######## block 1 ########
===== config.mk =====
export PLATFORM = sky130hd
export DESIGN_NAME = drawing_cmd_sequencer_flat
export DESIGN_NICKNAME = d
export VERILOG_FILES = /design/src/rtl/drawing_cmd_sequencer_if.sv /design/src/rtl/drawing_cmd_sequencer.sv /design/src/flat_wrapper.sv
export SDC_FILE = /design/constraint.sdc
export NUM_CORES = 1
export LEC_CHECK = 0
export CORE_MARGIN = 5
export CORE_UTILIZATION = 40
export DETAILED_ROUTE_END_ITERATION = 8
export MAX_ROUTING_LAYER = met4
export PLACE_DENSITY = 0.63
export RECOVER_POWER = 50
export SLEW_MARGIN = 20
export SYNTH_ARGS = -nofsm -noshare
export SYNTH_HDL_FRONTEND = slang
export SYNTH_SLANG_ARGS = --single-unit
export TNS_END_PERCENT = 50

===== constraint.sdc =====
create_clock -name clk -period 5 [get_ports clk]
set_input_delay 0.5 -clock clk [delete_from_list [all_inputs] [get_ports clk]]
set_output_delay 0.5 -clock clk [all_outputs]
set_load 0.01 [all_outputs]

===== src/rtl/drawing_cmd_sequencer_if.sv =====
`timescale 1ns/1ps
// ---------------------------------------------------------------------------
// drawing_cmd_sequencer_if
// Bundles the host-side command port and the demux-side four-phase port of
// the drawing command sequencer.
//   Host side : cmd_wr, cmd_in, data_in -> sequencer
//               cmd_full, cmd_count, overflow, busy <- sequencer
//   Demux side: de_req, de_cmd, de_data <- sequencer
//               de_ack -> sequencer (may be asynchronous)
// modport slave  : the sequencer's view
// modport master : the environment's view (host + demux)
// ---------------------------------------------------------------------------
interface drawing_cmd_sequencer_if #(
    parameter int DEPTH  = 4,
    parameter int DATA_W = 16
);
    localparam int CNT_W = $clog2(DEPTH) + 1;

    logic              cmd_wr;
    logic [2:0]        cmd_in;
    logic [DATA_W-1:0] data_in;
    logic              cmd_full;
    logic [CNT_W-1:0]  cmd_count;
    logic              overflow;
    logic              busy;
    logic              de_req;
    logic [2:0]        de_cmd;
    logic [DATA_W-1:0] de_data;
    logic              de_ack;

    modport slave (
        input  cmd_wr, cmd_in, data_in, de_ack,
        output cmd_full, cmd_count, overflow, busy, de_req, de_cmd, de_data
    );

    modport master (
        output cmd_wr, cmd_in, data_in, de_ack,
        input  cmd_full, cmd_count, overflow, busy, de_req, de_cmd, de_data
    );
endinterface


===== src/rtl/drawing_cmd_sequencer.sv =====
`timescale 1ns/1ps
// ---------------------------------------------------------------------------
// drawing_cmd_sequencer
// Queues drawing commands from the host and issues them one at a time to the
// 8-way drawing demux over a four-phase req/ack handshake. de_cmd/de_data
// are loaded only when a request starts and stay stable until the next one.
// Ports:
//   clk    : system clock, all state on rising edge
//   reset  : synchronous active-high reset
//   bus    : drawing_cmd_sequencer_if.slave (host push port + demux port)
// ---------------------------------------------------------------------------
module drawing_cmd_sequencer #(
    parameter int DEPTH       = 4,
    parameter int DATA_W      = 16,
    parameter int SYNC_STAGES = 2
) (
    input  logic                     clk,
    input  logic                     reset,
    drawing_cmd_sequencer_if.slave   bus
);
    localparam int PTR_W = $clog2(DEPTH);
    localparam int CNT_W = PTR_W + 1;

    typedef enum logic [1:0] {
        S_IDLE = 2'd0,
        S_REQ  = 2'd1,
        S_REL  = 2'd2
    } state_e;

    state_e            state_q, state_d;
    logic [PTR_W-1:0]  rd_ptr_q, rd_ptr_d;
    logic [PTR_W-1:0]  wr_ptr_q, wr_ptr_d;
    logic [CNT_W-1:0]  count_q, count_d;
    logic              overflow_q, overflow_d;
    logic              req_q, req_d;
    logic [2:0]        cmd_q, cmd_d;
    logic [DATA_W-1:0] data_q, data_d;

    logic [2:0]        cmd_mem_q  [DEPTH];
    logic [DATA_W-1:0] data_mem_q [DEPTH];

    logic ack_s;
    logic full;
    logic pop;
    logic push;

    // de_ack resynchroniser; depth 0 uses the raw input.
    generate
        if (SYNC_STAGES == 0) begin : g_no_sync
            assign ack_s = bus.de_ack;
        end else begin : g_sync
            logic [SYNC_STAGES-1:0] sync_q;
            always_ff @(posedge clk) begin
                if (reset) begin
                    sync_q <= '0;
                end else begin
                    sync_q[0] <= bus.de_ack;
                    for (int i = 1; i < SYNC_STAGES; i++) begin
                        sync_q[i] <= sync_q[i-1];
                    end
                end
            end
            assign ack_s = sync_q[SYNC_STAGES-1];
        end
    endgenerate

    assign full = (count_q == CNT_W'(DEPTH));
    // The head leaves the FIFO only once the demux has released its ack.
    assign pop  = (state_q == S_REL) && !ack_s;
    // A pop on the same edge frees the slot, so a push at full still fits.
    assign push = bus.cmd_wr && (!full || pop);

    // NOTE: storage has no reset; the count decides which entries are valid.
    always_ff @(posedge clk) begin
        if (push) begin
            cmd_mem_q[wr_ptr_q]  <= bus.cmd_in;
            data_mem_q[wr_ptr_q] <= bus.data_in;
        end
    end

    // NOTE: every signal gets a default first so no path leaves it unassigned
    // (which would infer a latch).
    always_comb begin
        state_d    = state_q;
        req_d      = req_q;
        cmd_d      = cmd_q;
        data_d     = data_q;
        rd_ptr_d   = rd_ptr_q;
        wr_ptr_d   = wr_ptr_q;
        count_d    = count_q;
        overflow_d = overflow_q || (bus.cmd_wr && full && !pop);

        if (push) begin
            wr_ptr_d = wr_ptr_q + PTR_W'(1);
        end
        if (pop) begin
            rd_ptr_d = rd_ptr_q + PTR_W'(1);
        end
        case ({push, pop})
            2'b10:   count_d = count_q + CNT_W'(1);
            2'b01:   count_d = count_q - CNT_W'(1);
            default: count_d = count_q;
        endcase

        case (state_q)
            S_IDLE: begin
                if (count_q != '0) begin
                    cmd_d   = cmd_mem_q[rd_ptr_q];
                    data_d  = data_mem_q[rd_ptr_q];
                    req_d   = 1'b1;
                    state_d = S_REQ;
                end
            end
            S_REQ: begin
                if (ack_s) begin
                    req_d   = 1'b0;
                    state_d = S_REL;
                end
            end
            S_REL: begin
                if (!ack_s) begin
                    state_d = S_IDLE;
                end
            end
            default: begin
                req_d   = 1'b0;
                state_d = S_IDLE;
            end
        endcase
    end

    // NOTE: sequential state uses non-blocking assignments so every flop
    // samples pre-edge values regardless of statement order.
    always_ff @(posedge clk) begin
        if (reset) begin
            state_q    <= S_IDLE;
            req_q      <= 1'b0;
            cmd_q      <= '0;
            data_q     <= '0;
            rd_ptr_q   <= '0;
            wr_ptr_q   <= '0;
            count_q    <= '0;
            overflow_q <= 1'b0;
        end else begin
            state_q    <= state_d;
            req_q      <= req_d;
            cmd_q      <= cmd_d;
            data_q     <= data_d;
            rd_ptr_q   <= rd_ptr_d;
            wr_ptr_q   <= wr_ptr_d;
            count_q    <= count_d;
            overflow_q <= overflow_d;
        end
    end

    assign bus.cmd_full  = full;
    assign bus.cmd_count = count_q;
    assign bus.overflow  = overflow_q;
    assign bus.busy      = (state_q != S_IDLE) || (count_q != '0);
    assign bus.de_req    = req_q;
    assign bus.de_cmd    = cmd_q;
    assign bus.de_data   = data_q;
endmodule


===== src/flat_wrapper.sv =====
// flat-port wrapper written by rule: the top's interface ports become plain ports
module drawing_cmd_sequencer_flat 
#(
    parameter int DEPTH       = 4,
    parameter int DATA_W      = 16,
    parameter int SYNC_STAGES = 2
)
  (clk, reset, bus_cmd_wr, bus_cmd_in, bus_data_in, bus_de_ack, bus_cmd_full, bus_cmd_count, bus_overflow, bus_busy, bus_de_req, bus_de_cmd, bus_de_data);
  drawing_cmd_sequencer_if #(.DEPTH(DEPTH), .DATA_W(DATA_W)) bus_i ();
  input  logic clk;
  input  logic reset;
  input wire logic [$bits(bus_i.cmd_wr)-1:0] bus_cmd_wr;
  input wire logic [$bits(bus_i.cmd_in)-1:0] bus_cmd_in;
  input wire logic [$bits(bus_i.data_in)-1:0] bus_data_in;
  input wire logic [$bits(bus_i.de_ack)-1:0] bus_de_ack;
  output wire logic [$bits(bus_i.cmd_full)-1:0] bus_cmd_full;
  output wire logic [$bits(bus_i.cmd_count)-1:0] bus_cmd_count;
  output wire logic [$bits(bus_i.overflow)-1:0] bus_overflow;
  output wire logic [$bits(bus_i.busy)-1:0] bus_busy;
  output wire logic [$bits(bus_i.de_req)-1:0] bus_de_req;
  output wire logic [$bits(bus_i.de_cmd)-1:0] bus_de_cmd;
  output wire logic [$bits(bus_i.de_data)-1:0] bus_de_data;
  assign bus_i.cmd_wr = bus_cmd_wr;
  assign bus_i.cmd_in = bus_cmd_in;
  assign bus_i.data_in = bus_data_in;
  assign bus_i.de_ack = bus_de_ack;
  assign bus_cmd_full = bus_i.cmd_full;
  assign bus_cmd_count = bus_i.cmd_count;
  assign bus_overflow = bus_i.overflow;
  assign bus_busy = bus_i.busy;
  assign bus_de_req = bus_i.de_req;
  assign bus_de_cmd = bus_i.de_cmd;
  assign bus_de_data = bus_i.de_data;
  drawing_cmd_sequencer #(.DEPTH(DEPTH), .DATA_W(DATA_W), .SYNC_STAGES(SYNC_STAGES)) u_core (.clk(clk), .reset(reset), .bus(bus_i));
endmodule

######## block 2 ########
## src/rtl/msrv32_wb_arbiter.sv

```systemverilog
// rtl/msrv32_wb_arbiter.sv - register-file write-port arbiter between pipeline write-back and a multi-cycle unit
// One-entry result buffer with a bounded-wait force that stalls the pipeline for a single cycle.
module msrv32_wb_arbiter #(
  parameter int XLEN     = 32,
  parameter int MAX_WAIT = 4
) (
  input  logic            ms_riscv32_mp_clk_in,
  input  logic            ms_riscv32_mp_rst_in,
  input  logic            flush_in,
  input  logic            pipe_wr_en_in,
  input  logic [4:0]      pipe_rd_addr_in,
  input  logic [XLEN-1:0] pipe_rd_data_in,
  input  logic            mc_req_in,
  input  logic [4:0]      mc_rd_addr_in,
  input  logic [XLEN-1:0] mc_rd_data_in,
  output logic            mc_ack_out,
  output logic            stall_out,
  output logic            rf_wr_en_out,
  output logic [4:0]      rf_wr_addr_out,
  output logic [XLEN-1:0] rf_wr_data_out
);

  localparam int CW = (MAX_WAIT > 1) ? $clog2(MAX_WAIT) : 1;

  typedef enum logic [1:0] {
    S_EMPTY = 2'd0,
    S_HOLD  = 2'd1,
    S_FORCE = 2'd2
  } state_t;

  state_t          r_state, w_state_nxt;
  logic [4:0]      r_buf_addr, w_buf_addr_nxt;
  logic [XLEN-1:0] r_buf_data, w_buf_data_nxt;
  logic [CW-1:0]   r_wait_cnt, w_wait_cnt_nxt;

  logic w_pipe_eff;
  logic w_sel_buf;
  logic w_sel_pipe;
  logic w_drop;
  logic w_blocked;
  logic w_ack;
  logic w_load;

  assign stall_out = (r_state == S_FORCE);

  assign w_pipe_eff = pipe_wr_en_in & ~flush_in & (pipe_rd_addr_in != 5'd0) & ~stall_out;
  assign w_sel_buf  = (r_state == S_FORCE) | ((r_state == S_HOLD) & ~w_pipe_eff);
  assign w_sel_pipe = w_pipe_eff;
  // A younger pipeline write to the same register makes the buffered result dead.
  assign w_drop     = (r_state == S_HOLD) & w_pipe_eff & (pipe_rd_addr_in == r_buf_addr);
  assign w_blocked  = (r_state == S_HOLD) & w_pipe_eff & ~w_drop;
  assign w_ack      = mc_req_in & ms_riscv32_mp_rst_in &
                      ((r_state == S_EMPTY) | w_sel_buf | w_drop);
  assign w_load     = w_ack & (mc_rd_addr_in != 5'd0);
  assign mc_ack_out = w_ack;

  always_comb begin
    w_state_nxt    = r_state;
    w_buf_addr_nxt = r_buf_addr;
    w_buf_data_nxt = r_buf_data;
    w_wait_cnt_nxt = r_wait_cnt;
    if (w_load) begin
      w_state_nxt    = S_HOLD;
      w_buf_addr_nxt = mc_rd_addr_in;
      w_buf_data_nxt = mc_rd_data_in;
      w_wait_cnt_nxt = '0;
    end else if (w_sel_buf | w_drop) begin
      w_state_nxt    = S_EMPTY;
      w_wait_cnt_nxt = '0;
    end else if (w_blocked) begin
      if (r_wait_cnt == CW'(MAX_WAIT - 1)) begin
        w_state_nxt    = S_FORCE;
        w_wait_cnt_nxt = '0;
      end else begin
        w_wait_cnt_nxt = r_wait_cnt + 1'b1;
      end
    end
  end

  always_ff @(posedge ms_riscv32_mp_clk_in or negedge ms_riscv32_mp_rst_in) begin
    if (!ms_riscv32_mp_rst_in) begin
      r_state    <= S_EMPTY;
      r_buf_addr <= '0;
      r_buf_data <= '0;
      r_wait_cnt <= '0;
    end else begin
      r_state    <= w_state_nxt;
      r_buf_addr <= w_buf_addr_nxt;
      r_buf_data <= w_buf_data_nxt;
      r_wait_cnt <= w_wait_cnt_nxt;
    end
  end

  // Address/data hold their last value on idle cycles; only the enable drops.
  always_ff @(posedge ms_riscv32_mp_clk_in or negedge ms_riscv32_mp_rst_in) begin
    if (!ms_riscv32_mp_rst_in) begin
      rf_wr_en_out   <= 1'b0;
      rf_wr_addr_out <= '0;
      rf_wr_data_out <= '0;
    end else begin
      rf_wr_en_out <= w_sel_buf | w_sel_pipe;
      if (w_sel_buf) begin
        rf_wr_addr_out <= r_buf_addr;
        rf_wr_data_out <= r_buf_data;
      end else if (w_sel_pipe) begin
        rf_wr_addr_out <= pipe_rd_addr_in;
        rf_wr_data_out <= pipe_rd_data_in;
      end
    end
  end

endmodule

```

## config.mk

```make
export PLATFORM = sky130hd
export DESIGN_NAME = msrv32_wb_arbiter
export DESIGN_NICKNAME = d
export VERILOG_FILES = /design/src/rtl/msrv32_wb_arbiter.sv
export SDC_FILE = /design/constraint.sdc
export NUM_CORES = 1
export LEC_CHECK = 0
export CAP_MARGIN = 20
export CORE_ASPECT_RATIO = 0.6
export CORE_MARGIN = 2
export CORE_UTILIZATION = 49
export CTS_BUF_LIST = sky130_fd_sc_hd__clkbuf_8 sky130_fd_sc_hd__clkbuf_16
export DETAILED_ROUTE_END_ITERATION = 12
export PLACE_DENSITY_LB_ADDON = 0.2
export SYNTH_ARGS = -nofsm -noshare
export SYNTH_HDL_FRONTEND = slang
export SYNTH_SLANG_ARGS = --single-unit
```

## constraint.sdc

```tcl
create_clock -name ms_riscv32_mp_clk_in -period 4.2 [get_ports ms_riscv32_mp_clk_in]
set_input_delay 0.84 -clock ms_riscv32_mp_clk_in [delete_from_list [all_inputs] [get_ports ms_riscv32_mp_clk_in]]
set_output_delay 0.84 -clock ms_riscv32_mp_clk_in [all_outputs]
set_load 0.02 [all_outputs]
```

######## block 3 ########
--- config.mk ---
export PLATFORM = sky130hd
export DESIGN_NAME = hazard_ctrl_flat
export DESIGN_NICKNAME = d
export VERILOG_FILES = /design/src/rtl/hazard_ctrl_pkg.sv /design/src/rtl/hazard_ctrl_if.sv /design/src/rtl/hazard_ctrl_sat_counter.sv /design/src/rtl/hazard_ctrl.sv /design/src/flat_wrapper.sv
export SDC_FILE = /design/constraint.sdc
export NUM_CORES = 1
export LEC_CHECK = 0
export ABC_AREA = 0
export CAP_MARGIN = 20
export CORE_MARGIN = 8
export CORE_UTILIZATION = 60
export CTS_BUF_LIST = sky130_fd_sc_hd__clkbuf_4 sky130_fd_sc_hd__clkbuf_8
export DETAILED_ROUTE_END_ITERATION = 12
export PLACE_DENSITY_LB_ADDON = 0.15
export SLEW_MARGIN = 20
export SYNTH_ARGS = -nofsm -noshare
export SYNTH_HDL_FRONTEND = slang
export SYNTH_HIERARCHICAL = 1
export SYNTH_SLANG_ARGS = --single-unit
--- constraint.sdc ---
create_clock -name CLK -period 4.4 [get_ports CLK]
set_input_delay 0.88 -clock CLK [delete_from_list [all_inputs] [get_ports CLK]]
set_output_delay 0.88 -clock CLK [all_outputs]
set_load 0.05 [all_outputs]
--- src/rtl/hazard_ctrl_pkg.sv ---
// Shared definitions for the hazard/forwarding controller: forwarding
// select encodings and default shadow-stage field widths.
package hazard_ctrl_pkg;

  localparam int DEF_REG_W = 5;
  localparam int DEF_CNT_W = 16;

  typedef enum logic [1:0] {
    FWD_RF  = 2'b00,
    FWD_WB  = 2'b01,
    FWD_MEM = 2'b10
  } fwd_sel_e;

endpackage

--- src/rtl/hazard_ctrl_if.sv ---
// ID-stage decode inputs and pipeline control outputs of the hazard controller.
interface hazard_ctrl_if #(
  parameter int REG_W = 5,
  parameter int CNT_W = 16
);
  logic [REG_W-1:0] RsD;
  logic [REG_W-1:0] RtD;
  logic [REG_W-1:0] RdD;
  logic             RFWE_D;
  logic             RFDSel_D;
  logic             MtoRFsel_D;
  logic             jump_D;
  logic             branch_taken_E;
  logic             mem_busy;
  logic             StallF;
  logic             StallD;
  logic             FlushD;
  logic             FlushE;
  logic [1:0]       ForwardAE;
  logic [1:0]       ForwardBE;
  logic [CNT_W-1:0] stall_cnt;
  logic [CNT_W-1:0] flush_cnt;

  modport master (
    output RsD, RtD, RdD, RFWE_D, RFDSel_D, MtoRFsel_D, jump_D,
           branch_taken_E, mem_busy,
    input  StallF, StallD, FlushD, FlushE, ForwardAE, ForwardBE,
           stall_cnt, flush_cnt
  );

  modport slave (
    input  RsD, RtD, RdD, RFWE_D, RFDSel_D, MtoRFsel_D, jump_D,
           branch_taken_E, mem_busy,
    output StallF, StallD, FlushD, FlushE, ForwardAE, ForwardBE,
           stall_cnt, flush_cnt
  );
endinterface

--- src/rtl/hazard_ctrl_sat_counter.sv ---
// Event counter that sticks at all-ones instead of wrapping.
module hazard_ctrl_sat_counter #(
  parameter int CNT_W = 16
) (
  input  logic             i_clk,
  input  logic             i_rst_n,
  input  logic             i_inc,
  output logic [CNT_W-1:0] o_cnt
);

  logic [CNT_W-1:0] r_cnt;

  always_ff @(posedge i_clk or negedge i_rst_n) begin
    if (!i_rst_n) begin
      r_cnt <= '0;
    end else if (i_inc && (r_cnt != '1)) begin
      r_cnt <= r_cnt + CNT_W'(1);
    end
  end

  assign o_cnt = r_cnt;

endmodule

--- src/rtl/hazard_ctrl.sv ---
// Stall/flush sequencing and EX forwarding for the 5-stage MIPS core, driven
// by a shadow copy of the destination registers held in EX, MEM and WB.
module hazard_ctrl
  import hazard_ctrl_pkg::*;
#(
  parameter int REG_W = DEF_REG_W,
  parameter int CNT_W = DEF_CNT_W
) (
  input  logic       CLK,
  input  logic       CLR,
  hazard_ctrl_if.slave bus
);

  logic             r_d_valid;
  logic             r_e_valid, r_e_wr, r_e_load;
  logic [REG_W-1:0] r_e_dst, r_e_rs, r_e_rt;
  logic             r_m_valid, r_m_wr, r_m_load;
  logic [REG_W-1:0] r_m_dst;
  logic             r_w_valid, r_w_wr;
  logic [REG_W-1:0] r_w_dst;

  logic [REG_W-1:0] w_dst_d;
  logic             w_lw_hazard;
  logic             w_stall_f, w_stall_d, w_flush_d, w_flush_e;
  logic             w_stall_inc, w_flush_inc;
  fwd_sel_e         w_fwd_a, w_fwd_b;

  assign w_dst_d = bus.RFDSel_D ? bus.RdD : bus.RtD;

  assign w_lw_hazard = r_d_valid & r_e_valid & r_e_load & (r_e_dst != '0) &
                       ((r_e_dst == bus.RsD) | (r_e_dst == bus.RtD));

  // Controls are forced low while CLR is held so nothing escapes during reset
  always_comb begin
    w_stall_f   = 1'b0;
    w_stall_d   = 1'b0;
    w_flush_d   = 1'b0;
    w_flush_e   = 1'b0;
    w_stall_inc = 1'b0;
    w_flush_inc = 1'b0;
    if (CLR) begin
      if (bus.mem_busy) begin
        w_stall_f = 1'b1;
        w_stall_d = 1'b1;
      end else if (bus.branch_taken_E) begin
        w_flush_d   = 1'b1;
        w_flush_e   = 1'b1;
        w_flush_inc = 1'b1;
      end else if (w_lw_hazard) begin
        w_stall_f   = 1'b1;
        w_stall_d   = 1'b1;
        w_flush_e   = 1'b1;
        w_stall_inc = 1'b1;
      end else if (bus.jump_D && r_d_valid) begin
        w_flush_d   = 1'b1;
        w_flush_inc = 1'b1;
      end
    end
  end

  always_ff @(posedge CLK or negedge CLR) begin
    if (!CLR) begin
      r_d_valid <= 1'b0;
      r_e_valid <= 1'b0;
      r_e_wr    <= 1'b0;
      r_e_load  <= 1'b0;
      r_e_dst   <= '0;
      r_e_rs    <= '0;
      r_e_rt    <= '0;
      r_m_valid <= 1'b0;
      r_m_wr    <= 1'b0;
      r_m_load  <= 1'b0;
      r_m_dst   <= '0;
      r_w_valid <= 1'b0;
      r_w_wr    <= 1'b0;
      r_w_dst   <= '0;
    end else if (!bus.mem_busy) begin
      r_w_valid <= r_m_valid;
      r_w_wr    <= r_m_wr;
      r_w_dst   <= r_m_dst;
      r_m_valid <= r_e_valid;
      r_m_wr    <= r_e_wr;
      r_m_load  <= r_e_load;
      r_m_dst   <= r_e_dst;
      if (w_flush_e) begin
        r_e_valid <= 1'b0;
        r_e_wr    <= 1'b0;
        r_e_load  <= 1'b0;
        r_e_dst   <= '0;
        r_e_rs    <= '0;
        r_e_rt    <= '0;
      end else begin
        r_e_valid <= r_d_valid;
        r_e_wr    <= bus.RFWE_D & r_d_valid;
        r_e_load  <= bus.MtoRFsel_D & r_d_valid;
        r_e_dst   <= w_dst_d;
        r_e_rs    <= bus.RsD;
        r_e_rt    <= bus.RtD;
      end
      if (w_flush_d) begin
        r_d_valid <= 1'b0;
      end else if (!w_stall_d) begin
        r_d_valid <= 1'b1;
      end
    end
  end

  // A load still in MEM has no result yet, so only WB may supply its data
  function automatic fwd_sel_e fwd_sel(input logic [REG_W-1:0] src);
    if ((src != '0) && r_m_valid && r_m_wr && !r_m_load && (r_m_dst == src)) begin
      return FWD_MEM;
    end else if ((src != '0) && r_w_valid && r_w_wr && (r_w_dst == src)) begin
      return FWD_WB;
    end
    return FWD_RF;
  endfunction

  always_comb begin
    w_fwd_a = fwd_sel(r_e_rs);
    w_fwd_b = fwd_sel(r_e_rt);
  end

  assign bus.StallF    = w_stall_f;
  assign bus.StallD    = w_stall_d;
  assign bus.FlushD    = w_flush_d;
  assign bus.FlushE    = w_flush_e;
  assign bus.ForwardAE = w_fwd_a;
  assign bus.ForwardBE = w_fwd_b;

  hazard_ctrl_sat_counter #(.CNT_W(CNT_W)) u_stall_cnt (
    .i_clk   (CLK),
    .i_rst_n (CLR),
    .i_inc   (w_stall_inc),
    .o_cnt   (bus.stall_cnt)
  );

  hazard_ctrl_sat_counter #(.CNT_W(CNT_W)) u_flush_cnt (
    .i_clk   (CLK),
    .i_rst_n (CLR),
    .i_inc   (w_flush_inc),
    .o_cnt   (bus.flush_cnt)
  );

endmodule

--- src/flat_wrapper.sv ---
// flat-port wrapper written by rule: the top's interface ports become plain ports
module hazard_ctrl_flat import hazard_ctrl_pkg::*;
#(
  parameter int REG_W = DEF_REG_W,
  parameter int CNT_W = DEF_CNT_W
)
  (CLK, CLR, bus_RsD, bus_RtD, bus_RdD, bus_RFWE_D, bus_RFDSel_D, bus_MtoRFsel_D, bus_jump_D, bus_branch_taken_E, bus_mem_busy, bus_StallF, bus_StallD, bus_FlushD, bus_FlushE, bus_ForwardAE, bus_ForwardBE, bus_stall_cnt, bus_flush_cnt);
  hazard_ctrl_if #(.REG_W(REG_W), .CNT_W(CNT_W)) bus_i ();
  input  logic CLK;
  input  logic CLR;
  input wire logic [$bits(bus_i.RsD)-1:0] bus_RsD;
  input wire logic [$bits(bus_i.RtD)-1:0] bus_RtD;
  input wire logic [$bits(bus_i.RdD)-1:0] bus_RdD;
  input wire logic [$bits(bus_i.RFWE_D)-1:0] bus_RFWE_D;
  input wire logic [$bits(bus_i.RFDSel_D)-1:0] bus_RFDSel_D;
  input wire logic [$bits(bus_i.MtoRFsel_D)-1:0] bus_MtoRFsel_D;
  input wire logic [$bits(bus_i.jump_D)-1:0] bus_jump_D;
  input wire logic [$bits(bus_i.branch_taken_E)-1:0] bus_branch_taken_E;
  input wire logic [$bits(bus_i.mem_busy)-1:0] bus_mem_busy;
  output wire logic [$bits(bus_i.StallF)-1:0] bus_StallF;
  output wire logic [$bits(bus_i.StallD)-1:0] bus_StallD;
  output wire logic [$bits(bus_i.FlushD)-1:0] bus_FlushD;
  output wire logic [$bits(bus_i.FlushE)-1:0] bus_FlushE;
  output wire logic [$bits(bus_i.ForwardAE)-1:0] bus_ForwardAE;
  output wire logic [$bits(bus_i.ForwardBE)-1:0] bus_ForwardBE;
  output wire logic [$bits(bus_i.stall_cnt)-1:0] bus_stall_cnt;
  output wire logic [$bits(bus_i.flush_cnt)-1:0] bus_flush_cnt;
  assign bus_i.RsD = bus_RsD;
  assign bus_i.RtD = bus_RtD;
  assign bus_i.RdD = bus_RdD;
  assign bus_i.RFWE_D = bus_RFWE_D;
  assign bus_i.RFDSel_D = bus_RFDSel_D;
  assign bus_i.MtoRFsel_D = bus_MtoRFsel_D;
  assign bus_i.jump_D = bus_jump_D;
  assign bus_i.branch_taken_E = bus_branch_taken_E;
  assign bus_i.mem_busy = bus_mem_busy;
  assign bus_StallF = bus_i.StallF;
  assign bus_StallD = bus_i.StallD;
  assign bus_FlushD = bus_i.FlushD;
  assign bus_FlushE = bus_i.FlushE;
  assign bus_ForwardAE = bus_i.ForwardAE;
  assign bus_ForwardBE = bus_i.ForwardBE;
  assign bus_stall_cnt = bus_i.stall_cnt;
  assign bus_flush_cnt = bus_i.flush_cnt;
  hazard_ctrl #(.REG_W(REG_W), .CNT_W(CNT_W)) u_core (.CLK(CLK), .CLR(CLR), .bus(bus_i));
endmodule
######## block 4 ########
<file path="config.mk">
export PLATFORM = sky130hd
export DESIGN_NAME = if_id_queue_flat
export DESIGN_NICKNAME = d
export VERILOG_FILES = /design/src/rtl/if_id_queue_if.sv /design/src/rtl/if_id_queue.sv /design/src/flat_wrapper.sv
export SDC_FILE = /design/constraint.sdc
export NUM_CORES = 1
export LEC_CHECK = 0
export CAP_MARGIN = 40
export CORE_MARGIN = 2
export CORE_UTILIZATION = 48
export CTS_CLUSTER_SIZE = 16
export DETAILED_ROUTE_END_ITERATION = 12
export PLACE_DENSITY = 0.79
export RECOVER_POWER = 100
export SLEW_MARGIN = 0
export SYNTH_ARGS = -nofsm -noshare
export SYNTH_HDL_FRONTEND = slang
export SYNTH_SLANG_ARGS = --single-unit
</file>
<file path="constraint.sdc">
create_clock -name clk -period 11.7 [get_ports clk]
set_clock_uncertainty 0.15 [all_clocks]
set_input_delay 1.755 -clock clk [delete_from_list [all_inputs] [get_ports clk]]
set_output_delay 1.755 -clock clk [all_outputs]
set_load 0.01 [all_outputs]
</file>
<file path="src/rtl/if_id_queue_if.sv">
// Fetch/decode handshake bundle for the IF/ID instruction queue.
// The master side is the fetch/decode environment and the slave side is the queue itself.
interface if_id_queue_if #(
  parameter int DEPTH = 2,
  parameter int XLEN  = 32
);
  logic                         valid_in_ifq;
  logic [XLEN-1:0]              pc_in_ifq;
  logic [XLEN-1:0]              pc4_in_ifq;
  logic [XLEN-1:0]              instr_in_ifq;
  logic                         halt_in_ifq;
  logic                         flush_in_ifq;
  logic                         ready_in_ifq;
  logic                         stall_out_ifq;
  logic                         valid_out_ifq;
  logic [XLEN-1:0]              pc_out_ifq;
  logic [XLEN-1:0]              pc4_out_ifq;
  logic [XLEN-1:0]              instr_out_ifq;
  logic                         halt_out_ifq;
  logic [$clog2(DEPTH+1)-1:0]   count_out_ifq;

  modport master (
    output valid_in_ifq, pc_in_ifq, pc4_in_ifq, instr_in_ifq, halt_in_ifq,
           flush_in_ifq, ready_in_ifq,
    input  stall_out_ifq, valid_out_ifq, pc_out_ifq, pc4_out_ifq,
           instr_out_ifq, halt_out_ifq, count_out_ifq
  );

  modport slave (
    input  valid_in_ifq, pc_in_ifq, pc4_in_ifq, instr_in_ifq, halt_in_ifq,
           flush_in_ifq, ready_in_ifq,
    output stall_out_ifq, valid_out_ifq, pc_out_ifq, pc4_out_ifq,
           instr_out_ifq, halt_out_ifq, count_out_ifq
  );
endinterface

</file>
<file path="src/rtl/if_id_queue.sv">
// Circular instruction buffer between fetch and decode, with redirect flush,
// sticky halt blocking and PC-hold back-pressure toward fetch.
module if_id_queue #(
  parameter int DEPTH = 2,
  parameter int XLEN  = 32
) (
  input  logic           clk,
  input  logic           rst,
  if_id_queue_if.slave   q
);
  localparam int PW = (DEPTH > 1) ? $clog2(DEPTH) : 1;
  localparam int CW = $clog2(DEPTH + 1);
  localparam logic [PW-1:0] PTR_STEP = PW'(1);
  localparam logic [CW-1:0] CNT_STEP = CW'(1);
  localparam logic [CW-1:0] CNT_FULL = CW'(DEPTH);

  typedef struct packed {
    logic [XLEN-1:0] pc;
    logic [XLEN-1:0] pc4;
    logic [XLEN-1:0] instr;
    logic            halt;
  } entry_t;

  entry_t          storage [DEPTH];
  logic [PW-1:0]   rd_ptr;
  logic [PW-1:0]   wr_ptr;
  logic [CW-1:0]   count;
  logic            halt_seen;

  entry_t          head;
  logic            empty;
  logic            full;
  logic            valid;
  logic            deq;
  logic            enq;

  // A slot freed by a same-cycle dequeue may be refilled even when full.
  always_comb begin
    head  = storage[rd_ptr];
    empty = (count == '0);
    full  = (count == CNT_FULL);
    valid = ~empty & ~q.flush_in_ifq;
    deq   = valid & q.ready_in_ifq;
    enq   = q.valid_in_ifq & ~q.flush_in_ifq & ~halt_seen & (~full | deq);
  end

  assign q.valid_out_ifq = valid;
  assign q.stall_out_ifq = halt_seen | (full & ~deq);
  assign q.pc_out_ifq    = empty ? '0 : head.pc;
  assign q.pc4_out_ifq   = empty ? '0 : head.pc4;
  assign q.instr_out_ifq = empty ? '0 : head.instr;
  assign q.halt_out_ifq  = valid & head.halt;
  assign q.count_out_ifq = count;

  always_ff @(posedge clk) begin
    if (rst || q.flush_in_ifq) begin
      rd_ptr    <= '0;
      wr_ptr    <= '0;
      count     <= '0;
      halt_seen <= 1'b0;
    end else begin
      if (enq) begin
        wr_ptr <= wr_ptr + PTR_STEP;
      end
      if (deq) begin
        rd_ptr <= rd_ptr + PTR_STEP;
      end
      if (enq && !deq) begin
        count <= count + CNT_STEP;
      end else if (deq && !enq) begin
        count <= count - CNT_STEP;
      end
      if (enq && q.halt_in_ifq) begin
        halt_seen <= 1'b1;
      end
    end
  end

  // Payload storage is intentionally left unreset; empty masks it on the outputs.
  always_ff @(posedge clk) begin
    if (enq && !rst) begin
      storage[wr_ptr] <= '{pc: q.pc_in_ifq, pc4: q.pc4_in_ifq,
                           instr: q.instr_in_ifq, halt: q.halt_in_ifq};
    end
  end
endmodule

</file>
<file path="src/flat_wrapper.sv">
// flat-port wrapper written by rule: the top's interface ports become plain ports
module if_id_queue_flat 
#(
  parameter int DEPTH = 2,
  parameter int XLEN  = 32
)
  (clk, rst, q_valid_in_ifq, q_pc_in_ifq, q_pc4_in_ifq, q_instr_in_ifq, q_halt_in_ifq, q_flush_in_ifq, q_ready_in_ifq, q_stall_out_ifq, q_valid_out_ifq, q_pc_out_ifq, q_pc4_out_ifq, q_instr_out_ifq, q_halt_out_ifq, q_count_out_ifq);
  if_id_queue_if #(.DEPTH(DEPTH), .XLEN(XLEN)) q_i ();
  input  logic clk;
  input  logic rst;
  input wire logic [$bits(q_i.valid_in_ifq)-1:0] q_valid_in_ifq;
  input wire logic [$bits(q_i.pc_in_ifq)-1:0] q_pc_in_ifq;
  input wire logic [$bits(q_i.pc4_in_ifq)-1:0] q_pc4_in_ifq;
  input wire logic [$bits(q_i.instr_in_ifq)-1:0] q_instr_in_ifq;
  input wire logic [$bits(q_i.halt_in_ifq)-1:0] q_halt_in_ifq;
  input wire logic [$bits(q_i.flush_in_ifq)-1:0] q_flush_in_ifq;
  input wire logic [$bits(q_i.ready_in_ifq)-1:0] q_ready_in_ifq;
  output wire logic [$bits(q_i.stall_out_ifq)-1:0] q_stall_out_ifq;
  output wire logic [$bits(q_i.valid_out_ifq)-1:0] q_valid_out_ifq;
  output wire logic [$bits(q_i.pc_out_ifq)-1:0] q_pc_out_ifq;
  output wire logic [$bits(q_i.pc4_out_ifq)-1:0] q_pc4_out_ifq;
  output wire logic [$bits(q_i.instr_out_ifq)-1:0] q_instr_out_ifq;
  output wire logic [$bits(q_i.halt_out_ifq)-1:0] q_halt_out_ifq;
  output wire logic [$bits(q_i.count_out_ifq)-1:0] q_count_out_ifq;
  assign q_i.valid_in_ifq = q_valid_in_ifq;
  assign q_i.pc_in_ifq = q_pc_in_ifq;
  assign q_i.pc4_in_ifq = q_pc4_in_ifq;
  assign q_i.instr_in_ifq = q_instr_in_ifq;
  assign q_i.halt_in_ifq = q_halt_in_ifq;
  assign q_i.flush_in_ifq = q_flush_in_ifq;
  assign q_i.ready_in_ifq = q_ready_in_ifq;
  assign q_stall_out_ifq = q_i.stall_out_ifq;
  assign q_valid_out_ifq = q_i.valid_out_ifq;
  assign q_pc_out_ifq = q_i.pc_out_ifq;
  assign q_pc4_out_ifq = q_i.pc4_out_ifq;
  assign q_instr_out_ifq = q_i.instr_out_ifq;
  assign q_halt_out_ifq = q_i.halt_out_ifq;
  assign q_count_out_ifq = q_i.count_out_ifq;
  if_id_queue #(.DEPTH(DEPTH), .XLEN(XLEN)) u_core (.clk(clk), .rst(rst), .q(q_i));
endmodule
</file>
### Wiring by layer, block 2

Two of the layers only.
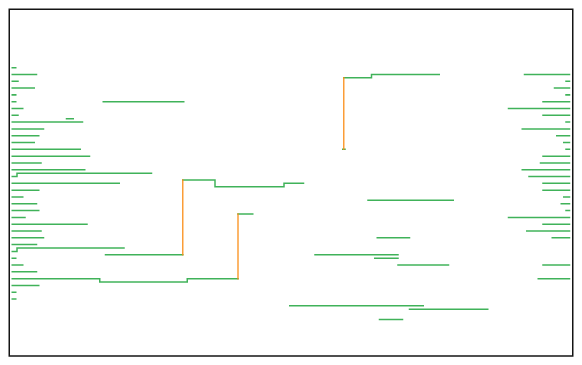
Key: metal 4 = orange [wire length 42.2 µm]; metal 3 = green [wire length 598 µm]

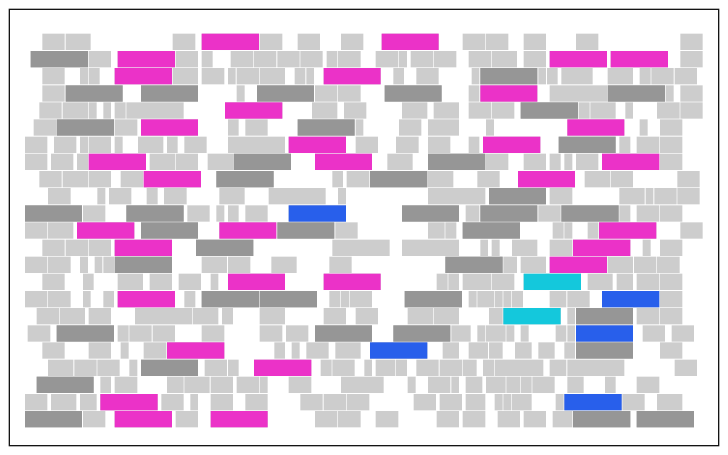
*Register map, names as in the netlist, block 2*
Other sequential cells in the stronger grey, the rest of the logic in the fainter grey.
Key: rf_wr_addr_out = blue [flops 5]; rf_wr_data_out = magenta [flops 32, where all over the die]; r_state = cyan [flops 2]
Another 40 sequential cells are not coloured.
fraction of area in registers: 39.8%
Storage cell area: 0.00198 mm²
total sequential power: 0.976 mW
post-route core utilization: 73.7%

==> qor.log, block 2 <==
[run_status] run status finished, final reports clean
[synth] Synth async-reset ratio 100%
[synth] net count after synthesis 361
[synth] area fraction in and, or, nand and nor cells after synthesis 7.18%
[synth] Cell Type Count 31
[timing] final period demand of the worst path 3760 ps
[layout] post-route non-filler standard cell count 491
[global_routing] number of antenna violations at the first check in global routing 0
[worst_hold_path] Hold Crit Depth 1
[worst_setup_path] FF-to-FF Start r_state[0]$_DFFE_PN0P_
[floorplan] die outline width 112 µm
[synth] library cell with the largest summed area after synthesis sky130_fd_sc_hd__dfrtp_1
[timing] final tally of setup violations 0
[route] remaining antenna violation count 0
[power] power of the combinational group 0.547 mW
[synth] top area contributor share 57.3%
[route] DR iter-0 viols 117
[worst_hold_path] worst-case hold path end point r_buf_data[26]$_DFFE_PN0P_
[power] Net Switching 0.602 mW
[power] switching part of the total power 27.1%
[synth] yosys cell count 281
[floorplan] total number of tap cells 87
[route] DR vias/cell 5.21
## block 2: critical path, cell delays in order
cell and delay (ps):
sky130_fd_sc_hd__clkdlybuf4s50_1 460, sky130_fd_sc_hd__or4_1 550, sky130_fd_sc_hd__o21a_2 220, sky130_fd_sc_hd__a31oi_1 220, sky130_fd_sc_hd__clkdlybuf4s50_1 640
## block 2: stage by stage
step           setup WS (ps)  util [%]  hold slack, ps  area, µm²
2_1_floorplan           1180         -             452       3450
3_3_place_gp             473      69.8             469       4700
3_5_place_dp             441      69.8             476       4700
4_1_cts                  428      73.7             496       4970
5_1_grt                  324      73.7             521       4970
6_report                 441      73.7             496       4970
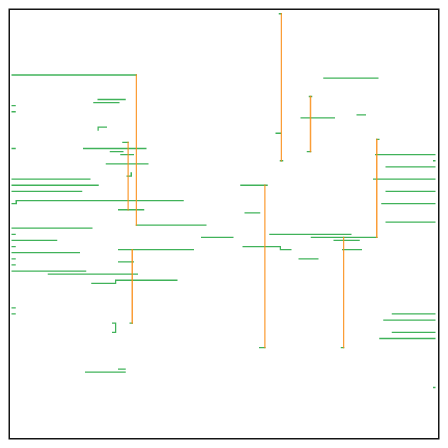
*Wiring by layer, block 3*
Two of the layers only.
Key: metal 3 = green [wire length 534 µm]; metal 4 = orange [wire length 192 µm]

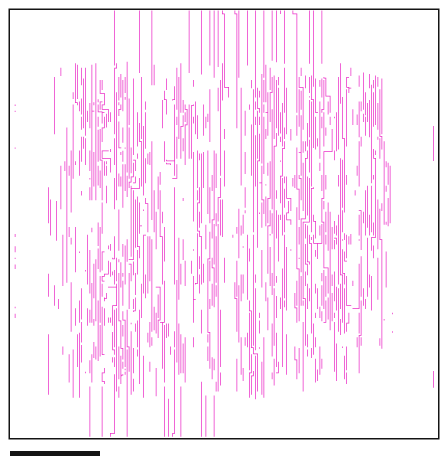
*The metal 2 layer, block 3*
Scale bar: 20 µm.
The layer carries 4,780 µm of wire. The layer holds 52% of the routed length. The wires run mostly vertical. 402 nets have wire on it.

==> qor.log, block 3 <==
[run_status] run status finished, final reports clean
[layout] post-route non-filler standard cell count 497
[placement] Placer Congestion 0.890
[synth] area fraction in and, or, nand and nor cells after synthesis 21.3%
[synth] syn_area_per_cell 10.7 µm²
[timing] share of the cycle needed by the critical path after routing 81.4%
[synth] Post-synth top flop sky130_fd_sc_hd__dfrtp_1
[synth] arithmetic-cell share of the synthesized area counting full adders, half adders and majority gates 0.668%
[floorplan] core utilization at floorplan 62.5%
[layout] fraction of area in registers 35.6%
[timing] Total Negative Setup Slacks 0 ps
[layout] buffers outside the clock class 68
[global_routing] GRT Resource Usage Total 21.3%
[route] DRC violations left 0
[layout] layout filler cell count 407
[clocking] number of levels the H-tree was split into 3
[layout] clock tree cell share of total cell area 4.17%
[synth] Synthesis Warnings 6
[route] first-pass iteration count of the detailed router 4
[floorplan] die y size 95.0 µm
[global_routing] number of antenna violations at the first check in global routing 0
[route] sum of routed wire segments on met1 3680 µm
[power] Clock group 0.504 mW
[synth] Cell Type Count 48
[power] highest ir drop seen on vdd 276 µV
[worst_setup_path] FF-to-FF Start u_core/r_e_dst[1]$_DFFE_PN0N_
[route] DR iter-0 viols 132
[worst_hold_path] worst-case hold path end point u_core/r_e_wr$_DFFE_PN0N_
[placement] DP Area 0.00445 mm²
[synth] number of enable flip-flop cells 0
block 3: sequential cells by signal, summed over array words and instances, names as in the netlist:
register,flops
u_core/r_d_valid,1
u_core/r_m_dst,5
u_core/u_flush_cnt/o_cnt,16
u_core/r_w_wr,1
u_core/r_w_dst,5
u_core/r_e_valid,1
u_core/r_e_rt,5
u_core/r_e_wr,1
u_core/r_m_load,1
u_core/r_m_valid,1
u_core/r_e_load,1
u_core/r_w_valid,1
u_core/r_e_rs,5
u_core/r_m_wr,1
u_core/u_stall_cnt/o_cnt,16
u_core/r_e_dst,5
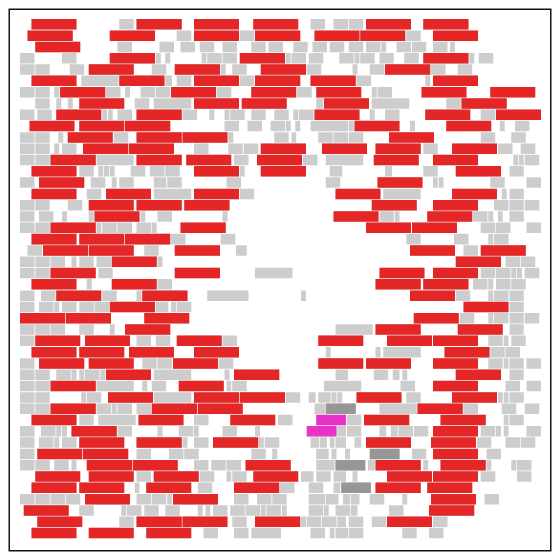
*Register map, names as in the netlist, block 4*
Other sequential cells in the stronger grey, the rest of the logic in the fainter grey.
Key: u_core.q.count_out_ifq = magenta [flops 2]; u_core.storage = red [flops 194, where all over the die]
Another 4 sequential cells are not coloured.
post-route core utilization: 65.9%
total sequential power: 0.799 mW
Storage cell area: 0.00595 mm²

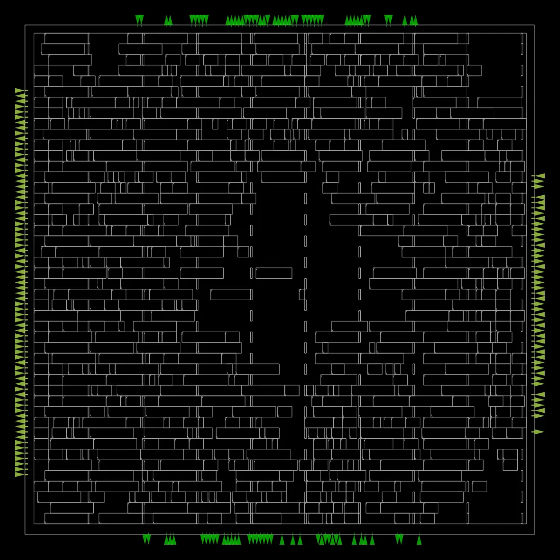
*Placement view, block 4*
post-route non-filler standard cell count: 887
layout filler cell count: 1,075

==> qor.log, block 4 <==
[placement] Placer Congestion 0.744
[run] Log Warnings 26
[layout] Final #Nets 755
[timing] highest achievable clock rate 130 MHz
[layout] multi-input gates 221
[timing] Total Negative Setup Slacks 0 ps
[layout] clock tree cell share of total cell area 4.92%
[layout] Inverters 2
[run_status] violations in the final reports max-capacitance violations, max-slew violations
[run_status] run status complete, but fails checks
[synth] Synth async-reset ratio 0%
[worst_setup_path] Required @ worst endpoint 11,500 ps
[power] Power per Cell Area 137 mW/mm²
[run] max-cap viol count 5
[synth] Post-synth top flop sky130_fd_sc_hd__edfxtp_1
[floorplan] I/O pin count 203
[route] Avg WL per Cell 16.9 µm
[timing] Final Max Tran Viols 220
-- block 4: flip-flops by register name, indices dropped and copies added, names as in the netlist, named ones only --
name and count:
u_core.halt_seen 1, u_core.q.count_out_ifq 2, u_core.rd_ptr 1, u_core.storage 194, u_core.wr_ptr 1
-- block 4: critical path: cells and delay by family --
kind | cells | cell delay [ps]
buffers and inverters | 3 | 4090
and+or+nand+nor | 2 | 1540
-- block 4: per-stage QoR --
step	cells	util, %
after floorplan	446	-
after global placement	846	62.5
after detailed placement	849	63.0
after CTS	880	66.3
after global routing	883	65.9
final	887	65.9
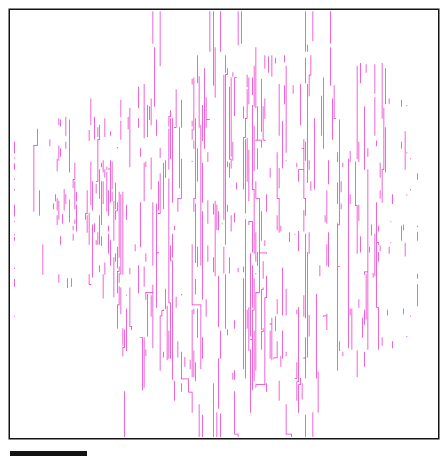
*The metal 2 layer, block 1*
Scale bar: 20 µm.
The layer holds 50% of the routed length. 267 nets have wire on it. The longest straight run is 49.0 µm.

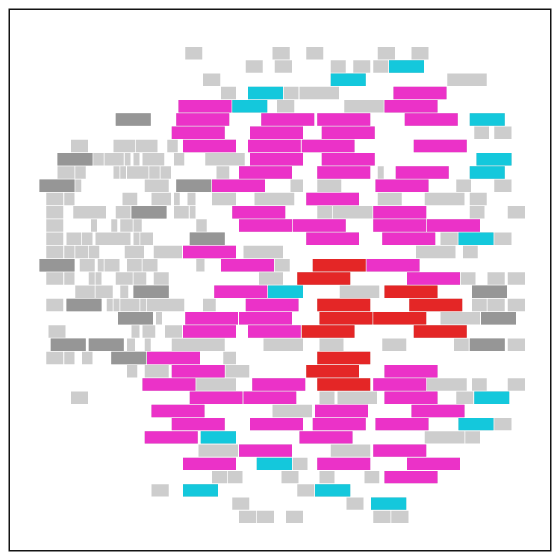
*Register map, names as in the netlist, block 1*
Other sequential cells in the stronger grey, the rest of the logic in the fainter grey.
Key: u_core.data_mem_q = magenta [flops 64]; u_core.bus.de_data = cyan [flops 16]; u_core.cmd_mem_q = red [flops 12]

==> qor.log, block 1 <==
[layout] fraction of standard cell area in multi-input logic 21.6%
[power] Power per Cell Area 358 mW/mm²
[global_routing] largest net degree at the start of global routing 22
[global_routing] layer with the highest usage met2
[clocking] Reg clk slew, reported paths 100 ps
[power] power of the combinational group 0.185 mW
[synth] top post-synthesis cells by count sky130_fd_sc_hd__edfxtp_1, sky130_fd_sc_hd__dfxtp_1, sky130_fd_sc_hd__a22o_1, sky130_fd_sc_hd__mux4_2, sky130_fd_sc_hd__nor2_1
[power] sum of internal, switching and leakage power 1.74 mW
[layout] largest cell class by area flip-flops and latches
[power] internal power summed over all cells 1.35 mW
[clocking] post-cts repair resize count 0
[synth] Post-Synthesis Cells 223
[run_status] run status finished, final reports clean
[placement] DP Area 0.00466 mm²
[synth] xor/xnor share of the synthesized area 0.430%
[worst_hold_path] worst-case hold path end point u_core.g_sync.sync_q[1]$_SDFF_PP0_
[placement] DP HPWL 4320 µm
[synth] syn_area_per_cell 18.3 µm²
[route] top routing layer in use met4
[synth] main combinational cell family by area after synthesis multiplexers
[layout] clock tree cell share of total cell area 4.13%
[worst_setup_path] number of cells on the worst reg-to-reg path 3
[timing] Setup WS post-layout 2480 ps
[worst_hold_path] Hold Crit Depth 1
[layout] layout filler cell count 821
[synth] yosys cell count 223
[layout] post-route core utilization 49.4%
[layout] Final Instance Area 0.00487 mm²
[layout] most frequently placed logic cell in the final layout sky130_fd_sc_hd__edfxtp_1
[route] DRC violations left 0
[floorplan] number of cell rows 36
[run] Log Warnings 29
[floorplan] total number of tap cells 133
[worst_hold_path] beginning of the worst hold path u_core.g_sync.sync_q[0]$_SDFF_PP0_
[placement] number of input and output port buffers inserted 48
[worst_setup_path] critical path launch point type register
[clocking] CTS tree built
[timing] share of the cycle needed by the critical path after routing 50.4%
block 1: sequential cells by signal, indices dropped and copies added, names as in the netlist:
register              cells
u_core.bus.cmd_count      3
u_core.bus.de_cmd         3
u_core.bus.de_data       16
u_core.bus.de_req         1
u_core.bus.overflow       1
u_core.cmd_mem_q         12
u_core.data_mem_q        64
u_core.g_sync.sync_q      2
u_core.rd_ptr_q           2
u_core.state_q            2
u_core.wr_ptr_q           2
block 1: critical path, delay by kind of cell (launching register included):
kind               cells  cell delay [ps]
and+or+nand+nor        2             1370
DFF                    1              490
AOI/OAI and AO/OA      1              280

==> screenshots <==
Wires at chosen ports, followed through buffers.
(a)
Scale bar: 20 µm.
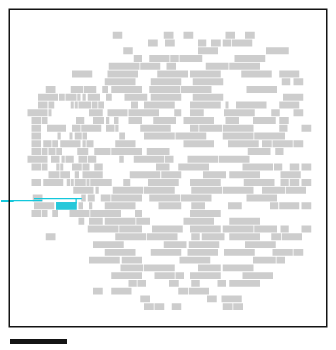
(b)
Scale bar: 20 µm.
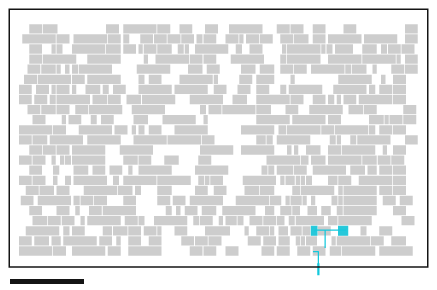
(c)
Scale bar: 50 µm.
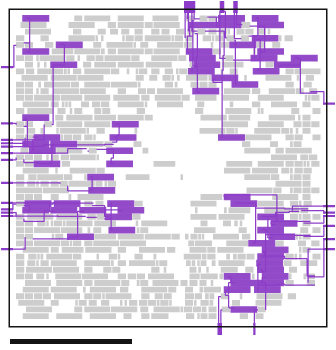
(d)
Scale bar: 20 µm.
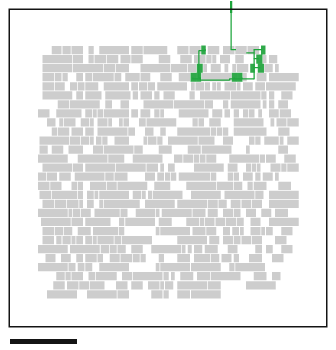
(c) comes from block 4.
(b) comes from block 2.
(d) comes from block 3.
(a) comes from block 1.
The one with the smallest die is (b).


######## block 5 ########
### Placement view, block 5

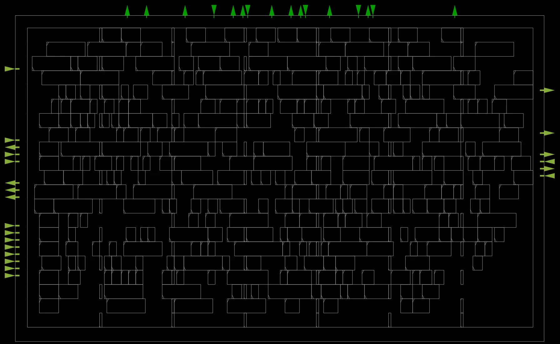

`config.mk`:
```
export PLATFORM = sky130hd
export DESIGN_NAME = seq_restoring_divider
export DESIGN_NICKNAME = d
export VERILOG_FILES = /design/src/rtl/seq_restoring_divider.sv
export SDC_FILE = /design/constraint.sdc
export NUM_CORES = 1
export LEC_CHECK = 0
export CAP_MARGIN = 25
export CORE_ASPECT_RATIO = 0.6
export CORE_MARGIN = 2
export CORE_UTILIZATION = 45
export DETAILED_ROUTE_END_ITERATION = 10
export GPL_ROUTABILITY_DRIVEN = 0
export PLACE_DENSITY = 0.68
export SETUP_SLACK_MARGIN = 0.3
export SYNTH_ARGS = -nofsm -noshare
export SYNTH_HDL_FRONTEND = slang
export SYNTH_SLANG_ARGS = --single-unit
```
`constraint.sdc`:
```
create_clock -name clk -period 2.9 [get_ports clk]
set_clock_uncertainty 0.2 [all_clocks]
set_input_delay 0.725 -clock clk [delete_from_list [all_inputs] [get_ports clk]]
set_output_delay 0.725 -clock clk [all_outputs]
set_load 0.05 [all_outputs]
```
`src/rtl/seq_restoring_divider.sv`:
```
// Sequential restoring divider: one quotient bit per clock, start/done handshake.
// Define SIGNED_DIV_EN for two's-complement operands; default is unsigned.
module seq_restoring_divider #(
   parameter int WIDTH = 8
) (
   input  logic             clk,
   input  logic             rst,
   input  logic             start,
   input  logic [WIDTH-1:0] dividend,
   input  logic [WIDTH-1:0] divisor,
   output logic             busy,
   output logic             done,
   output logic [WIDTH-1:0] quotient,
   output logic [WIDTH-1:0] remainder,
   output logic             div_by_zero
);

   localparam int CW = $clog2(WIDTH);

   typedef enum logic [1:0] {S_IDLE, S_CALC, S_DONE} state_t;

   state_t           r_state;
   state_t           w_state_nxt;
   logic [CW-1:0]    r_cnt;
   logic [WIDTH-1:0] r_prem;
   logic [WIDTH-1:0] r_dvd;
   logic [WIDTH-1:0] r_dvs;
   logic [WIDTH-1:0] r_quo;
   logic [WIDTH-1:0] r_rem;
   logic             r_busy;
   logic             r_done;
   logic             r_dbz;
   logic             r_zpend;

   logic             w_accept;
   logic             w_zero;
   logic             w_last;
   logic [WIDTH:0]   w_shift;
   logic [WIDTH:0]   w_trial;
   logic [WIDTH-1:0] w_prem_nxt;
   logic [WIDTH-1:0] w_q_nxt;
   logic [WIDTH-1:0] w_a_mag;
   logic [WIDTH-1:0] w_b_mag;
   logic [WIDTH-1:0] w_q_fin;
   logic [WIDTH-1:0] w_r_fin;

   assign w_zero   = (divisor == '0);
   assign w_last   = (r_cnt == '0);
   assign w_accept = start & ~r_busy &
                     ((r_state == S_IDLE) |
                      ((r_state == S_DONE) & ~r_zpend));

   // r_dvd doubles as dividend shifter and quotient accumulator
   assign w_shift    = {r_prem, r_dvd[WIDTH-1]};
   assign w_trial    = w_shift - {1'b0, r_dvs};
   assign w_prem_nxt = w_trial[WIDTH] ? w_shift[WIDTH-1:0]
                                      : w_trial[WIDTH-1:0];
   assign w_q_nxt    = {r_dvd[WIDTH-2:0], ~w_trial[WIDTH]};

`ifdef SIGNED_DIV_EN
   logic r_qneg;
   logic r_rneg;

   assign w_a_mag = dividend[WIDTH-1] ? -dividend : dividend;
   assign w_b_mag = divisor[WIDTH-1] ? -divisor : divisor;
   assign w_q_fin = r_qneg ? -w_q_nxt : w_q_nxt;
   assign w_r_fin = r_rneg ? -w_prem_nxt : w_prem_nxt;

   always_ff @(posedge clk) begin
      if (rst) begin
         r_qneg <= 1'b0;
         r_rneg <= 1'b0;
      end else if (w_accept) begin
         r_qneg <= dividend[WIDTH-1] ^ divisor[WIDTH-1];
         r_rneg <= dividend[WIDTH-1];
      end
   end
`else
   assign w_a_mag = dividend;
   assign w_b_mag = divisor;
   assign w_q_fin = w_q_nxt;
   assign w_r_fin = w_prem_nxt;
`endif

   always_ff @(posedge clk) begin
      if (rst) r_state <= S_IDLE;
      else     r_state <= w_state_nxt;
   end

   always_comb begin
      w_state_nxt = r_state;
      unique case (r_state)
         S_IDLE: begin
            if (w_accept) w_state_nxt = w_zero ? S_DONE : S_CALC;
         end
         S_CALC: begin
            if (w_last) w_state_nxt = S_DONE;
         end
         S_DONE: begin
            if (w_accept)      w_state_nxt = w_zero ? S_DONE : S_CALC;
            else if (!r_zpend) w_state_nxt = S_IDLE;
         end
         default: w_state_nxt = S_IDLE;
      endcase
   end

   always_ff @(posedge clk) begin
      if (rst) begin
         r_cnt   <= '0;
         r_prem  <= '0;
         r_dvd   <= '0;
         r_dvs   <= '0;
         r_quo   <= '0;
         r_rem   <= '0;
         r_busy  <= 1'b0;
         r_done  <= 1'b0;
         r_dbz   <= 1'b0;
         r_zpend <= 1'b0;
      end else begin
         r_done <= 1'b0;
         if (w_accept) begin
            // divide-by-zero keeps the raw dividend for the remainder output
            r_dvd   <= w_zero ? dividend : w_a_mag;
            r_dvs   <= w_b_mag;
            r_prem  <= '0;
            r_cnt   <= CW'(WIDTH - 1);
            r_busy  <= ~w_zero;
            r_zpend <= w_zero;
         end else if (r_state == S_CALC) begin
            r_prem <= w_prem_nxt;
            r_dvd  <= w_q_nxt;
            r_cnt  <= r_cnt - CW'(1);
            if (w_last) begin
               r_quo  <= w_q_fin;
               r_rem  <= w_r_fin;
               r_dbz  <= 1'b0;
               r_done <= 1'b1;
               r_busy <= 1'b0;
            end
         end else if (r_zpend) begin
            r_quo   <= '1;
            r_rem   <= r_dvd;
            r_dbz   <= 1'b1;
            r_done  <= 1'b1;
            r_zpend <= 1'b0;
         end
      end
   end

   assign busy        = r_busy;
   assign done        = r_done;
   assign quotient    = r_quo;
   assign remainder   = r_rem;
   assign div_by_zero = r_dbz;

endmodule

```
######## block 6 ########
--- config.mk ---
export PLATFORM = sky130hd
export DESIGN_NAME = vmul_group_sched_flat
export DESIGN_NICKNAME = d
export VERILOG_FILES = /design/src/rtl/vmul_group_sched_if.sv /design/src/rtl/vmul_group_sched.sv /design/src/flat_wrapper.sv
export SDC_FILE = /design/constraint.sdc
export NUM_CORES = 1
export LEC_CHECK = 0
export CAP_MARGIN = 30
export CORE_MARGIN = 2
export CORE_UTILIZATION = 40
export CTS_BUF_LIST = sky130_fd_sc_hd__clkbuf_8 sky130_fd_sc_hd__clkbuf_16
export DETAILED_ROUTE_END_ITERATION = 6
export GPL_TIMING_DRIVEN = 0
export PLACE_DENSITY_LB_ADDON = 0.3
export SETUP_SLACK_MARGIN = 0.1
export SYNTH_ARGS = -nofsm -noshare
export SYNTH_HDL_FRONTEND = slang
export SYNTH_SLANG_ARGS = --single-unit
--- constraint.sdc ---
create_clock -name clk -period 1.8 [get_ports clk]
set_input_delay 0.18 -clock clk [delete_from_list [all_inputs] [get_ports clk]]
set_output_delay 0.18 -clock clk [all_outputs]
set_load 0.01 [all_outputs]
--- src/rtl/vmul_group_sched_if.sv ---
// +------------------------------------------------------------------+
// | vmul_group_sched_if                                              |
// | Issue/group/capture bundle for the grouped vector multiply sched.|
// | Rev 1.0                                                          |
// +------------------------------------------------------------------+
`default_nettype none

interface vmul_group_sched_if #(
    parameter int NUMLANES = 8,
    parameter int MULLANES = 4,
    parameter int GRPBITS  = 1
);
    logic                en;
    logic                squash;
    logic                issue_valid;
    logic                issue_ready;
    logic [NUMLANES-1:0] issue_mask;
    logic [4:0]          issue_op;
    logic                grp_valid;
    logic [GRPBITS-1:0]  grp_sel;
    logic [MULLANES-1:0] grp_mask;
    logic [4:0]          grp_op;
    logic                cap_valid;
    logic [GRPBITS-1:0]  cap_sel;
    logic                stall;
    logic                done;

    modport master (
        output en, squash, issue_valid, issue_mask, issue_op,
        input  issue_ready, grp_valid, grp_sel, grp_mask, grp_op,
        input  cap_valid, cap_sel, stall, done
    );

    modport slave (
        input  en, squash, issue_valid, issue_mask, issue_op,
        output issue_ready, grp_valid, grp_sel, grp_mask, grp_op,
        output cap_valid, cap_sel, stall, done
    );
endinterface

`default_nettype wire

--- src/rtl/vmul_group_sched.sv ---
// +------------------------------------------------------------------+
// | vmul_group_sched                                                 |
// | Walks a vector multiply in MULLANES-wide groups, skipping empty  |
// | groups, and tags fixed-latency results with their group index.   |
// | Rev 1.0                                                          |
// +------------------------------------------------------------------+
`default_nettype none

module vmul_group_sched #(
    parameter int NUMLANES = 8,
    parameter int MULLANES = 4,
    parameter int GRPBITS  = 1,
    parameter int LAT      = 2
) (
    input  wire logic          clk,
    input  wire logic          resetn,
    vmul_group_sched_if.slave  bus
);
    localparam int NUMGRP = NUMLANES / MULLANES;
    localparam int CNTW   = 2;

    typedef enum logic [1:0] {
        S_IDLE  = 2'd0,
        S_RUN   = 2'd1,
        S_DRAIN = 2'd2,
        S_FIN   = 2'd3
    } state_t;

    state_t              r_state;
    logic [GRPBITS-1:0]  r_cur;
    logic [NUMLANES-1:0] r_mask;
    logic [4:0]          r_op;
    logic [CNTW-1:0]     r_cnt;
    logic [LAT-1:0]      r_pv;
    logic [GRPBITS-1:0]  r_ps [LAT];

    logic                w_first_found;
    logic [GRPBITS-1:0]  w_first_grp;
    logic                w_next_found;
    logic [GRPBITS-1:0]  w_next_grp;
    logic [MULLANES-1:0] w_cur_slice;
    logic                w_grp_valid;

    // Scan downward so the lowest qualifying group is the one that sticks.
    always_comb begin
        w_first_found = 1'b0;
        w_first_grp   = '0;
        w_next_found  = 1'b0;
        w_next_grp    = '0;
        w_cur_slice   = '0;
        for (int g = NUMGRP - 1; g >= 0; g--) begin
            if (|bus.issue_mask[g*MULLANES +: MULLANES]) begin
                w_first_found = 1'b1;
                w_first_grp   = GRPBITS'(g);
            end
            if ((g > int'(r_cur)) && (|r_mask[g*MULLANES +: MULLANES])) begin
                w_next_found = 1'b1;
                w_next_grp   = GRPBITS'(g);
            end
            if (GRPBITS'(g) == r_cur) begin
                w_cur_slice = r_mask[g*MULLANES +: MULLANES];
            end
        end
    end

    assign w_grp_valid = (r_state == S_RUN) && bus.en;

    always_ff @(posedge clk) begin
        if (!resetn) begin
            r_state <= S_IDLE;
            r_cur   <= '0;
            r_mask  <= '0;
            r_op    <= '0;
            r_cnt   <= '0;
            r_pv    <= '0;
            for (int i = 0; i < LAT; i++) begin
                r_ps[i] <= '0;
            end
        end else if (bus.squash) begin
            r_state <= S_IDLE;
            r_pv    <= '0;
        end else if (bus.en) begin
            for (int i = 1; i < LAT; i++) begin
                r_pv[i] <= r_pv[i-1];
                r_ps[i] <= r_ps[i-1];
            end
            r_pv[0] <= w_grp_valid;
            r_ps[0] <= r_cur;

            case (r_state)
                S_IDLE: begin
                    if (bus.issue_valid) begin
                        r_mask <= bus.issue_mask;
                        r_op   <= bus.issue_op;
                        if (w_first_found) begin
                            r_state <= S_RUN;
                            r_cur   <= w_first_grp;
                        end else begin
                            r_state <= S_FIN;
                        end
                    end
                end
                S_RUN: begin
                    if (w_next_found) begin
                        r_cur <= w_next_grp;
                    end else begin
                        r_state <= S_DRAIN;
                        r_cnt   <= CNTW'(LAT - 1);
                    end
                end
                S_DRAIN: begin
                    if (r_cnt == '0) begin
                        r_state <= S_FIN;
                    end else begin
                        r_cnt <= r_cnt - 1'b1;
                    end
                end
                S_FIN: begin
                    r_state <= S_IDLE;
                end
                default: begin
                    r_state <= S_IDLE;
                end
            endcase
        end
    end

    assign bus.issue_ready = (r_state == S_IDLE);
    assign bus.grp_valid   = w_grp_valid;
    assign bus.grp_sel     = r_cur;
    assign bus.grp_mask    = w_cur_slice;
    assign bus.grp_op      = r_op;
    assign bus.cap_valid   = r_pv[LAT-1] & bus.en;
    assign bus.cap_sel     = r_ps[LAT-1];
    assign bus.stall       = (r_state == S_RUN) || (r_state == S_DRAIN);
    assign bus.done        = (r_state == S_FIN) && bus.en;

endmodule

`default_nettype wire

--- src/flat_wrapper.sv ---
// flat-port wrapper written by rule: the top's interface ports become plain ports
module vmul_group_sched_flat 
#(
    parameter int NUMLANES = 8,
    parameter int MULLANES = 4,
    parameter int GRPBITS  = 1,
    parameter int LAT      = 2
)
  (clk, resetn, bus_en, bus_squash, bus_issue_valid, bus_issue_mask, bus_issue_op, bus_issue_ready, bus_grp_valid, bus_grp_sel, bus_grp_mask, bus_grp_op, bus_cap_valid, bus_cap_sel, bus_stall, bus_done);
  vmul_group_sched_if #(.NUMLANES(NUMLANES), .MULLANES(MULLANES), .GRPBITS(GRPBITS)) bus_i ();
  input  wire logic clk;
  input  wire logic resetn;
  input wire logic [$bits(bus_i.en)-1:0] bus_en;
  input wire logic [$bits(bus_i.squash)-1:0] bus_squash;
  input wire logic [$bits(bus_i.issue_valid)-1:0] bus_issue_valid;
  input wire logic [$bits(bus_i.issue_mask)-1:0] bus_issue_mask;
  input wire logic [$bits(bus_i.issue_op)-1:0] bus_issue_op;
  output wire logic [$bits(bus_i.issue_ready)-1:0] bus_issue_ready;
  output wire logic [$bits(bus_i.grp_valid)-1:0] bus_grp_valid;
  output wire logic [$bits(bus_i.grp_sel)-1:0] bus_grp_sel;
  output wire logic [$bits(bus_i.grp_mask)-1:0] bus_grp_mask;
  output wire logic [$bits(bus_i.grp_op)-1:0] bus_grp_op;
  output wire logic [$bits(bus_i.cap_valid)-1:0] bus_cap_valid;
  output wire logic [$bits(bus_i.cap_sel)-1:0] bus_cap_sel;
  output wire logic [$bits(bus_i.stall)-1:0] bus_stall;
  output wire logic [$bits(bus_i.done)-1:0] bus_done;
  assign bus_i.en = bus_en;
  assign bus_i.squash = bus_squash;
  assign bus_i.issue_valid = bus_issue_valid;
  assign bus_i.issue_mask = bus_issue_mask;
  assign bus_i.issue_op = bus_issue_op;
  assign bus_issue_ready = bus_i.issue_ready;
  assign bus_grp_valid = bus_i.grp_valid;
  assign bus_grp_sel = bus_i.grp_sel;
  assign bus_grp_mask = bus_i.grp_mask;
  assign bus_grp_op = bus_i.grp_op;
  assign bus_cap_valid = bus_i.cap_valid;
  assign bus_cap_sel = bus_i.cap_sel;
  assign bus_stall = bus_i.stall;
  assign bus_done = bus_i.done;
  vmul_group_sched #(.NUMLANES(NUMLANES), .MULLANES(MULLANES), .GRPBITS(GRPBITS), .LAT(LAT)) u_core (.clk(clk), .resetn(resetn), .bus(bus_i));
endmodule
### Wiring by layer, block 5

Two of the layers only.
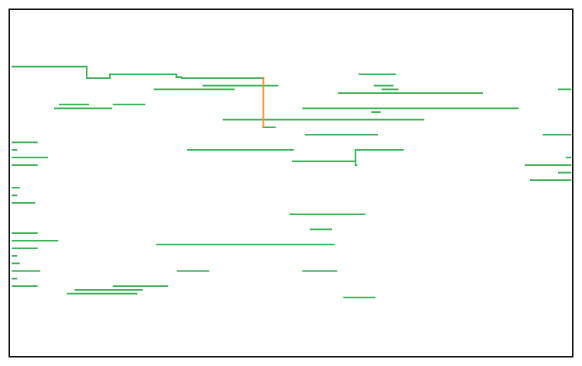
Key: metal 4 = orange [wire length 8.80 µm]; metal 3 = green [wire length 442 µm]
Avg WL per Cell: 16.5 µm
via count: 2,393

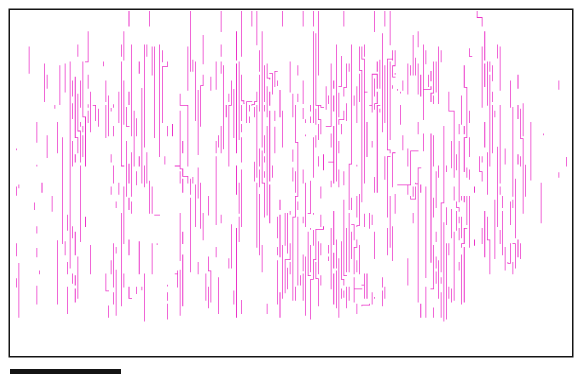
*The metal 2 layer, block 5*
Scale bar: 20 µm.
The layer holds 41% of the routed length. The wires run mostly vertical.

Notes on 'Placement view' of block 5 above:
number of cell rows: 21
flip-flop and latch count: 49
standard cell core area: 0.00552 mm²
fraction of area in registers: 30.7%
layout filler cell count: 529

==> qor.log, block 5 <==
[synth] area of the mapped netlist 0.00254 mm²
[clocking] clock buffers created by TritonCTS 5
[route] DR vias/cell 5.74
[global_routing] number of antenna violations at the first check in global routing 0
[route] detailed route wirelength on metal2 2820 µm
[power] Power per Cell Area 795 mW/mm²
[run_status] run status finished, final reports clean
[power] Net Switching 1.04 mW
[clocking] Reg clk slew, reported paths 90 ps
[synth] Synth async-reset ratio 0%
[placement] DP Area 0.00303 mm²
[floorplan] die y size 62.2 µm
[synth] yosys cell count 305
[timing] setup repair after global routing missed its margin true
[synth] most common cell in the netlist sky130_fd_sc_hd__dfxtp_1
[synth] top post-synthesis cells by count sky130_fd_sc_hd__dfxtp_1, sky130_fd_sc_hd__a21oi_1, sky130_fd_sc_hd__nand2_1
[layout] post-route core utilization 58.1%
[power] share of power burned in combinational logic 50.6%
[synth] Post-Synthesis Cells 305
[global_routing] overall overflow remaining after global route 0
[block 5: layout make-up]
class | instances | area, µm²
inverters | 18 | 67.6
clock inverters | 1 | 7.51
clock buffers | 6 | 82.6
repair buffers | 52 | 483
flip-flops and latches | 49 | 982
fillers | 529 | 2310
well taps | 69 | 86.3
multi-input cells | 222 | 1500
[block 5: sequential cells by signal, summed over array words and instances (netlist names)]
| name | cells |
|---|---|
| quotient | 8 |
| div_by_zero | 1 |
| done | 1 |
| r_dvs | 8 |
| r_zpend | 1 |
| r_prem | 8 |
| r_dvd | 8 |
| r_cnt | 3 |
| remainder | 8 |
| busy | 1 |
| r_state | 2 |
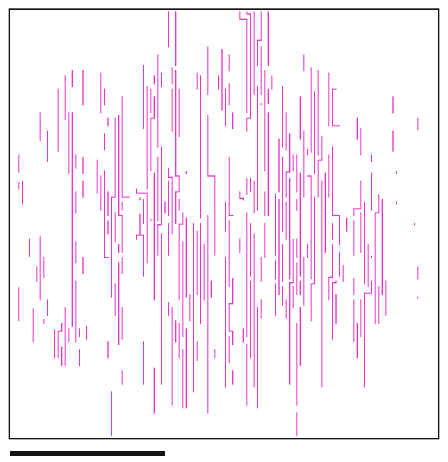
*The metal 2 layer, block 6*
Scale bar: 20 µm.
166 nets have wire on it. The layer holds 52% of the routed length.

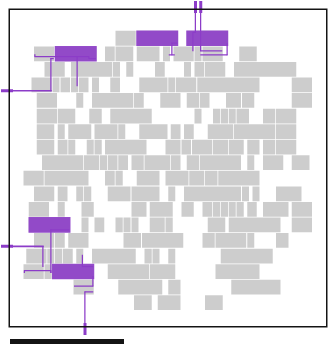
*Wires at chosen ports, followed through buffers, block 6*
Scale bar: 20 µm.
Key: bus_grp_op = purple [direction output, end cells 5, buffers 5, wire 98.2 µm]
I/O pin count: 34
number of input and output port buffers inserted: 33

==> qor.log, block 6 <==
[run_status] violations in the final reports negative setup slack
[route] top routing layer in use met4
[worst_setup_path] critical path launch point type register
[placement] DP Area 0.00142 mm²
[worst_hold_path] beginning of the worst hold path bus_en
[power] total sequential power 0.520 mW
[timing] Total Negative Setup Slacks -12.4 ps
[run_status] run status complete, but fails checks
[floorplan] standard cell core area 0.00248 mm²
[layout] clk_buf instances 3
[run] Log Warnings 32
[clocking] hold buffer count at cts 0
[synth] main area contributors after synthesis sky130_fd_sc_hd__dfxtp_1, sky130_fd_sc_hd__nand2_1, sky130_fd_sc_hd__a21oi_1, sky130_fd_sc_hd__ha_1, sky130_fd_sc_hd__edfxtp_1
[route] DR iter-0 viols 17
[timing] Final Max Tran Viols 0
[power] switching part of the total power 25.2%
[worst_setup_path] Crit path arrival time 2010 ps
[worst_setup_path] largest fanout on the critical path 2
[layout] fraction of area in registers 29.4%
[timing] Setup WS post-layout -12.4 ps
[worst_setup_path] worst stage delay on the critical path 530 ps
[layout] Area growth, synth to finish 51.7%
[timing] highest achievable clock rate 552 MHz
[global_routing] grt met1 use 20.7%
[timing] final tally of setup violations 1
[layout] post-route non-filler standard cell count 200
[clocking] CTS tree built
[worst_setup_path] Required @ worst endpoint 2000 ps
[power] highest ir drop seen on vdd 486 µV
[run] max-cap viol count 0
[layout] Storage cell area 469 µm²
[worst_setup_path] number of cells on the worst reg-to-reg path 4
[timing] Clock Skew 1.63 ps
[layout] # diodes 0
## block 6: repair_timing
item                       4_1_cts  5_1_grt
setup endpoints to repair       11       17
cloned                           0        0
setup buffers                    4        3
gates resized                   21       11
pin swaps                        4        2
## block 6: cell families after synthesis
| group | after synthesis | share of synthesized area, % |
|---|---|---|
| compound gates | 23 | 13.6 |
| fa+ha+maj | 5 | 5.95 |
| buf+inv | 10 | 3.57 |
| flops | 22 | 43.8 |
| mux | 6 | 6.19 |
| simple gates | 60 | 26.9 |

######## block 7 ########
### The metal 2 layer, block 7

Scale bar: 50 µm.
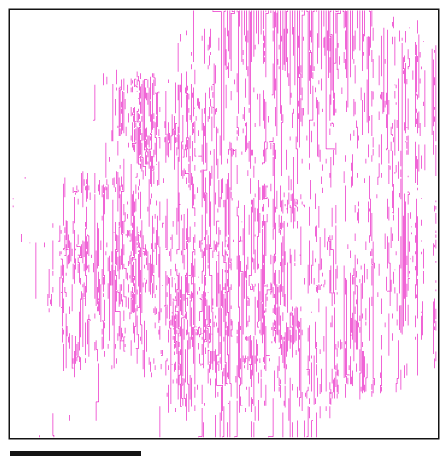

===== config.mk =====
export PLATFORM = sky130hd
export DESIGN_NAME = puf_test_ctrl
export DESIGN_NICKNAME = d
export VERILOG_FILES = /design/src/rtl/puf_test_ctrl.sv
export SDC_FILE = /design/constraint.sdc
export NUM_CORES = 1
export LEC_CHECK = 0
export CORE_MARGIN = 4
export CORE_UTILIZATION = 40
export CTS_CLUSTER_DIAMETER = 150
export CTS_CLUSTER_SIZE = 10
export DETAILED_ROUTE_END_ITERATION = 12
export GPL_TIMING_DRIVEN = 0
export PLACE_DENSITY = 0.66
export SETUP_SLACK_MARGIN = 0.02
export SLEW_MARGIN = 10
export SYNTH_ARGS = -nofsm -noshare
export SYNTH_HDL_FRONTEND = slang
export SYNTH_SLANG_ARGS = --single-unit

===== constraint.sdc =====
create_clock -name clk -period 2.2 [get_ports clk]
set_input_delay 0.33 -clock clk [delete_from_list [all_inputs] [get_ports clk]]
set_output_delay 0.33 -clock clk [all_outputs]
set_load 0.05 [all_outputs]

===== src/rtl/puf_test_ctrl.sv =====
// PUF test controller: feeds PUF responses (raw / XOR-pair / decimated) to an on-line
// test block, accumulates per-test pass counts per round and stores the summary words.
// Optional build macro PUF_TEST_ROUNDLOG_EN also logs each round's raw test_result.
module puf_test_ctrl #(
  parameter int N_CB       = 64,
  parameter int N_TESTS    = 8,
  parameter int ROUND_BITS = 20000,
  parameter int N_ROUNDS   = 255,
  parameter int ADDR_W     = 13
) (
  input  logic               clk,
  input  logic               rst_n,
  input  logic               start,
  input  logic [1:0]         mode,
  input  logic [ADDR_W-1:0]  base_addr,
  input  logic [N_CB-1:0]    C,
  output logic [N_CB-1:0]    challenge,
  input  logic               response,
  output logic               test_data,
  output logic               test_valid,
  input  logic [N_TESTS-1:0] test_result,
  output logic               mem_we,
  output logic [ADDR_W-1:0]  mem_waddr,
  output logic [7:0]         mem_din,
  output logic               busy,
  output logic               done
);

  localparam int BC_W  = $clog2(ROUND_BITS + 1);
  localparam int IDX_W = (N_TESTS > 1) ? $clog2(N_TESTS) : 1;

  typedef enum logic [2:0] {
    S_IDLE,
    S_RUN,
    S_SAMPLE,
    S_STORE,
    S_DONE
  } state_t;

  state_t                        state_q, state_d;
  logic [1:0]                    mode_q, mode_d;
  logic [ADDR_W-1:0]             base_q, base_d;
  logic [BC_W-1:0]               bit_cnt_q, bit_cnt_d;
  logic [7:0]                    round_cnt_q, round_cnt_d;
  logic [IDX_W-1:0]              st_idx_q, st_idx_d;
  logic [N_TESTS-1:0][7:0]       pass_q, pass_d;
  logic                          phase_q, phase_d;
  logic                          first_q, first_d;
  logic [N_CB-1:0]               challenge_q, challenge_d;
  logic                          test_data_q, test_data_d;
  logic                          test_valid_q, test_valid_d;
  logic                          mem_we_q, mem_we_d;
  logic [ADDR_W-1:0]             mem_waddr_q, mem_waddr_d;
  logic [7:0]                    mem_din_q, mem_din_d;
  logic                          busy_q, busy_d;
  logic                          done_q, done_d;

  // Pass counters stick at 255 instead of wrapping.
  function automatic logic [7:0] sat_inc(input logic [7:0] v, input logic b);
    return (b && (v != 8'hFF)) ? (v + 8'd1) : v;
  endfunction

  always_ff @(posedge clk or negedge rst_n) begin
    if (!rst_n) begin
      state_q      <= S_IDLE;
      mode_q       <= '0;
      base_q       <= '0;
      bit_cnt_q    <= '0;
      round_cnt_q  <= '0;
      st_idx_q     <= '0;
      pass_q       <= '0;
      phase_q      <= 1'b0;
      first_q      <= 1'b0;
      challenge_q  <= '0;
      test_data_q  <= 1'b0;
      test_valid_q <= 1'b0;
      mem_we_q     <= 1'b0;
      mem_waddr_q  <= '0;
      mem_din_q    <= '0;
      busy_q       <= 1'b0;
      done_q       <= 1'b0;
    end else begin
      state_q      <= state_d;
      mode_q       <= mode_d;
      base_q       <= base_d;
      bit_cnt_q    <= bit_cnt_d;
      round_cnt_q  <= round_cnt_d;
      st_idx_q     <= st_idx_d;
      pass_q       <= pass_d;
      phase_q      <= phase_d;
      first_q      <= first_d;
      challenge_q  <= challenge_d;
      test_data_q  <= test_data_d;
      test_valid_q <= test_valid_d;
      mem_we_q     <= mem_we_d;
      mem_waddr_q  <= mem_waddr_d;
      mem_din_q    <= mem_din_d;
      busy_q       <= busy_d;
      done_q       <= done_d;
    end
  end

  always_comb begin
    state_d      = state_q;
    mode_d       = mode_q;
    base_d       = base_q;
    bit_cnt_d    = bit_cnt_q;
    round_cnt_d  = round_cnt_q;
    st_idx_d     = st_idx_q;
    pass_d       = pass_q;
    phase_d      = phase_q;
    first_d      = first_q;
    challenge_d  = challenge_q;
    test_data_d  = test_data_q;
    test_valid_d = 1'b0;
    mem_we_d     = 1'b0;
    mem_waddr_d  = mem_waddr_q;
    mem_din_d    = mem_din_q;

    if (state_q == S_RUN || state_q == S_SAMPLE || state_q == S_STORE) begin
      challenge_d = C;
    end

    // Bit feed: phase alternates every RUN/SAMPLE cycle, so pairs straddle SAMPLE.
    if (state_q == S_RUN || state_q == S_SAMPLE) begin
      phase_d = ~phase_q;
      case (mode_q)
        2'd1: begin
          if (!phase_q) begin
            first_d = response;
          end else begin
            test_valid_d = 1'b1;
            test_data_d  = first_q ^ response;
          end
        end
        2'd2: begin
          if (!phase_q) begin
            test_valid_d = 1'b1;
            test_data_d  = response;
          end
        end
        default: begin
          test_valid_d = 1'b1;
          test_data_d  = response;
        end
      endcase
    end

    case (state_q)
      S_IDLE, S_DONE: begin
        if (start) begin
          state_d     = S_RUN;
          mode_d      = (mode == 2'd3) ? 2'd0 : mode;
          base_d      = base_addr;
          bit_cnt_d   = '0;
          round_cnt_d = '0;
          st_idx_d    = '0;
          pass_d      = '0;
          phase_d     = 1'b0;
          first_d     = 1'b0;
        end
      end
      S_RUN: begin
        if (test_valid_q) begin
          if (bit_cnt_q == BC_W'(ROUND_BITS - 1)) begin
            bit_cnt_d = '0;
            state_d   = S_SAMPLE;
          end else begin
            bit_cnt_d = bit_cnt_q + 1'b1;
          end
        end
      end
      S_SAMPLE: begin
        for (int i = 0; i < N_TESTS; i++) begin
          pass_d[i] = sat_inc(pass_q[i], test_result[i]);
        end
`ifdef PUF_TEST_ROUNDLOG_EN
        mem_we_d    = 1'b1;
        mem_waddr_d = base_q + ADDR_W'(N_TESTS) + ADDR_W'(round_cnt_q);
        mem_din_d   = 8'(test_result);
`endif
        round_cnt_d = round_cnt_q + 8'd1;
        if (round_cnt_q == 8'(N_ROUNDS - 1)) begin
          state_d  = S_STORE;
          st_idx_d = '0;
        end else begin
          state_d = S_RUN;
        end
      end
      S_STORE: begin
        mem_we_d    = 1'b1;
        mem_waddr_d = base_q + ADDR_W'(st_idx_q);
        mem_din_d   = pass_q[st_idx_q];
        if (st_idx_q == IDX_W'(N_TESTS - 1)) begin
          state_d = S_DONE;
        end else begin
          st_idx_d = st_idx_q + 1'b1;
        end
      end
      default: state_d = S_IDLE;
    endcase

    busy_d = (state_d == S_RUN) || (state_d == S_SAMPLE) || (state_d == S_STORE);
    done_d = (state_d == S_DONE);
  end

  assign challenge  = challenge_q;
  assign test_data  = test_data_q;
  assign test_valid = test_valid_q;
  assign mem_we     = mem_we_q;
  assign mem_waddr  = mem_waddr_q;
  assign mem_din    = mem_din_q;
  assign busy       = busy_q;
  assign done       = done_q;

endmodule


######## block 8 ########
--- src/rtl/fsm_responder.sv ---
// fsm_responder: responder side of the linked-state-machine handshake; raises ready a programmable delay after start.
// Optional acknowledge timeout (ERR state) is compiled in with `define FSM_RESP_TIMEOUT_EN.
`default_nettype none

module fsm_responder #(
    parameter int W       = 8,
    parameter int TIMEOUT = 16
) (
    input  logic         clk,
    input  logic         reset,
    input  logic         clr,
    input  logic         start,
    input  logic         y,
    input  logic [W-1:0] delay,
    output logic         ready,
    output logic         busy,
    output logic         done,
    output logic         err,
    output logic [W-1:0] count
);

    typedef enum logic [4:0] {
        S_IDLE = 5'b00001,
        S_CNT  = 5'b00010,
        S_RDY  = 5'b00100,
        S_ACK  = 5'b01000,
        S_ERR  = 5'b10000
    } state_t;

    state_t       state;
    state_t       state_nx;
    logic [W-1:0] counter;
    logic [W-1:0] counter_nx;

    if (TIMEOUT < 1) begin : g_timeout_range
        $error("fsm_responder: TIMEOUT must be >= 1");
    end

`ifdef FSM_RESP_TIMEOUT_EN
    localparam int TW = $clog2(TIMEOUT + 1);
    logic [TW-1:0] tcnt;
    logic [TW-1:0] tcnt_nx;
`endif

    always_ff @(posedge clk or posedge reset) begin
        if (reset) begin
            state   <= S_IDLE;
            counter <= '0;
`ifdef FSM_RESP_TIMEOUT_EN
            tcnt    <= '0;
`endif
        end else begin
            state   <= state_nx;
            counter <= counter_nx;
`ifdef FSM_RESP_TIMEOUT_EN
            tcnt    <= tcnt_nx;
`endif
        end
    end

    always_comb begin
        state_nx   = S_IDLE;
        counter_nx = counter;
`ifdef FSM_RESP_TIMEOUT_EN
        tcnt_nx    = tcnt;
`endif
        if (clr) begin
            state_nx   = S_IDLE;
            counter_nx = '0;
`ifdef FSM_RESP_TIMEOUT_EN
            tcnt_nx    = '0;
`endif
        end else begin
            case (state)
                S_IDLE: begin
                    if (start) begin
                        state_nx   = S_CNT;
                        counter_nx = delay;
                    end else begin
                        state_nx   = S_IDLE;
                    end
                end
                S_CNT: begin
                    // Counter holds at zero on the exit cycle, so it never wraps.
                    if (counter == '0) begin
                        state_nx = S_RDY;
`ifdef FSM_RESP_TIMEOUT_EN
                        tcnt_nx  = '0;
`endif
                    end else begin
                        state_nx   = S_CNT;
                        counter_nx = counter - W'(1);
                    end
                end
                S_RDY: begin
                    if (y) begin
                        state_nx = S_ACK;
                    end else begin
`ifdef FSM_RESP_TIMEOUT_EN
                        if (tcnt == TW'(TIMEOUT - 1)) begin
                            state_nx = S_ERR;
                        end else begin
                            state_nx = S_RDY;
                            tcnt_nx  = tcnt + TW'(1);
                        end
`else
                        state_nx = S_RDY;
`endif
                    end
                end
                S_ACK: begin
                    state_nx = y ? S_ACK : S_IDLE;
                end
                S_ERR: begin
`ifdef FSM_RESP_TIMEOUT_EN
                    state_nx = S_ERR;
`else
                    state_nx = S_IDLE;
`endif
                end
                default: begin
                    state_nx   = S_IDLE;
                    counter_nx = '0;
                end
            endcase
        end
    end

    always_comb begin
        ready = 1'b0;
        busy  = 1'b0;
        done  = 1'b0;
        err   = 1'b0;
        case (state)
            S_CNT:   busy  = 1'b1;
            S_RDY:   ready = 1'b1;
            S_ACK:   done  = 1'b1;
`ifdef FSM_RESP_TIMEOUT_EN
            S_ERR:   err   = 1'b1;
`endif
            default: ;
        endcase
    end

    assign count = counter;

endmodule

`default_nettype wire

--- config.mk ---
export PLATFORM = sky130hd
export DESIGN_NAME = fsm_responder
export DESIGN_NICKNAME = d
export VERILOG_FILES = /design/src/rtl/fsm_responder.sv
export SDC_FILE = /design/constraint.sdc
export NUM_CORES = 1
export LEC_CHECK = 0
export CORE_MARGIN = 10
export CORE_UTILIZATION = 42
export DETAILED_ROUTE_END_ITERATION = 8
export GPL_TIMING_DRIVEN = 0
export PLACE_DENSITY = 0.75
export SYNTH_ARGS = -nofsm -noshare
export SYNTH_HDL_FRONTEND = slang
export SYNTH_SLANG_ARGS = --single-unit
--- constraint.sdc ---
create_clock -name clk -period 2.2 [get_ports clk]
set_input_delay 0.44 -clock clk [delete_from_list [all_inputs] [get_ports clk]]
set_output_delay 0.44 -clock clk [all_outputs]
set_load 0.05 [all_outputs]
######## block 9 ########
## config.mk

```make
export PLATFORM = sky130hd
export DESIGN_NAME = scr_tx_sched
export DESIGN_NICKNAME = d
export VERILOG_FILES = /design/src/rtl/scr_pkg.sv /design/src/rtl/gbx_seq_cnt.sv /design/src/rtl/scr_tx_sched.sv
export SDC_FILE = /design/constraint.sdc
export NUM_CORES = 1
export LEC_CHECK = 0
export CORE_MARGIN = 4
export CORE_UTILIZATION = 35
export DETAILED_ROUTE_END_ITERATION = 12
export PLACE_DENSITY = 0.72
export SYNTH_ARGS = -nofsm -noshare
export SYNTH_HDL_FRONTEND = slang
export SYNTH_HIERARCHICAL = 1
export SYNTH_SLANG_ARGS = --single-unit
```

## constraint.sdc

```tcl
create_clock -name clk -period 7.2 [get_ports clk]
set_clock_uncertainty 0.05 [all_clocks]
set_input_delay 0.72 -clock clk [delete_from_list [all_inputs] [get_ports clk]]
set_output_delay 0.72 -clock clk [all_outputs]
set_load 0.01 [all_outputs]
```

## src/rtl/scr_pkg.sv

```systemverilog
// Shared types and constants for the 64b66b TX scheduler and its gearbox counter.
package scr_pkg;

    typedef enum logic [1:0] {
        ST_WAIT = 2'd0,
        ST_INIT = 2'd1,
        ST_RUN  = 2'd2
    } state_t;

    localparam int SEQ_W = 6;

    localparam logic [1:0]  HDR_DATA      = 2'b01;
    localparam logic [1:0]  HDR_CTRL      = 2'b10;
    localparam logic [63:0] IDLE_DATA_DEF = 64'h0000_0000_0000_001E;
    localparam logic [63:0] ERR_DATA_DEF  = 64'h3C78_F1E3_C78F_1E1E;

    function automatic logic hdr_legal(input logic [1:0] head);
        return (head == HDR_DATA) || (head == HDR_CTRL);
    endfunction

endpackage

```

## src/rtl/gbx_seq_cnt.sv

```systemverilog
// Gearbox sequence counter: 0..SEQ_MAX with wrap, synchronous clear and a pause-slot flag.
module gbx_seq_cnt
    import scr_pkg::*;
#(
    parameter int SEQ_MAX = 32
) (
    input  logic             clk,
    input  logic             rst,
    input  logic             i_clr,
    input  logic             i_en,
    output logic [SEQ_W-1:0] o_seq,
    output logic             o_pause
);

    localparam logic [SEQ_W-1:0] LP_MAX = SEQ_W'(SEQ_MAX);

    logic [SEQ_W-1:0] r_seq;

    always_ff @(posedge clk) begin
        if (rst || i_clr) begin
            r_seq <= '0;
        end else if (i_en) begin
            r_seq <= (r_seq == LP_MAX) ? '0 : r_seq + 1'b1;
        end
    end

    assign o_seq   = r_seq;
    assign o_pause = (r_seq == LP_MAX);

endmodule

```

## src/rtl/scr_tx_sched.sv

```systemverilog
// Feeds the 64b66b scrambler: startup idle burst, gearbox pause stalls,
// idle fill when upstream is empty and error-block substitution for bad headers.
module scr_tx_sched
    import scr_pkg::*;
#(
    parameter int          SEQ_MAX    = 32,
    parameter int          INIT_IDLES = 16,
    parameter logic [63:0] IDLE_DATA  = IDLE_DATA_DEF,
    parameter logic [63:0] ERR_DATA   = ERR_DATA_DEF
) (
    input  logic             clk,
    input  logic             rst,
    input  logic             gt_tx_ready_i,
    input  logic [63:0]      s_data_i,
    input  logic [1:0]       s_head_i,
    input  logic             s_valid_i,
    output logic             s_ready_o,
    output logic [63:0]      scr_data_o,
    output logic [1:0]       scr_head_o,
    output logic [SEQ_W-1:0] scr_seq_o,
    output logic             scr_en_o,
    output logic             link_up_o,
    output logic [15:0]      err_cnt_o,
    output state_t           dbg_state_o
);

    localparam logic [7:0] LP_LAST_IDLE = 8'(INIT_IDLES - 1);

    state_t           r_state, w_next_state;
    logic [7:0]       r_idle_cnt;
    logic [63:0]      r_data, w_data_d;
    logic [1:0]       r_head, w_head_d;
    logic [SEQ_W-1:0] r_seq, w_seq_d;
    logic             r_en, w_en_d;
    logic             r_link;
    logic [15:0]      r_err_cnt, w_err_cnt_d;
    logic [SEQ_W-1:0] w_seq;
    logic             w_pause, w_active, w_slot, w_accept, w_legal;

    // A low TX-ready is treated exactly like WAIT in the same cycle, so nothing is accepted.
    assign w_active  = gt_tx_ready_i && (r_state != ST_WAIT);
    assign w_slot    = w_active && !w_pause;
    assign s_ready_o = (r_state == ST_RUN) && !w_pause && gt_tx_ready_i;
    assign w_accept  = s_valid_i && s_ready_o;
    assign w_legal   = hdr_legal(s_head_i);

    gbx_seq_cnt #(.SEQ_MAX(SEQ_MAX)) u_seq_cnt (
        .clk     (clk),
        .rst     (rst),
        .i_clr   (!w_active),
        .i_en    (w_active),
        .o_seq   (w_seq),
        .o_pause (w_pause)
    );

    always_comb begin
        w_next_state = r_state;
        unique case (r_state)
            ST_WAIT: w_next_state = ST_INIT;
            ST_INIT: if (w_slot && (r_idle_cnt == LP_LAST_IDLE)) w_next_state = ST_RUN;
            ST_RUN:  w_next_state = ST_RUN;
            default: w_next_state = ST_WAIT;
        endcase
        if (!gt_tx_ready_i) w_next_state = ST_WAIT;
    end

    always_comb begin
        w_data_d    = r_data;
        w_head_d    = r_head;
        w_en_d      = 1'b0;
        w_seq_d     = '0;
        w_err_cnt_d = r_err_cnt;
        if (!w_active) begin
            w_head_d = 2'b00;
        end else begin
            w_seq_d = w_seq;
            // Pause slot leaves data/head untouched for the gearbox.
            if (!w_pause) begin
                w_en_d   = 1'b1;
                w_data_d = IDLE_DATA;
                w_head_d = HDR_CTRL;
                if (w_accept) begin
                    if (w_legal) begin
                        w_data_d = s_data_i;
                        w_head_d = s_head_i;
                    end else begin
                        w_data_d = ERR_DATA;
                        if (r_err_cnt != 16'hFFFF) w_err_cnt_d = r_err_cnt + 16'd1;
                    end
                end
            end
        end
    end

    always_ff @(posedge clk) begin
        if (rst) begin
            r_state    <= ST_WAIT;
            r_idle_cnt <= '0;
            r_data     <= '0;
            r_head     <= 2'b00;
            r_seq      <= '0;
            r_en       <= 1'b0;
            r_link     <= 1'b0;
            r_err_cnt  <= '0;
        end else begin
            r_state   <= w_next_state;
            r_link    <= (w_next_state == ST_RUN);
            r_data    <= w_data_d;
            r_head    <= w_head_d;
            r_seq     <= w_seq_d;
            r_en      <= w_en_d;
            r_err_cnt <= w_err_cnt_d;
            if (r_state != ST_INIT) begin
                r_idle_cnt <= '0;
            end else if (w_slot) begin
                r_idle_cnt <= r_idle_cnt + 8'd1;
            end
        end
    end

    assign scr_data_o  = r_data;
    assign scr_head_o  = r_head;
    assign scr_seq_o   = r_seq;
    assign scr_en_o    = r_en;
    assign link_up_o   = r_link;
    assign err_cnt_o   = r_err_cnt;
    assign dbg_state_o = r_state;

endmodule

```

######## block 10 ########
## src/rtl/mem_stage.sv

```systemverilog
// RV32I memory-access stage: drives the data bus for loads/stores,
// extracts load data and registers the MEM/WB bundle.
module mem_stage (
    input  logic        clk,
    input  logic        rst,
    input  logic        i_valid,
    input  logic        i_load,
    input  logic        i_store,
    input  logic [2:0]  i_funct3,
    input  logic        i_rd_wen,
    input  logic [4:0]  i_rd_addr,
    input  logic [31:0] i_alu_result,
    input  logic [31:0] i_store_data,
    output logic        o_stall,
    output logic        o_dbus_req,
    output logic        o_dbus_we,
    output logic [31:0] o_dbus_addr,
    output logic [3:0]  o_dbus_be,
    output logic [31:0] o_dbus_wdata,
    input  logic        i_dbus_gnt,
    input  logic        i_dbus_rvalid,
    input  logic [31:0] i_dbus_rdata,
    output logic        o_sel,
    output logic        o_rd_wen,
    output logic [4:0]  o_rd_addr,
    output logic [31:0] o_alu_result,
    output logic [31:0] o_mem_data,
    output logic        o_misalign
);
    localparam logic [1:0] IDLE = 2'd0;
    localparam logic [1:0] REQ  = 2'd1;
    localparam logic [1:0] RESP = 2'd2;

    logic [1:0]  state_q, state_d;
    logic        stall_q, stall_d;
    logic        req_q, req_d;
    logic        we_q, we_d;
    logic [31:0] addr_q, addr_d;
    logic [3:0]  be_q, be_d;
    logic [31:0] wdata_q, wdata_d;
    logic [2:0]  f3_q, f3_d;
    logic [4:0]  rd_q, rd_d;
    logic        rdwen_q, rdwen_d;
    logic        sel_q, sel_d;
    logic        wen_q, wen_d;
    logic [4:0]  wbrd_q, wbrd_d;
    logic [31:0] alu_q, alu_d;
    logic [31:0] mem_q, mem_d;
    logic        mis_q, mis_d;

    logic        is_mem, byte_op, half_op, misal;
    logic [3:0]  be_in;
    logic [31:0] wdata_in;
    logic [7:0]  ld_byte;
    logic [15:0] ld_half;
    logic [31:0] ld_ext;

    // funct3[1:0] picks the width; unknown encodings fall through to word
    assign is_mem  = i_load | i_store;
    assign byte_op = (i_funct3[1:0] == 2'b00);
    assign half_op = (i_funct3[1:0] == 2'b01);
    assign misal   = half_op ? i_alu_result[0]
                   : (!byte_op && (i_alu_result[1:0] != 2'b00));

    always_comb begin
        be_in    = 4'b1111;
        wdata_in = i_store_data;
        if (byte_op) begin
            be_in    = 4'b0001 << i_alu_result[1:0];
            wdata_in = {4{i_store_data[7:0]}};
        end else if (half_op) begin
            be_in    = i_alu_result[1] ? 4'b1100 : 4'b0011;
            wdata_in = {2{i_store_data[15:0]}};
        end
    end

    always_comb begin
        case (addr_q[1:0])
            2'd0:    ld_byte = i_dbus_rdata[7:0];
            2'd1:    ld_byte = i_dbus_rdata[15:8];
            2'd2:    ld_byte = i_dbus_rdata[23:16];
            default: ld_byte = i_dbus_rdata[31:24];
        endcase
        ld_half = addr_q[1] ? i_dbus_rdata[31:16] : i_dbus_rdata[15:0];
        if (f3_q[1:0] == 2'b00)
            ld_ext = f3_q[2] ? {24'd0, ld_byte} : {{24{ld_byte[7]}}, ld_byte};
        else if (f3_q[1:0] == 2'b01)
            ld_ext = f3_q[2] ? {16'd0, ld_half} : {{16{ld_half[15]}}, ld_half};
        else
            ld_ext = i_dbus_rdata;
    end

    always_comb begin
        state_d = state_q;
        req_d   = req_q;
        we_d    = we_q;
        addr_d  = addr_q;
        be_d    = be_q;
        wdata_d = wdata_q;
        f3_d    = f3_q;
        rd_d    = rd_q;
        rdwen_d = rdwen_q;
        sel_d   = sel_q;
        wen_d   = 1'b0;
        wbrd_d  = wbrd_q;
        alu_d   = alu_q;
        mem_d   = mem_q;
        mis_d   = 1'b0;
        case (state_q)
            IDLE: begin
                if (i_valid) begin
                    if (!is_mem) begin
                        sel_d  = 1'b1;
                        wen_d  = i_rd_wen;
                        wbrd_d = i_rd_addr;
                        alu_d  = i_alu_result;
                    end else if (misal) begin
                        mis_d = 1'b1;
                    end else begin
                        state_d = REQ;
                        req_d   = 1'b1;
                        we_d    = !i_load;
                        addr_d  = i_alu_result;
                        be_d    = be_in;
                        wdata_d = wdata_in;
                        f3_d    = i_funct3;
                        rd_d    = i_rd_addr;
                        rdwen_d = i_rd_wen;
                    end
                end
            end
            REQ: begin
                if (i_dbus_gnt) begin
                    req_d   = 1'b0;
                    state_d = we_q ? IDLE : RESP;
                end
            end
            RESP: begin
                if (i_dbus_rvalid) begin
                    state_d = IDLE;
                    mem_d   = ld_ext;
                    sel_d   = 1'b0;
                    wen_d   = rdwen_q;
                    wbrd_d  = rd_q;
                    alu_d   = addr_q;
                end
            end
            default: state_d = IDLE;
        endcase
        stall_d = (state_d != IDLE);
    end

    always_ff @(posedge clk or posedge rst) begin
        if (rst) begin
            state_q <= IDLE;
            stall_q <= 1'b0;
            req_q   <= 1'b0;
            we_q    <= 1'b0;
            addr_q  <= 32'd0;
            be_q    <= 4'd0;
            wdata_q <= 32'd0;
            f3_q    <= 3'd0;
            rd_q    <= 5'd0;
            rdwen_q <= 1'b0;
            sel_q   <= 1'b0;
            wen_q   <= 1'b0;
            wbrd_q  <= 5'd0;
            alu_q   <= 32'd0;
            mem_q   <= 32'd0;
            mis_q   <= 1'b0;
        end else begin
            state_q <= state_d;
            stall_q <= stall_d;
            req_q   <= req_d;
            we_q    <= we_d;
            addr_q  <= addr_d;
            be_q    <= be_d;
            wdata_q <= wdata_d;
            f3_q    <= f3_d;
            rd_q    <= rd_d;
            rdwen_q <= rdwen_d;
            sel_q   <= sel_d;
            wen_q   <= wen_d;
            wbrd_q  <= wbrd_d;
            alu_q   <= alu_d;
            mem_q   <= mem_d;
            mis_q   <= mis_d;
        end
    end

    assign o_stall      = stall_q;
    assign o_dbus_req   = req_q;
    assign o_dbus_we    = we_q;
    assign o_dbus_addr  = {addr_q[31:2], 2'b00};
    assign o_dbus_be    = be_q;
    assign o_dbus_wdata = wdata_q;
    assign o_sel        = sel_q;
    assign o_rd_wen     = wen_q;
    assign o_rd_addr    = wbrd_q;
    assign o_alu_result = alu_q;
    assign o_mem_data   = mem_q;
    assign o_misalign   = mis_q;
endmodule

```

## config.mk

```make
export PLATFORM = sky130hd
export DESIGN_NAME = mem_stage
export DESIGN_NICKNAME = d
export VERILOG_FILES = /design/src/rtl/mem_stage.sv
export SDC_FILE = /design/constraint.sdc
export NUM_CORES = 1
export LEC_CHECK = 0
export CAP_MARGIN = 5
export CORE_ASPECT_RATIO = 0.9
export CORE_MARGIN = 4
export CORE_UTILIZATION = 30
export CTS_CLUSTER_DIAMETER = 150
export DETAILED_ROUTE_END_ITERATION = 12
export HOLD_SLACK_MARGIN = 0.12
export PLACE_DENSITY = 0.65
export SETUP_SLACK_MARGIN = 0.05
export SYNTH_ARGS = -nofsm -noshare
export SYNTH_HDL_FRONTEND = slang
export SYNTH_SLANG_ARGS = --single-unit
```

## constraint.sdc

```tcl
create_clock -name clk -period 13.6 [get_ports clk]
set_input_delay 2.72 -clock clk [delete_from_list [all_inputs] [get_ports clk]]
set_output_delay 2.72 -clock clk [all_outputs]
set_load 0.05 [all_outputs]
```


==> screenshots <==
The metal 2 layer.
panel A
Scale bar: 20 µm.
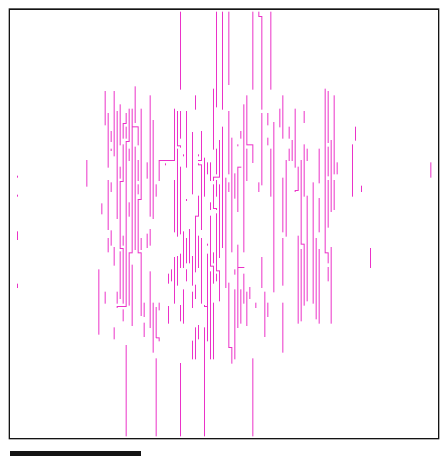
panel B
Scale bar: 50 µm.
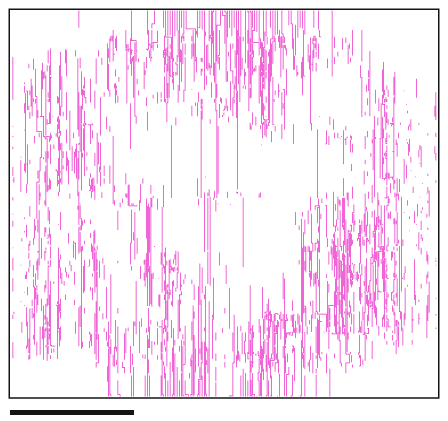
panel C
Scale bar: 20 µm.
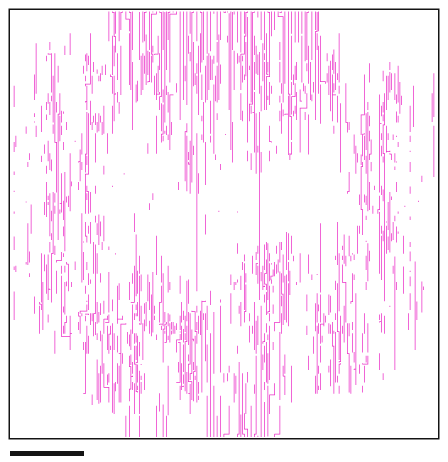
Panel B is block 10.
Panel A is block 8.
Panel C is block 9.
Of these, largest die: panel B
Of these, smallest die: panel A

Key to panel B:
The longest straight run is 47.3 µm. The layer holds 46% of the routed length. The wires run mostly vertical.

### Placement view, block 8

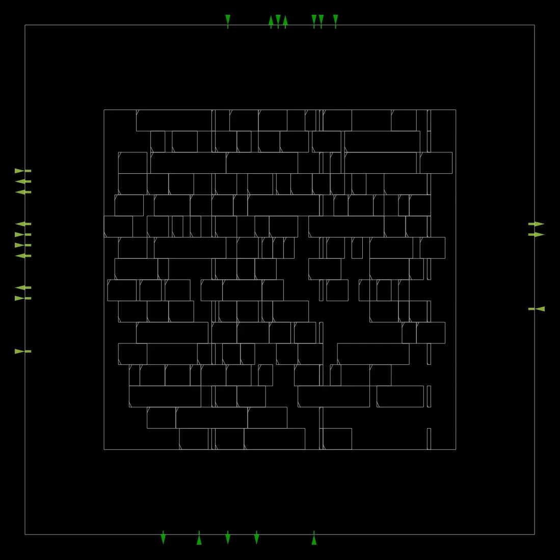
fraction of area in registers: 24.3%
number of cell rows: 16
total number of tap cells: 27
standard cell core area: 0.00196 mm²

==> qor.log, block 8 <==
[synth] Yosys chip area 861 µm²
[global_routing] GRT met2 Usage 21.7%
[synth] yosys cell count 97
[layout] layout filler cell count 189
[route] DRC violations left 0
[synth] syn_area_per_cell 8.87 µm²
[timing] Setup WS post-layout 20.9 ps
[timing] final hold slack 462 ps
[layout] largest cell class by area multi-input combinational cells
[global_routing] overall overflow remaining after global route 0
[timing] share of the cycle needed by the critical path after routing 99.0%
[placement] Place WS -350 ps
[worst_setup_path] Required @ worst endpoint 2340 ps
[worst_setup_path] buffers plus inverters on the worst setup path 1
[worst_hold_path] type of the tightest min-delay check input port to async pin
[run_status] run status finished, final reports clean
[route] remaining antenna violation count 0
[timing] worst-margin pin slew 1010 ps
[layout] fraction of layout cells with a size suffix above 1 31.0%
[power] total sequential power 0.315 mW
[placement] count of placed standard cells including taps 146
[worst_setup_path] largest fanout on the critical path 8
[worst_setup_path] Crit path arrival time 2320 ps
[synth] top area contributor share 32.0%
[route] DR vias/cell 5.73
[layout] multi-input gates 69
[placement] Placer Congestion 0.787
[synth] net count after synthesis 111
[clocking] postcts setup bufs 0
[clocking] clock buffers created by TritonCTS 3
[clocking] Reg clk slew, reported paths 80 ps
[synth] sequential element share of the synthesized area 35.0%
[placement] DP Area 0.00115 mm²
[power] internal power summed over all cells 0.571 mW
[synth] Synth async-reset ratio 100%
[floorplan] die y size 65.3 µm
[global_routing] vias in the first global route 952
[route] DR iter-0 viols 35
[power] Largest Pwr Group combinational cells
==> block 8: flip-flops by register name (all words and copies together) (netlist names) <==
name and flops:
state 4, count 8
==> block 8: worst register-to-register path: stages, from the launching register on <==
cell and delay (ps):
sky130_fd_sc_hd__dfrtp_2 440, sky130_fd_sc_hd__inv_2 80, sky130_fd_sc_hd__ha_4 120, sky130_fd_sc_hd__or4b_4 500
sky130_fd_sc_hd__or4_4 640, sky130_fd_sc_hd__a21oi_2 190, sky130_fd_sc_hd__a211oi_2 70
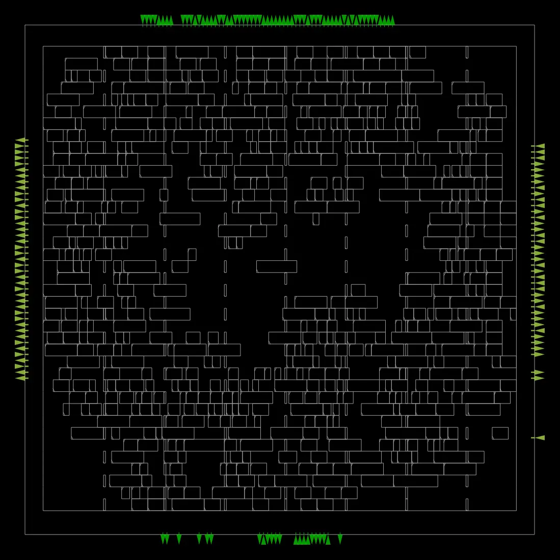
*Placement view, block 9*
fraction of area in registers: 34.8%
post-route non-filler standard cell count: 750

==> qor.log, block 9 <==
[synth] xor/xnor share of the synthesized area 2.13%
[route] Total Wirelength 11,600 µm
[placement] number of input and output port buffers inserted 162
[layout] layout filler cell count 1,053
[synth] Synth async-reset ratio 0%
[synth] library cell with the largest summed area after synthesis sky130_fd_sc_hd__dfxtp_1
[synth] top area contributor share 51.6%
[floorplan] die outline width 116 µm
[synth] Yosys chip area 0.00411 mm²
[clocking] clock buffers created by TritonCTS 9
[timing] Setup WS post-layout 3750 ps
[layout] post-route core utilization 53.2%
[synth] main combinational cell family by area after synthesis AND-OR/OR-AND gates
[worst_setup_path] category of the critical setup timing path input port to register
[layout] fraction of layout cells with a size suffix above 1 4.94%
[timing] Final Max Tran Viols 0
[power] Largest Pwr Group sequential cells
[timing] final hold slack 401 ps
[synth] Post-Synthesis Cells 458
[power] total sequential power 0.589 mW
[run_status] run status finished, final reports clean
[clocking] number of levels the H-tree was split into 3
[layout] multi-input gates 310
[floorplan] core utilization at floorplan 35.9%
[worst_setup_path] endpoint kind of the worst setup timing path register
[placement] Placer Congestion 0.788
[route] detailed route wirelength on metal2 5720 µm
[route] DR iter-0 viols 261
[synth] Compound-Gate Fraction of Synth Area 21.4%
[global_routing] overall overflow remaining after global route 0
[block 9: worst max-delay path: cells and delay by family]
kind	cells	cell delay [ps]
buf+inv	2	490
fa+ha+maj	1	950
compound gates	1	160
simple gates	3	1340
[block 9: cell usage after synthesis (all sizes together), types with 4 or more instances]
library cell	instances
a21oi	46
a22oi	28
and2	8
clkbuf	29
dfxtp	106
ha	5
inv	10
nand2	49
nand3	5
nand4	10
nor2	45
nor3	5
nor4	7
o21ai	38
o221a	4
o31ai	9
or4	10
xnor2	7
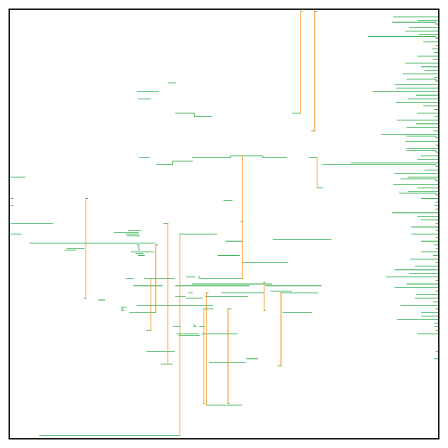
*Wiring by layer, block 7*
Two of the layers only.
Key: metal 3 = green [wire length 1,510 µm]; metal 4 = orange [wire length 511 µm]

Notes on 'The metal 2 layer' of block 7 above:
The layer carries 12,300 µm of wire. The layer holds 48% of the routed length. 1,016 nets have wire on it. The longest straight run is 111 µm. The wires run mostly vertical.
GRT met2 Usage: 30.9%
via count: 7,568
Total Wirelength: 25,300 µm

==> qor.log, block 7 <==
[synth] Yosys chip area 0.00967 mm²
[synth] top area contributor share 51.8%
[route] top routing layer in use met4
[worst_setup_path] cell count along the critical path 1
[power] Static Leakage 5.31 nW
[worst_setup_path] Crit-path slowest cell sky130_fd_sc_hd__clkdlybuf4s50_1
[layout] Storage cell area 0.00501 mm²
[worst_setup_path] endpoint kind of the worst setup timing path primary output
[synth] Compound-Gate Fraction of Synth Area 10.2%
[synth] Cell Type Count 59
[synth] sequential element share of the synthesized area 51.8%
[route] DRC violations left 0
[global_routing] vias in the first global route 7,375
[worst_setup_path] critical path launch point type register
[placement] Place WS -531 ps
[synth] net count after synthesis 981
[power] Clock power frac 37.9%
[global_routing] met3 track demand over resource in global routing 4.31%
[timing] headroom to the max-slew limit 51.0%
[timing] share of the cycle needed by the critical path after routing 95.6%
[layout] multi-input gates 609
[run] max-cap viol count 0
[synth] arithmetic-cell share of the synthesized area counting full adders, half adders and majority gates 2.54%
[worst_setup_path] Required @ worst endpoint 1870 ps
[layout] most used cells in the layout excluding fill and tap cells sky130_fd_sc_hd__dfrtp_1, sky130_fd_sc_hd__clkdlybuf4s50_1, sky130_fd_sc_hd__nand2_1
[timing] final period demand of the worst path 2100 ps
[floorplan] die y size 163 µm
[worst_setup_path] CP cell instances clkdlybuf4s50_1
[clocking] Reg clk slew, reported paths 80 ps
[power] internal power summed over all cells 5.91 mW
[layout] # diodes 0
[synth] xor/xnor share of the synthesized area 2.54%
[run_status] run status finished, final reports clean
[clocking] CTS tree built
[layout] buffers outside the clock class 225
[synth] yosys cell count 871
[route] detailed route wirelength on metal2 12,300 µm
[synth] area fraction in and, or, nand and nor cells after synthesis 16.2%
[worst_setup_path] Crit path arrival time 1770 ps
[layout] clock tree cell share of total cell area 4.68%
[global_routing] GRT Resource Usage Total 19.1%
==> block 7: power by group through the flow <==
stage / Combinational (mW) / Clock (mW) / Sequential, mW
6_report: 1.08 / 3.12 / 4.05
5_1_grt: 1.18 / 3.35 / 4.08
4_1_cts: 1.06 / 3.20 / 4.05
3_5_place_dp: 1.06 / 0 / 4.12
3_3_place_gp: 1.02 / 0 / 4.12
2_1_floorplan: 0.343 / 0 / 4.31
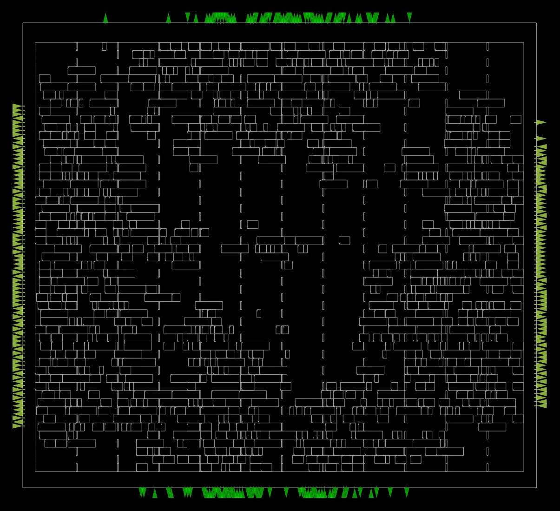
*Placement view, block 10*
fraction of area in registers: 37.1%
post-route non-filler standard cell count: 1,230
standard cell core area: 0.0237 mm²
flip-flop and latch count: 154
layout filler cell count: 2,262

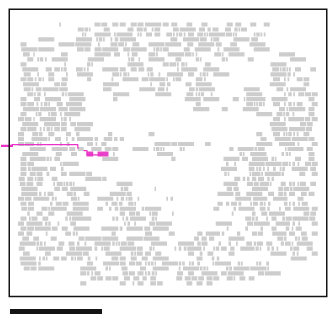
*Wires at chosen ports, followed through buffers, block 10*
Scale bar: 50 µm.
Key: i_valid = magenta [direction input, end cells 3, buffers 1, wire 52.8 µm]

==> qor.log, block 10 <==
[synth] number of synthesized register bits 154
[timing] Total Negative Setup Slacks 0 ps
[power] Static Leakage 4.37 nW
[layout] multi-input gates 470
[synth] main area contributors after synthesis sky130_fd_sc_hd__dfrtp_1, sky130_fd_sc_hd__nand2_1, sky130_fd_sc_hd__mux2_2, sky130_fd_sc_hd__mux2i_1, sky130_fd_sc_hd__buf_4
[power] Net Switching 1.29 mW
[run_status] run status finished, final reports clean
[clocking] hold buffer count at cts 0
[placement] number of input and output port buffers inserted 252
[layout] Storage cell area 0.00385 mm²
[timing] headroom to the max-slew limit 24.9%
[timing] Clock Skew 8.84 ps
[route] top routing layer in use met4
[clocking] postcts setup bufs 0
[worst_setup_path] critical path launch point type input port
[placement] Placer Congestion 0.779
[power] power of the combinational group 1.45 mW
[clocking] Reg clk slew, reported paths 60 ps
[worst_hold_path] beginning of the worst hold path o_dbus_wdata[11]$_DFFE_PP0P_
[worst_hold_path] type of the tightest min-delay check register to register
[layout] Inverters 13
==> block 10: per-layer routing <==
layer,track usage (%),up-vias
li1,-,2888
met1,21.1,2984
met2,24.8,233
met3,6.37,21
met4,4.68,0
met5,0,-
==> block 10: logic make-up after synthesis <==
| kind of cell | Yosys count | share of synthesized area (%) |
|---|---|---|
| AOI/OAI and AO/OA | 142 | 12.6 |
| buffers and inverters | 99 | 7.57 |
| and+or+nand+nor | 246 | 13.9 |
| DFF | 154 | 52.7 |
| other | 1 | 0.0512 |
| muxes | 80 | 13.2 |


## Gallery

Placement view.
image #1
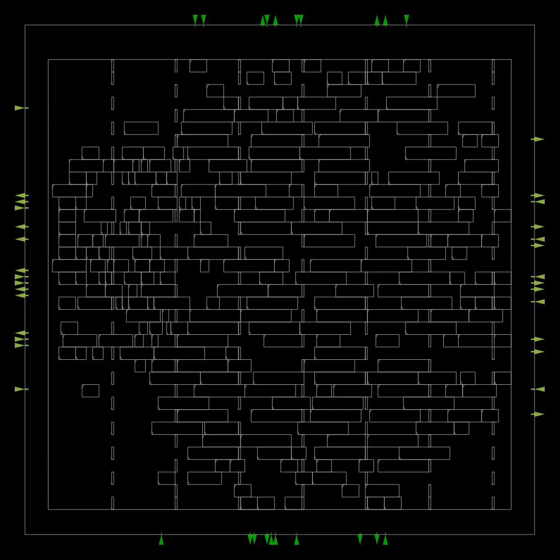
image #2
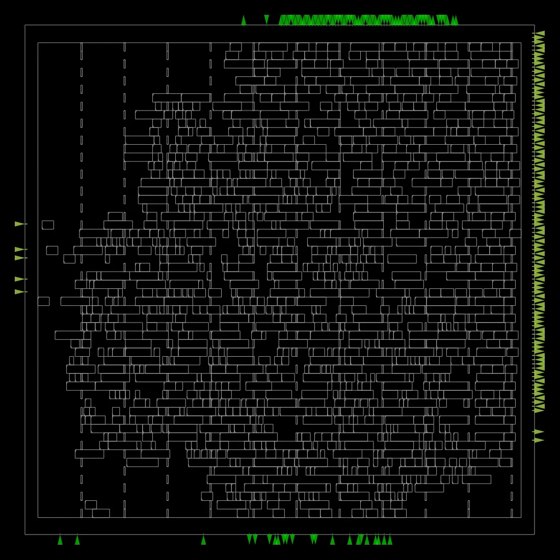
image #3
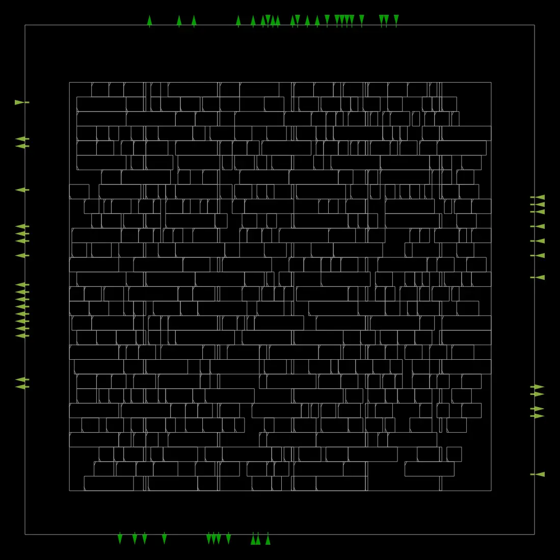
image #4
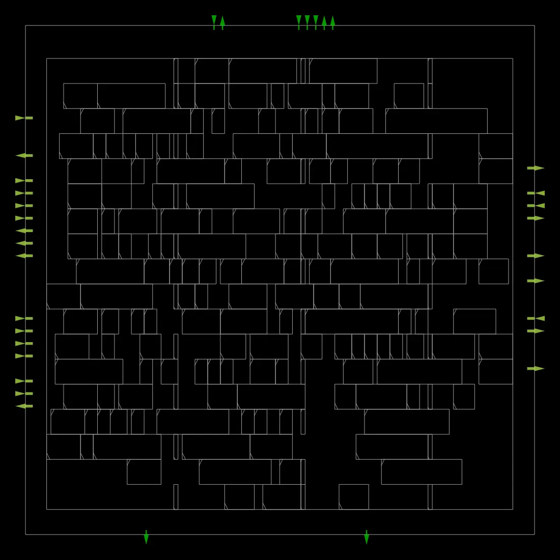
image #5
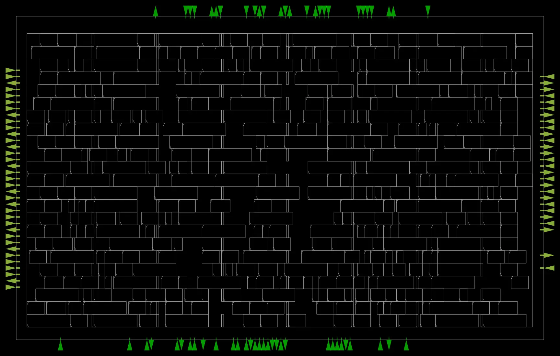
The one with the most sequential cells is image #2.
The one with the fewest cells is image #4.
- image #2 = block 7
- image #5 = block 2
- image #3 = block 3
- image #1 = block 1
- image #4 = block 6


==> screenshots <==
Register map, names as in the netlist.
shot_01.png
Other sequential cells in the stronger grey, the rest of the logic in the fainter grey.
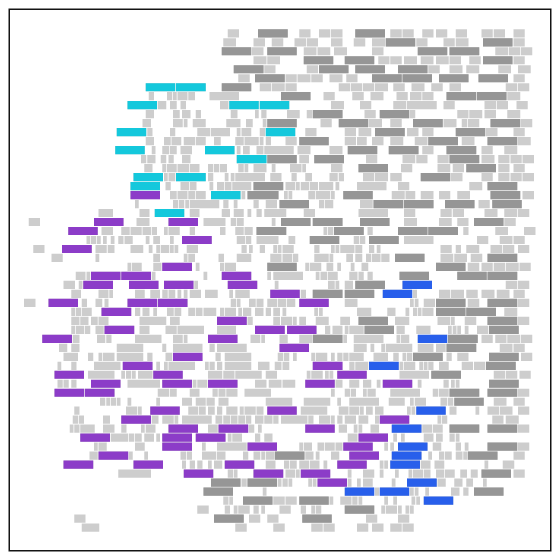
shot_02.png
Other sequential cells in the stronger grey, the rest of the logic in the fainter grey.
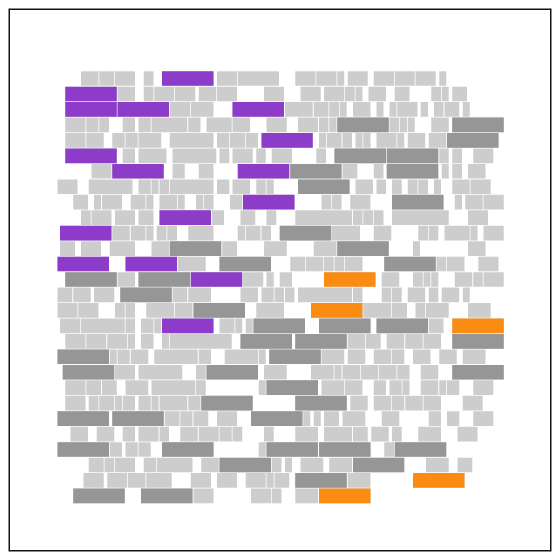
shot_03.png
Other sequential cells in the stronger grey, the rest of the logic in the fainter grey.
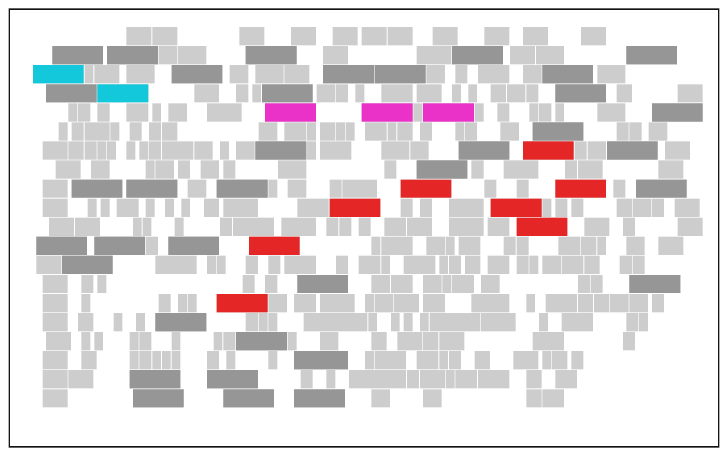
shot_04.png
Other sequential cells in the stronger grey, the rest of the logic in the fainter grey.
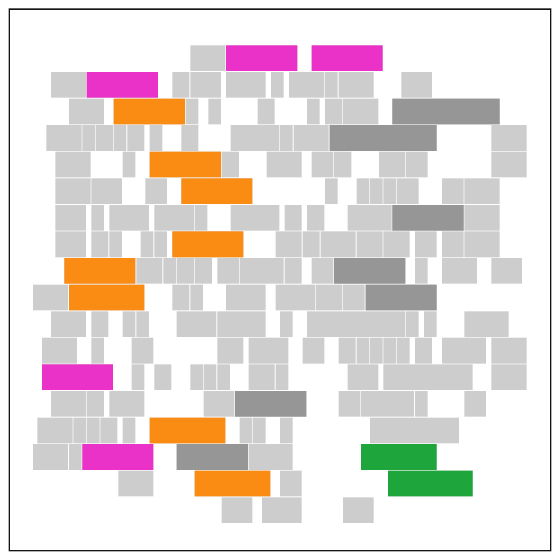
shot_05.png
Other cells in grey.
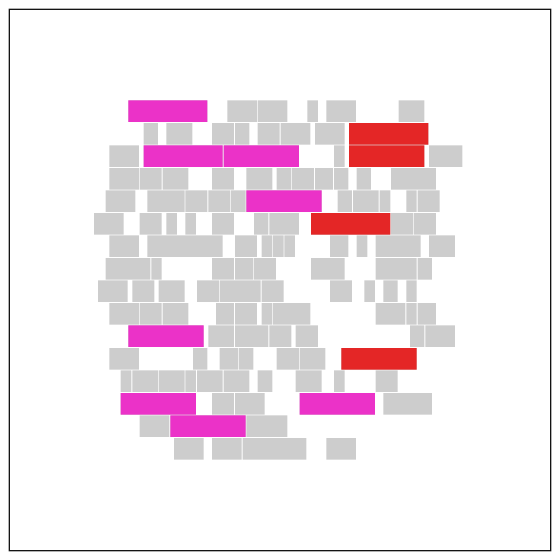
shot_06.png
Other sequential cells in the stronger grey, the rest of the logic in the fainter grey.
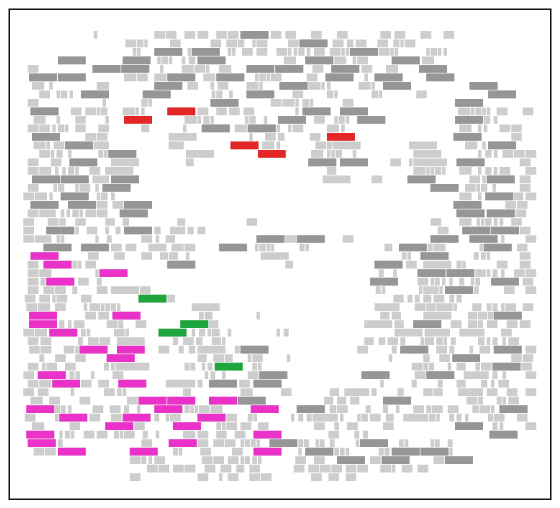
shot_05.png is block 8.
shot_04.png is block 6.
shot_06.png is block 10.
shot_02.png is block 3.
shot_01.png is block 7.
shot_03.png is block 5.
The one with the fewest sequential cells is shot_05.png.

No activity file was given, so power comes from the tool's default toggle rates.
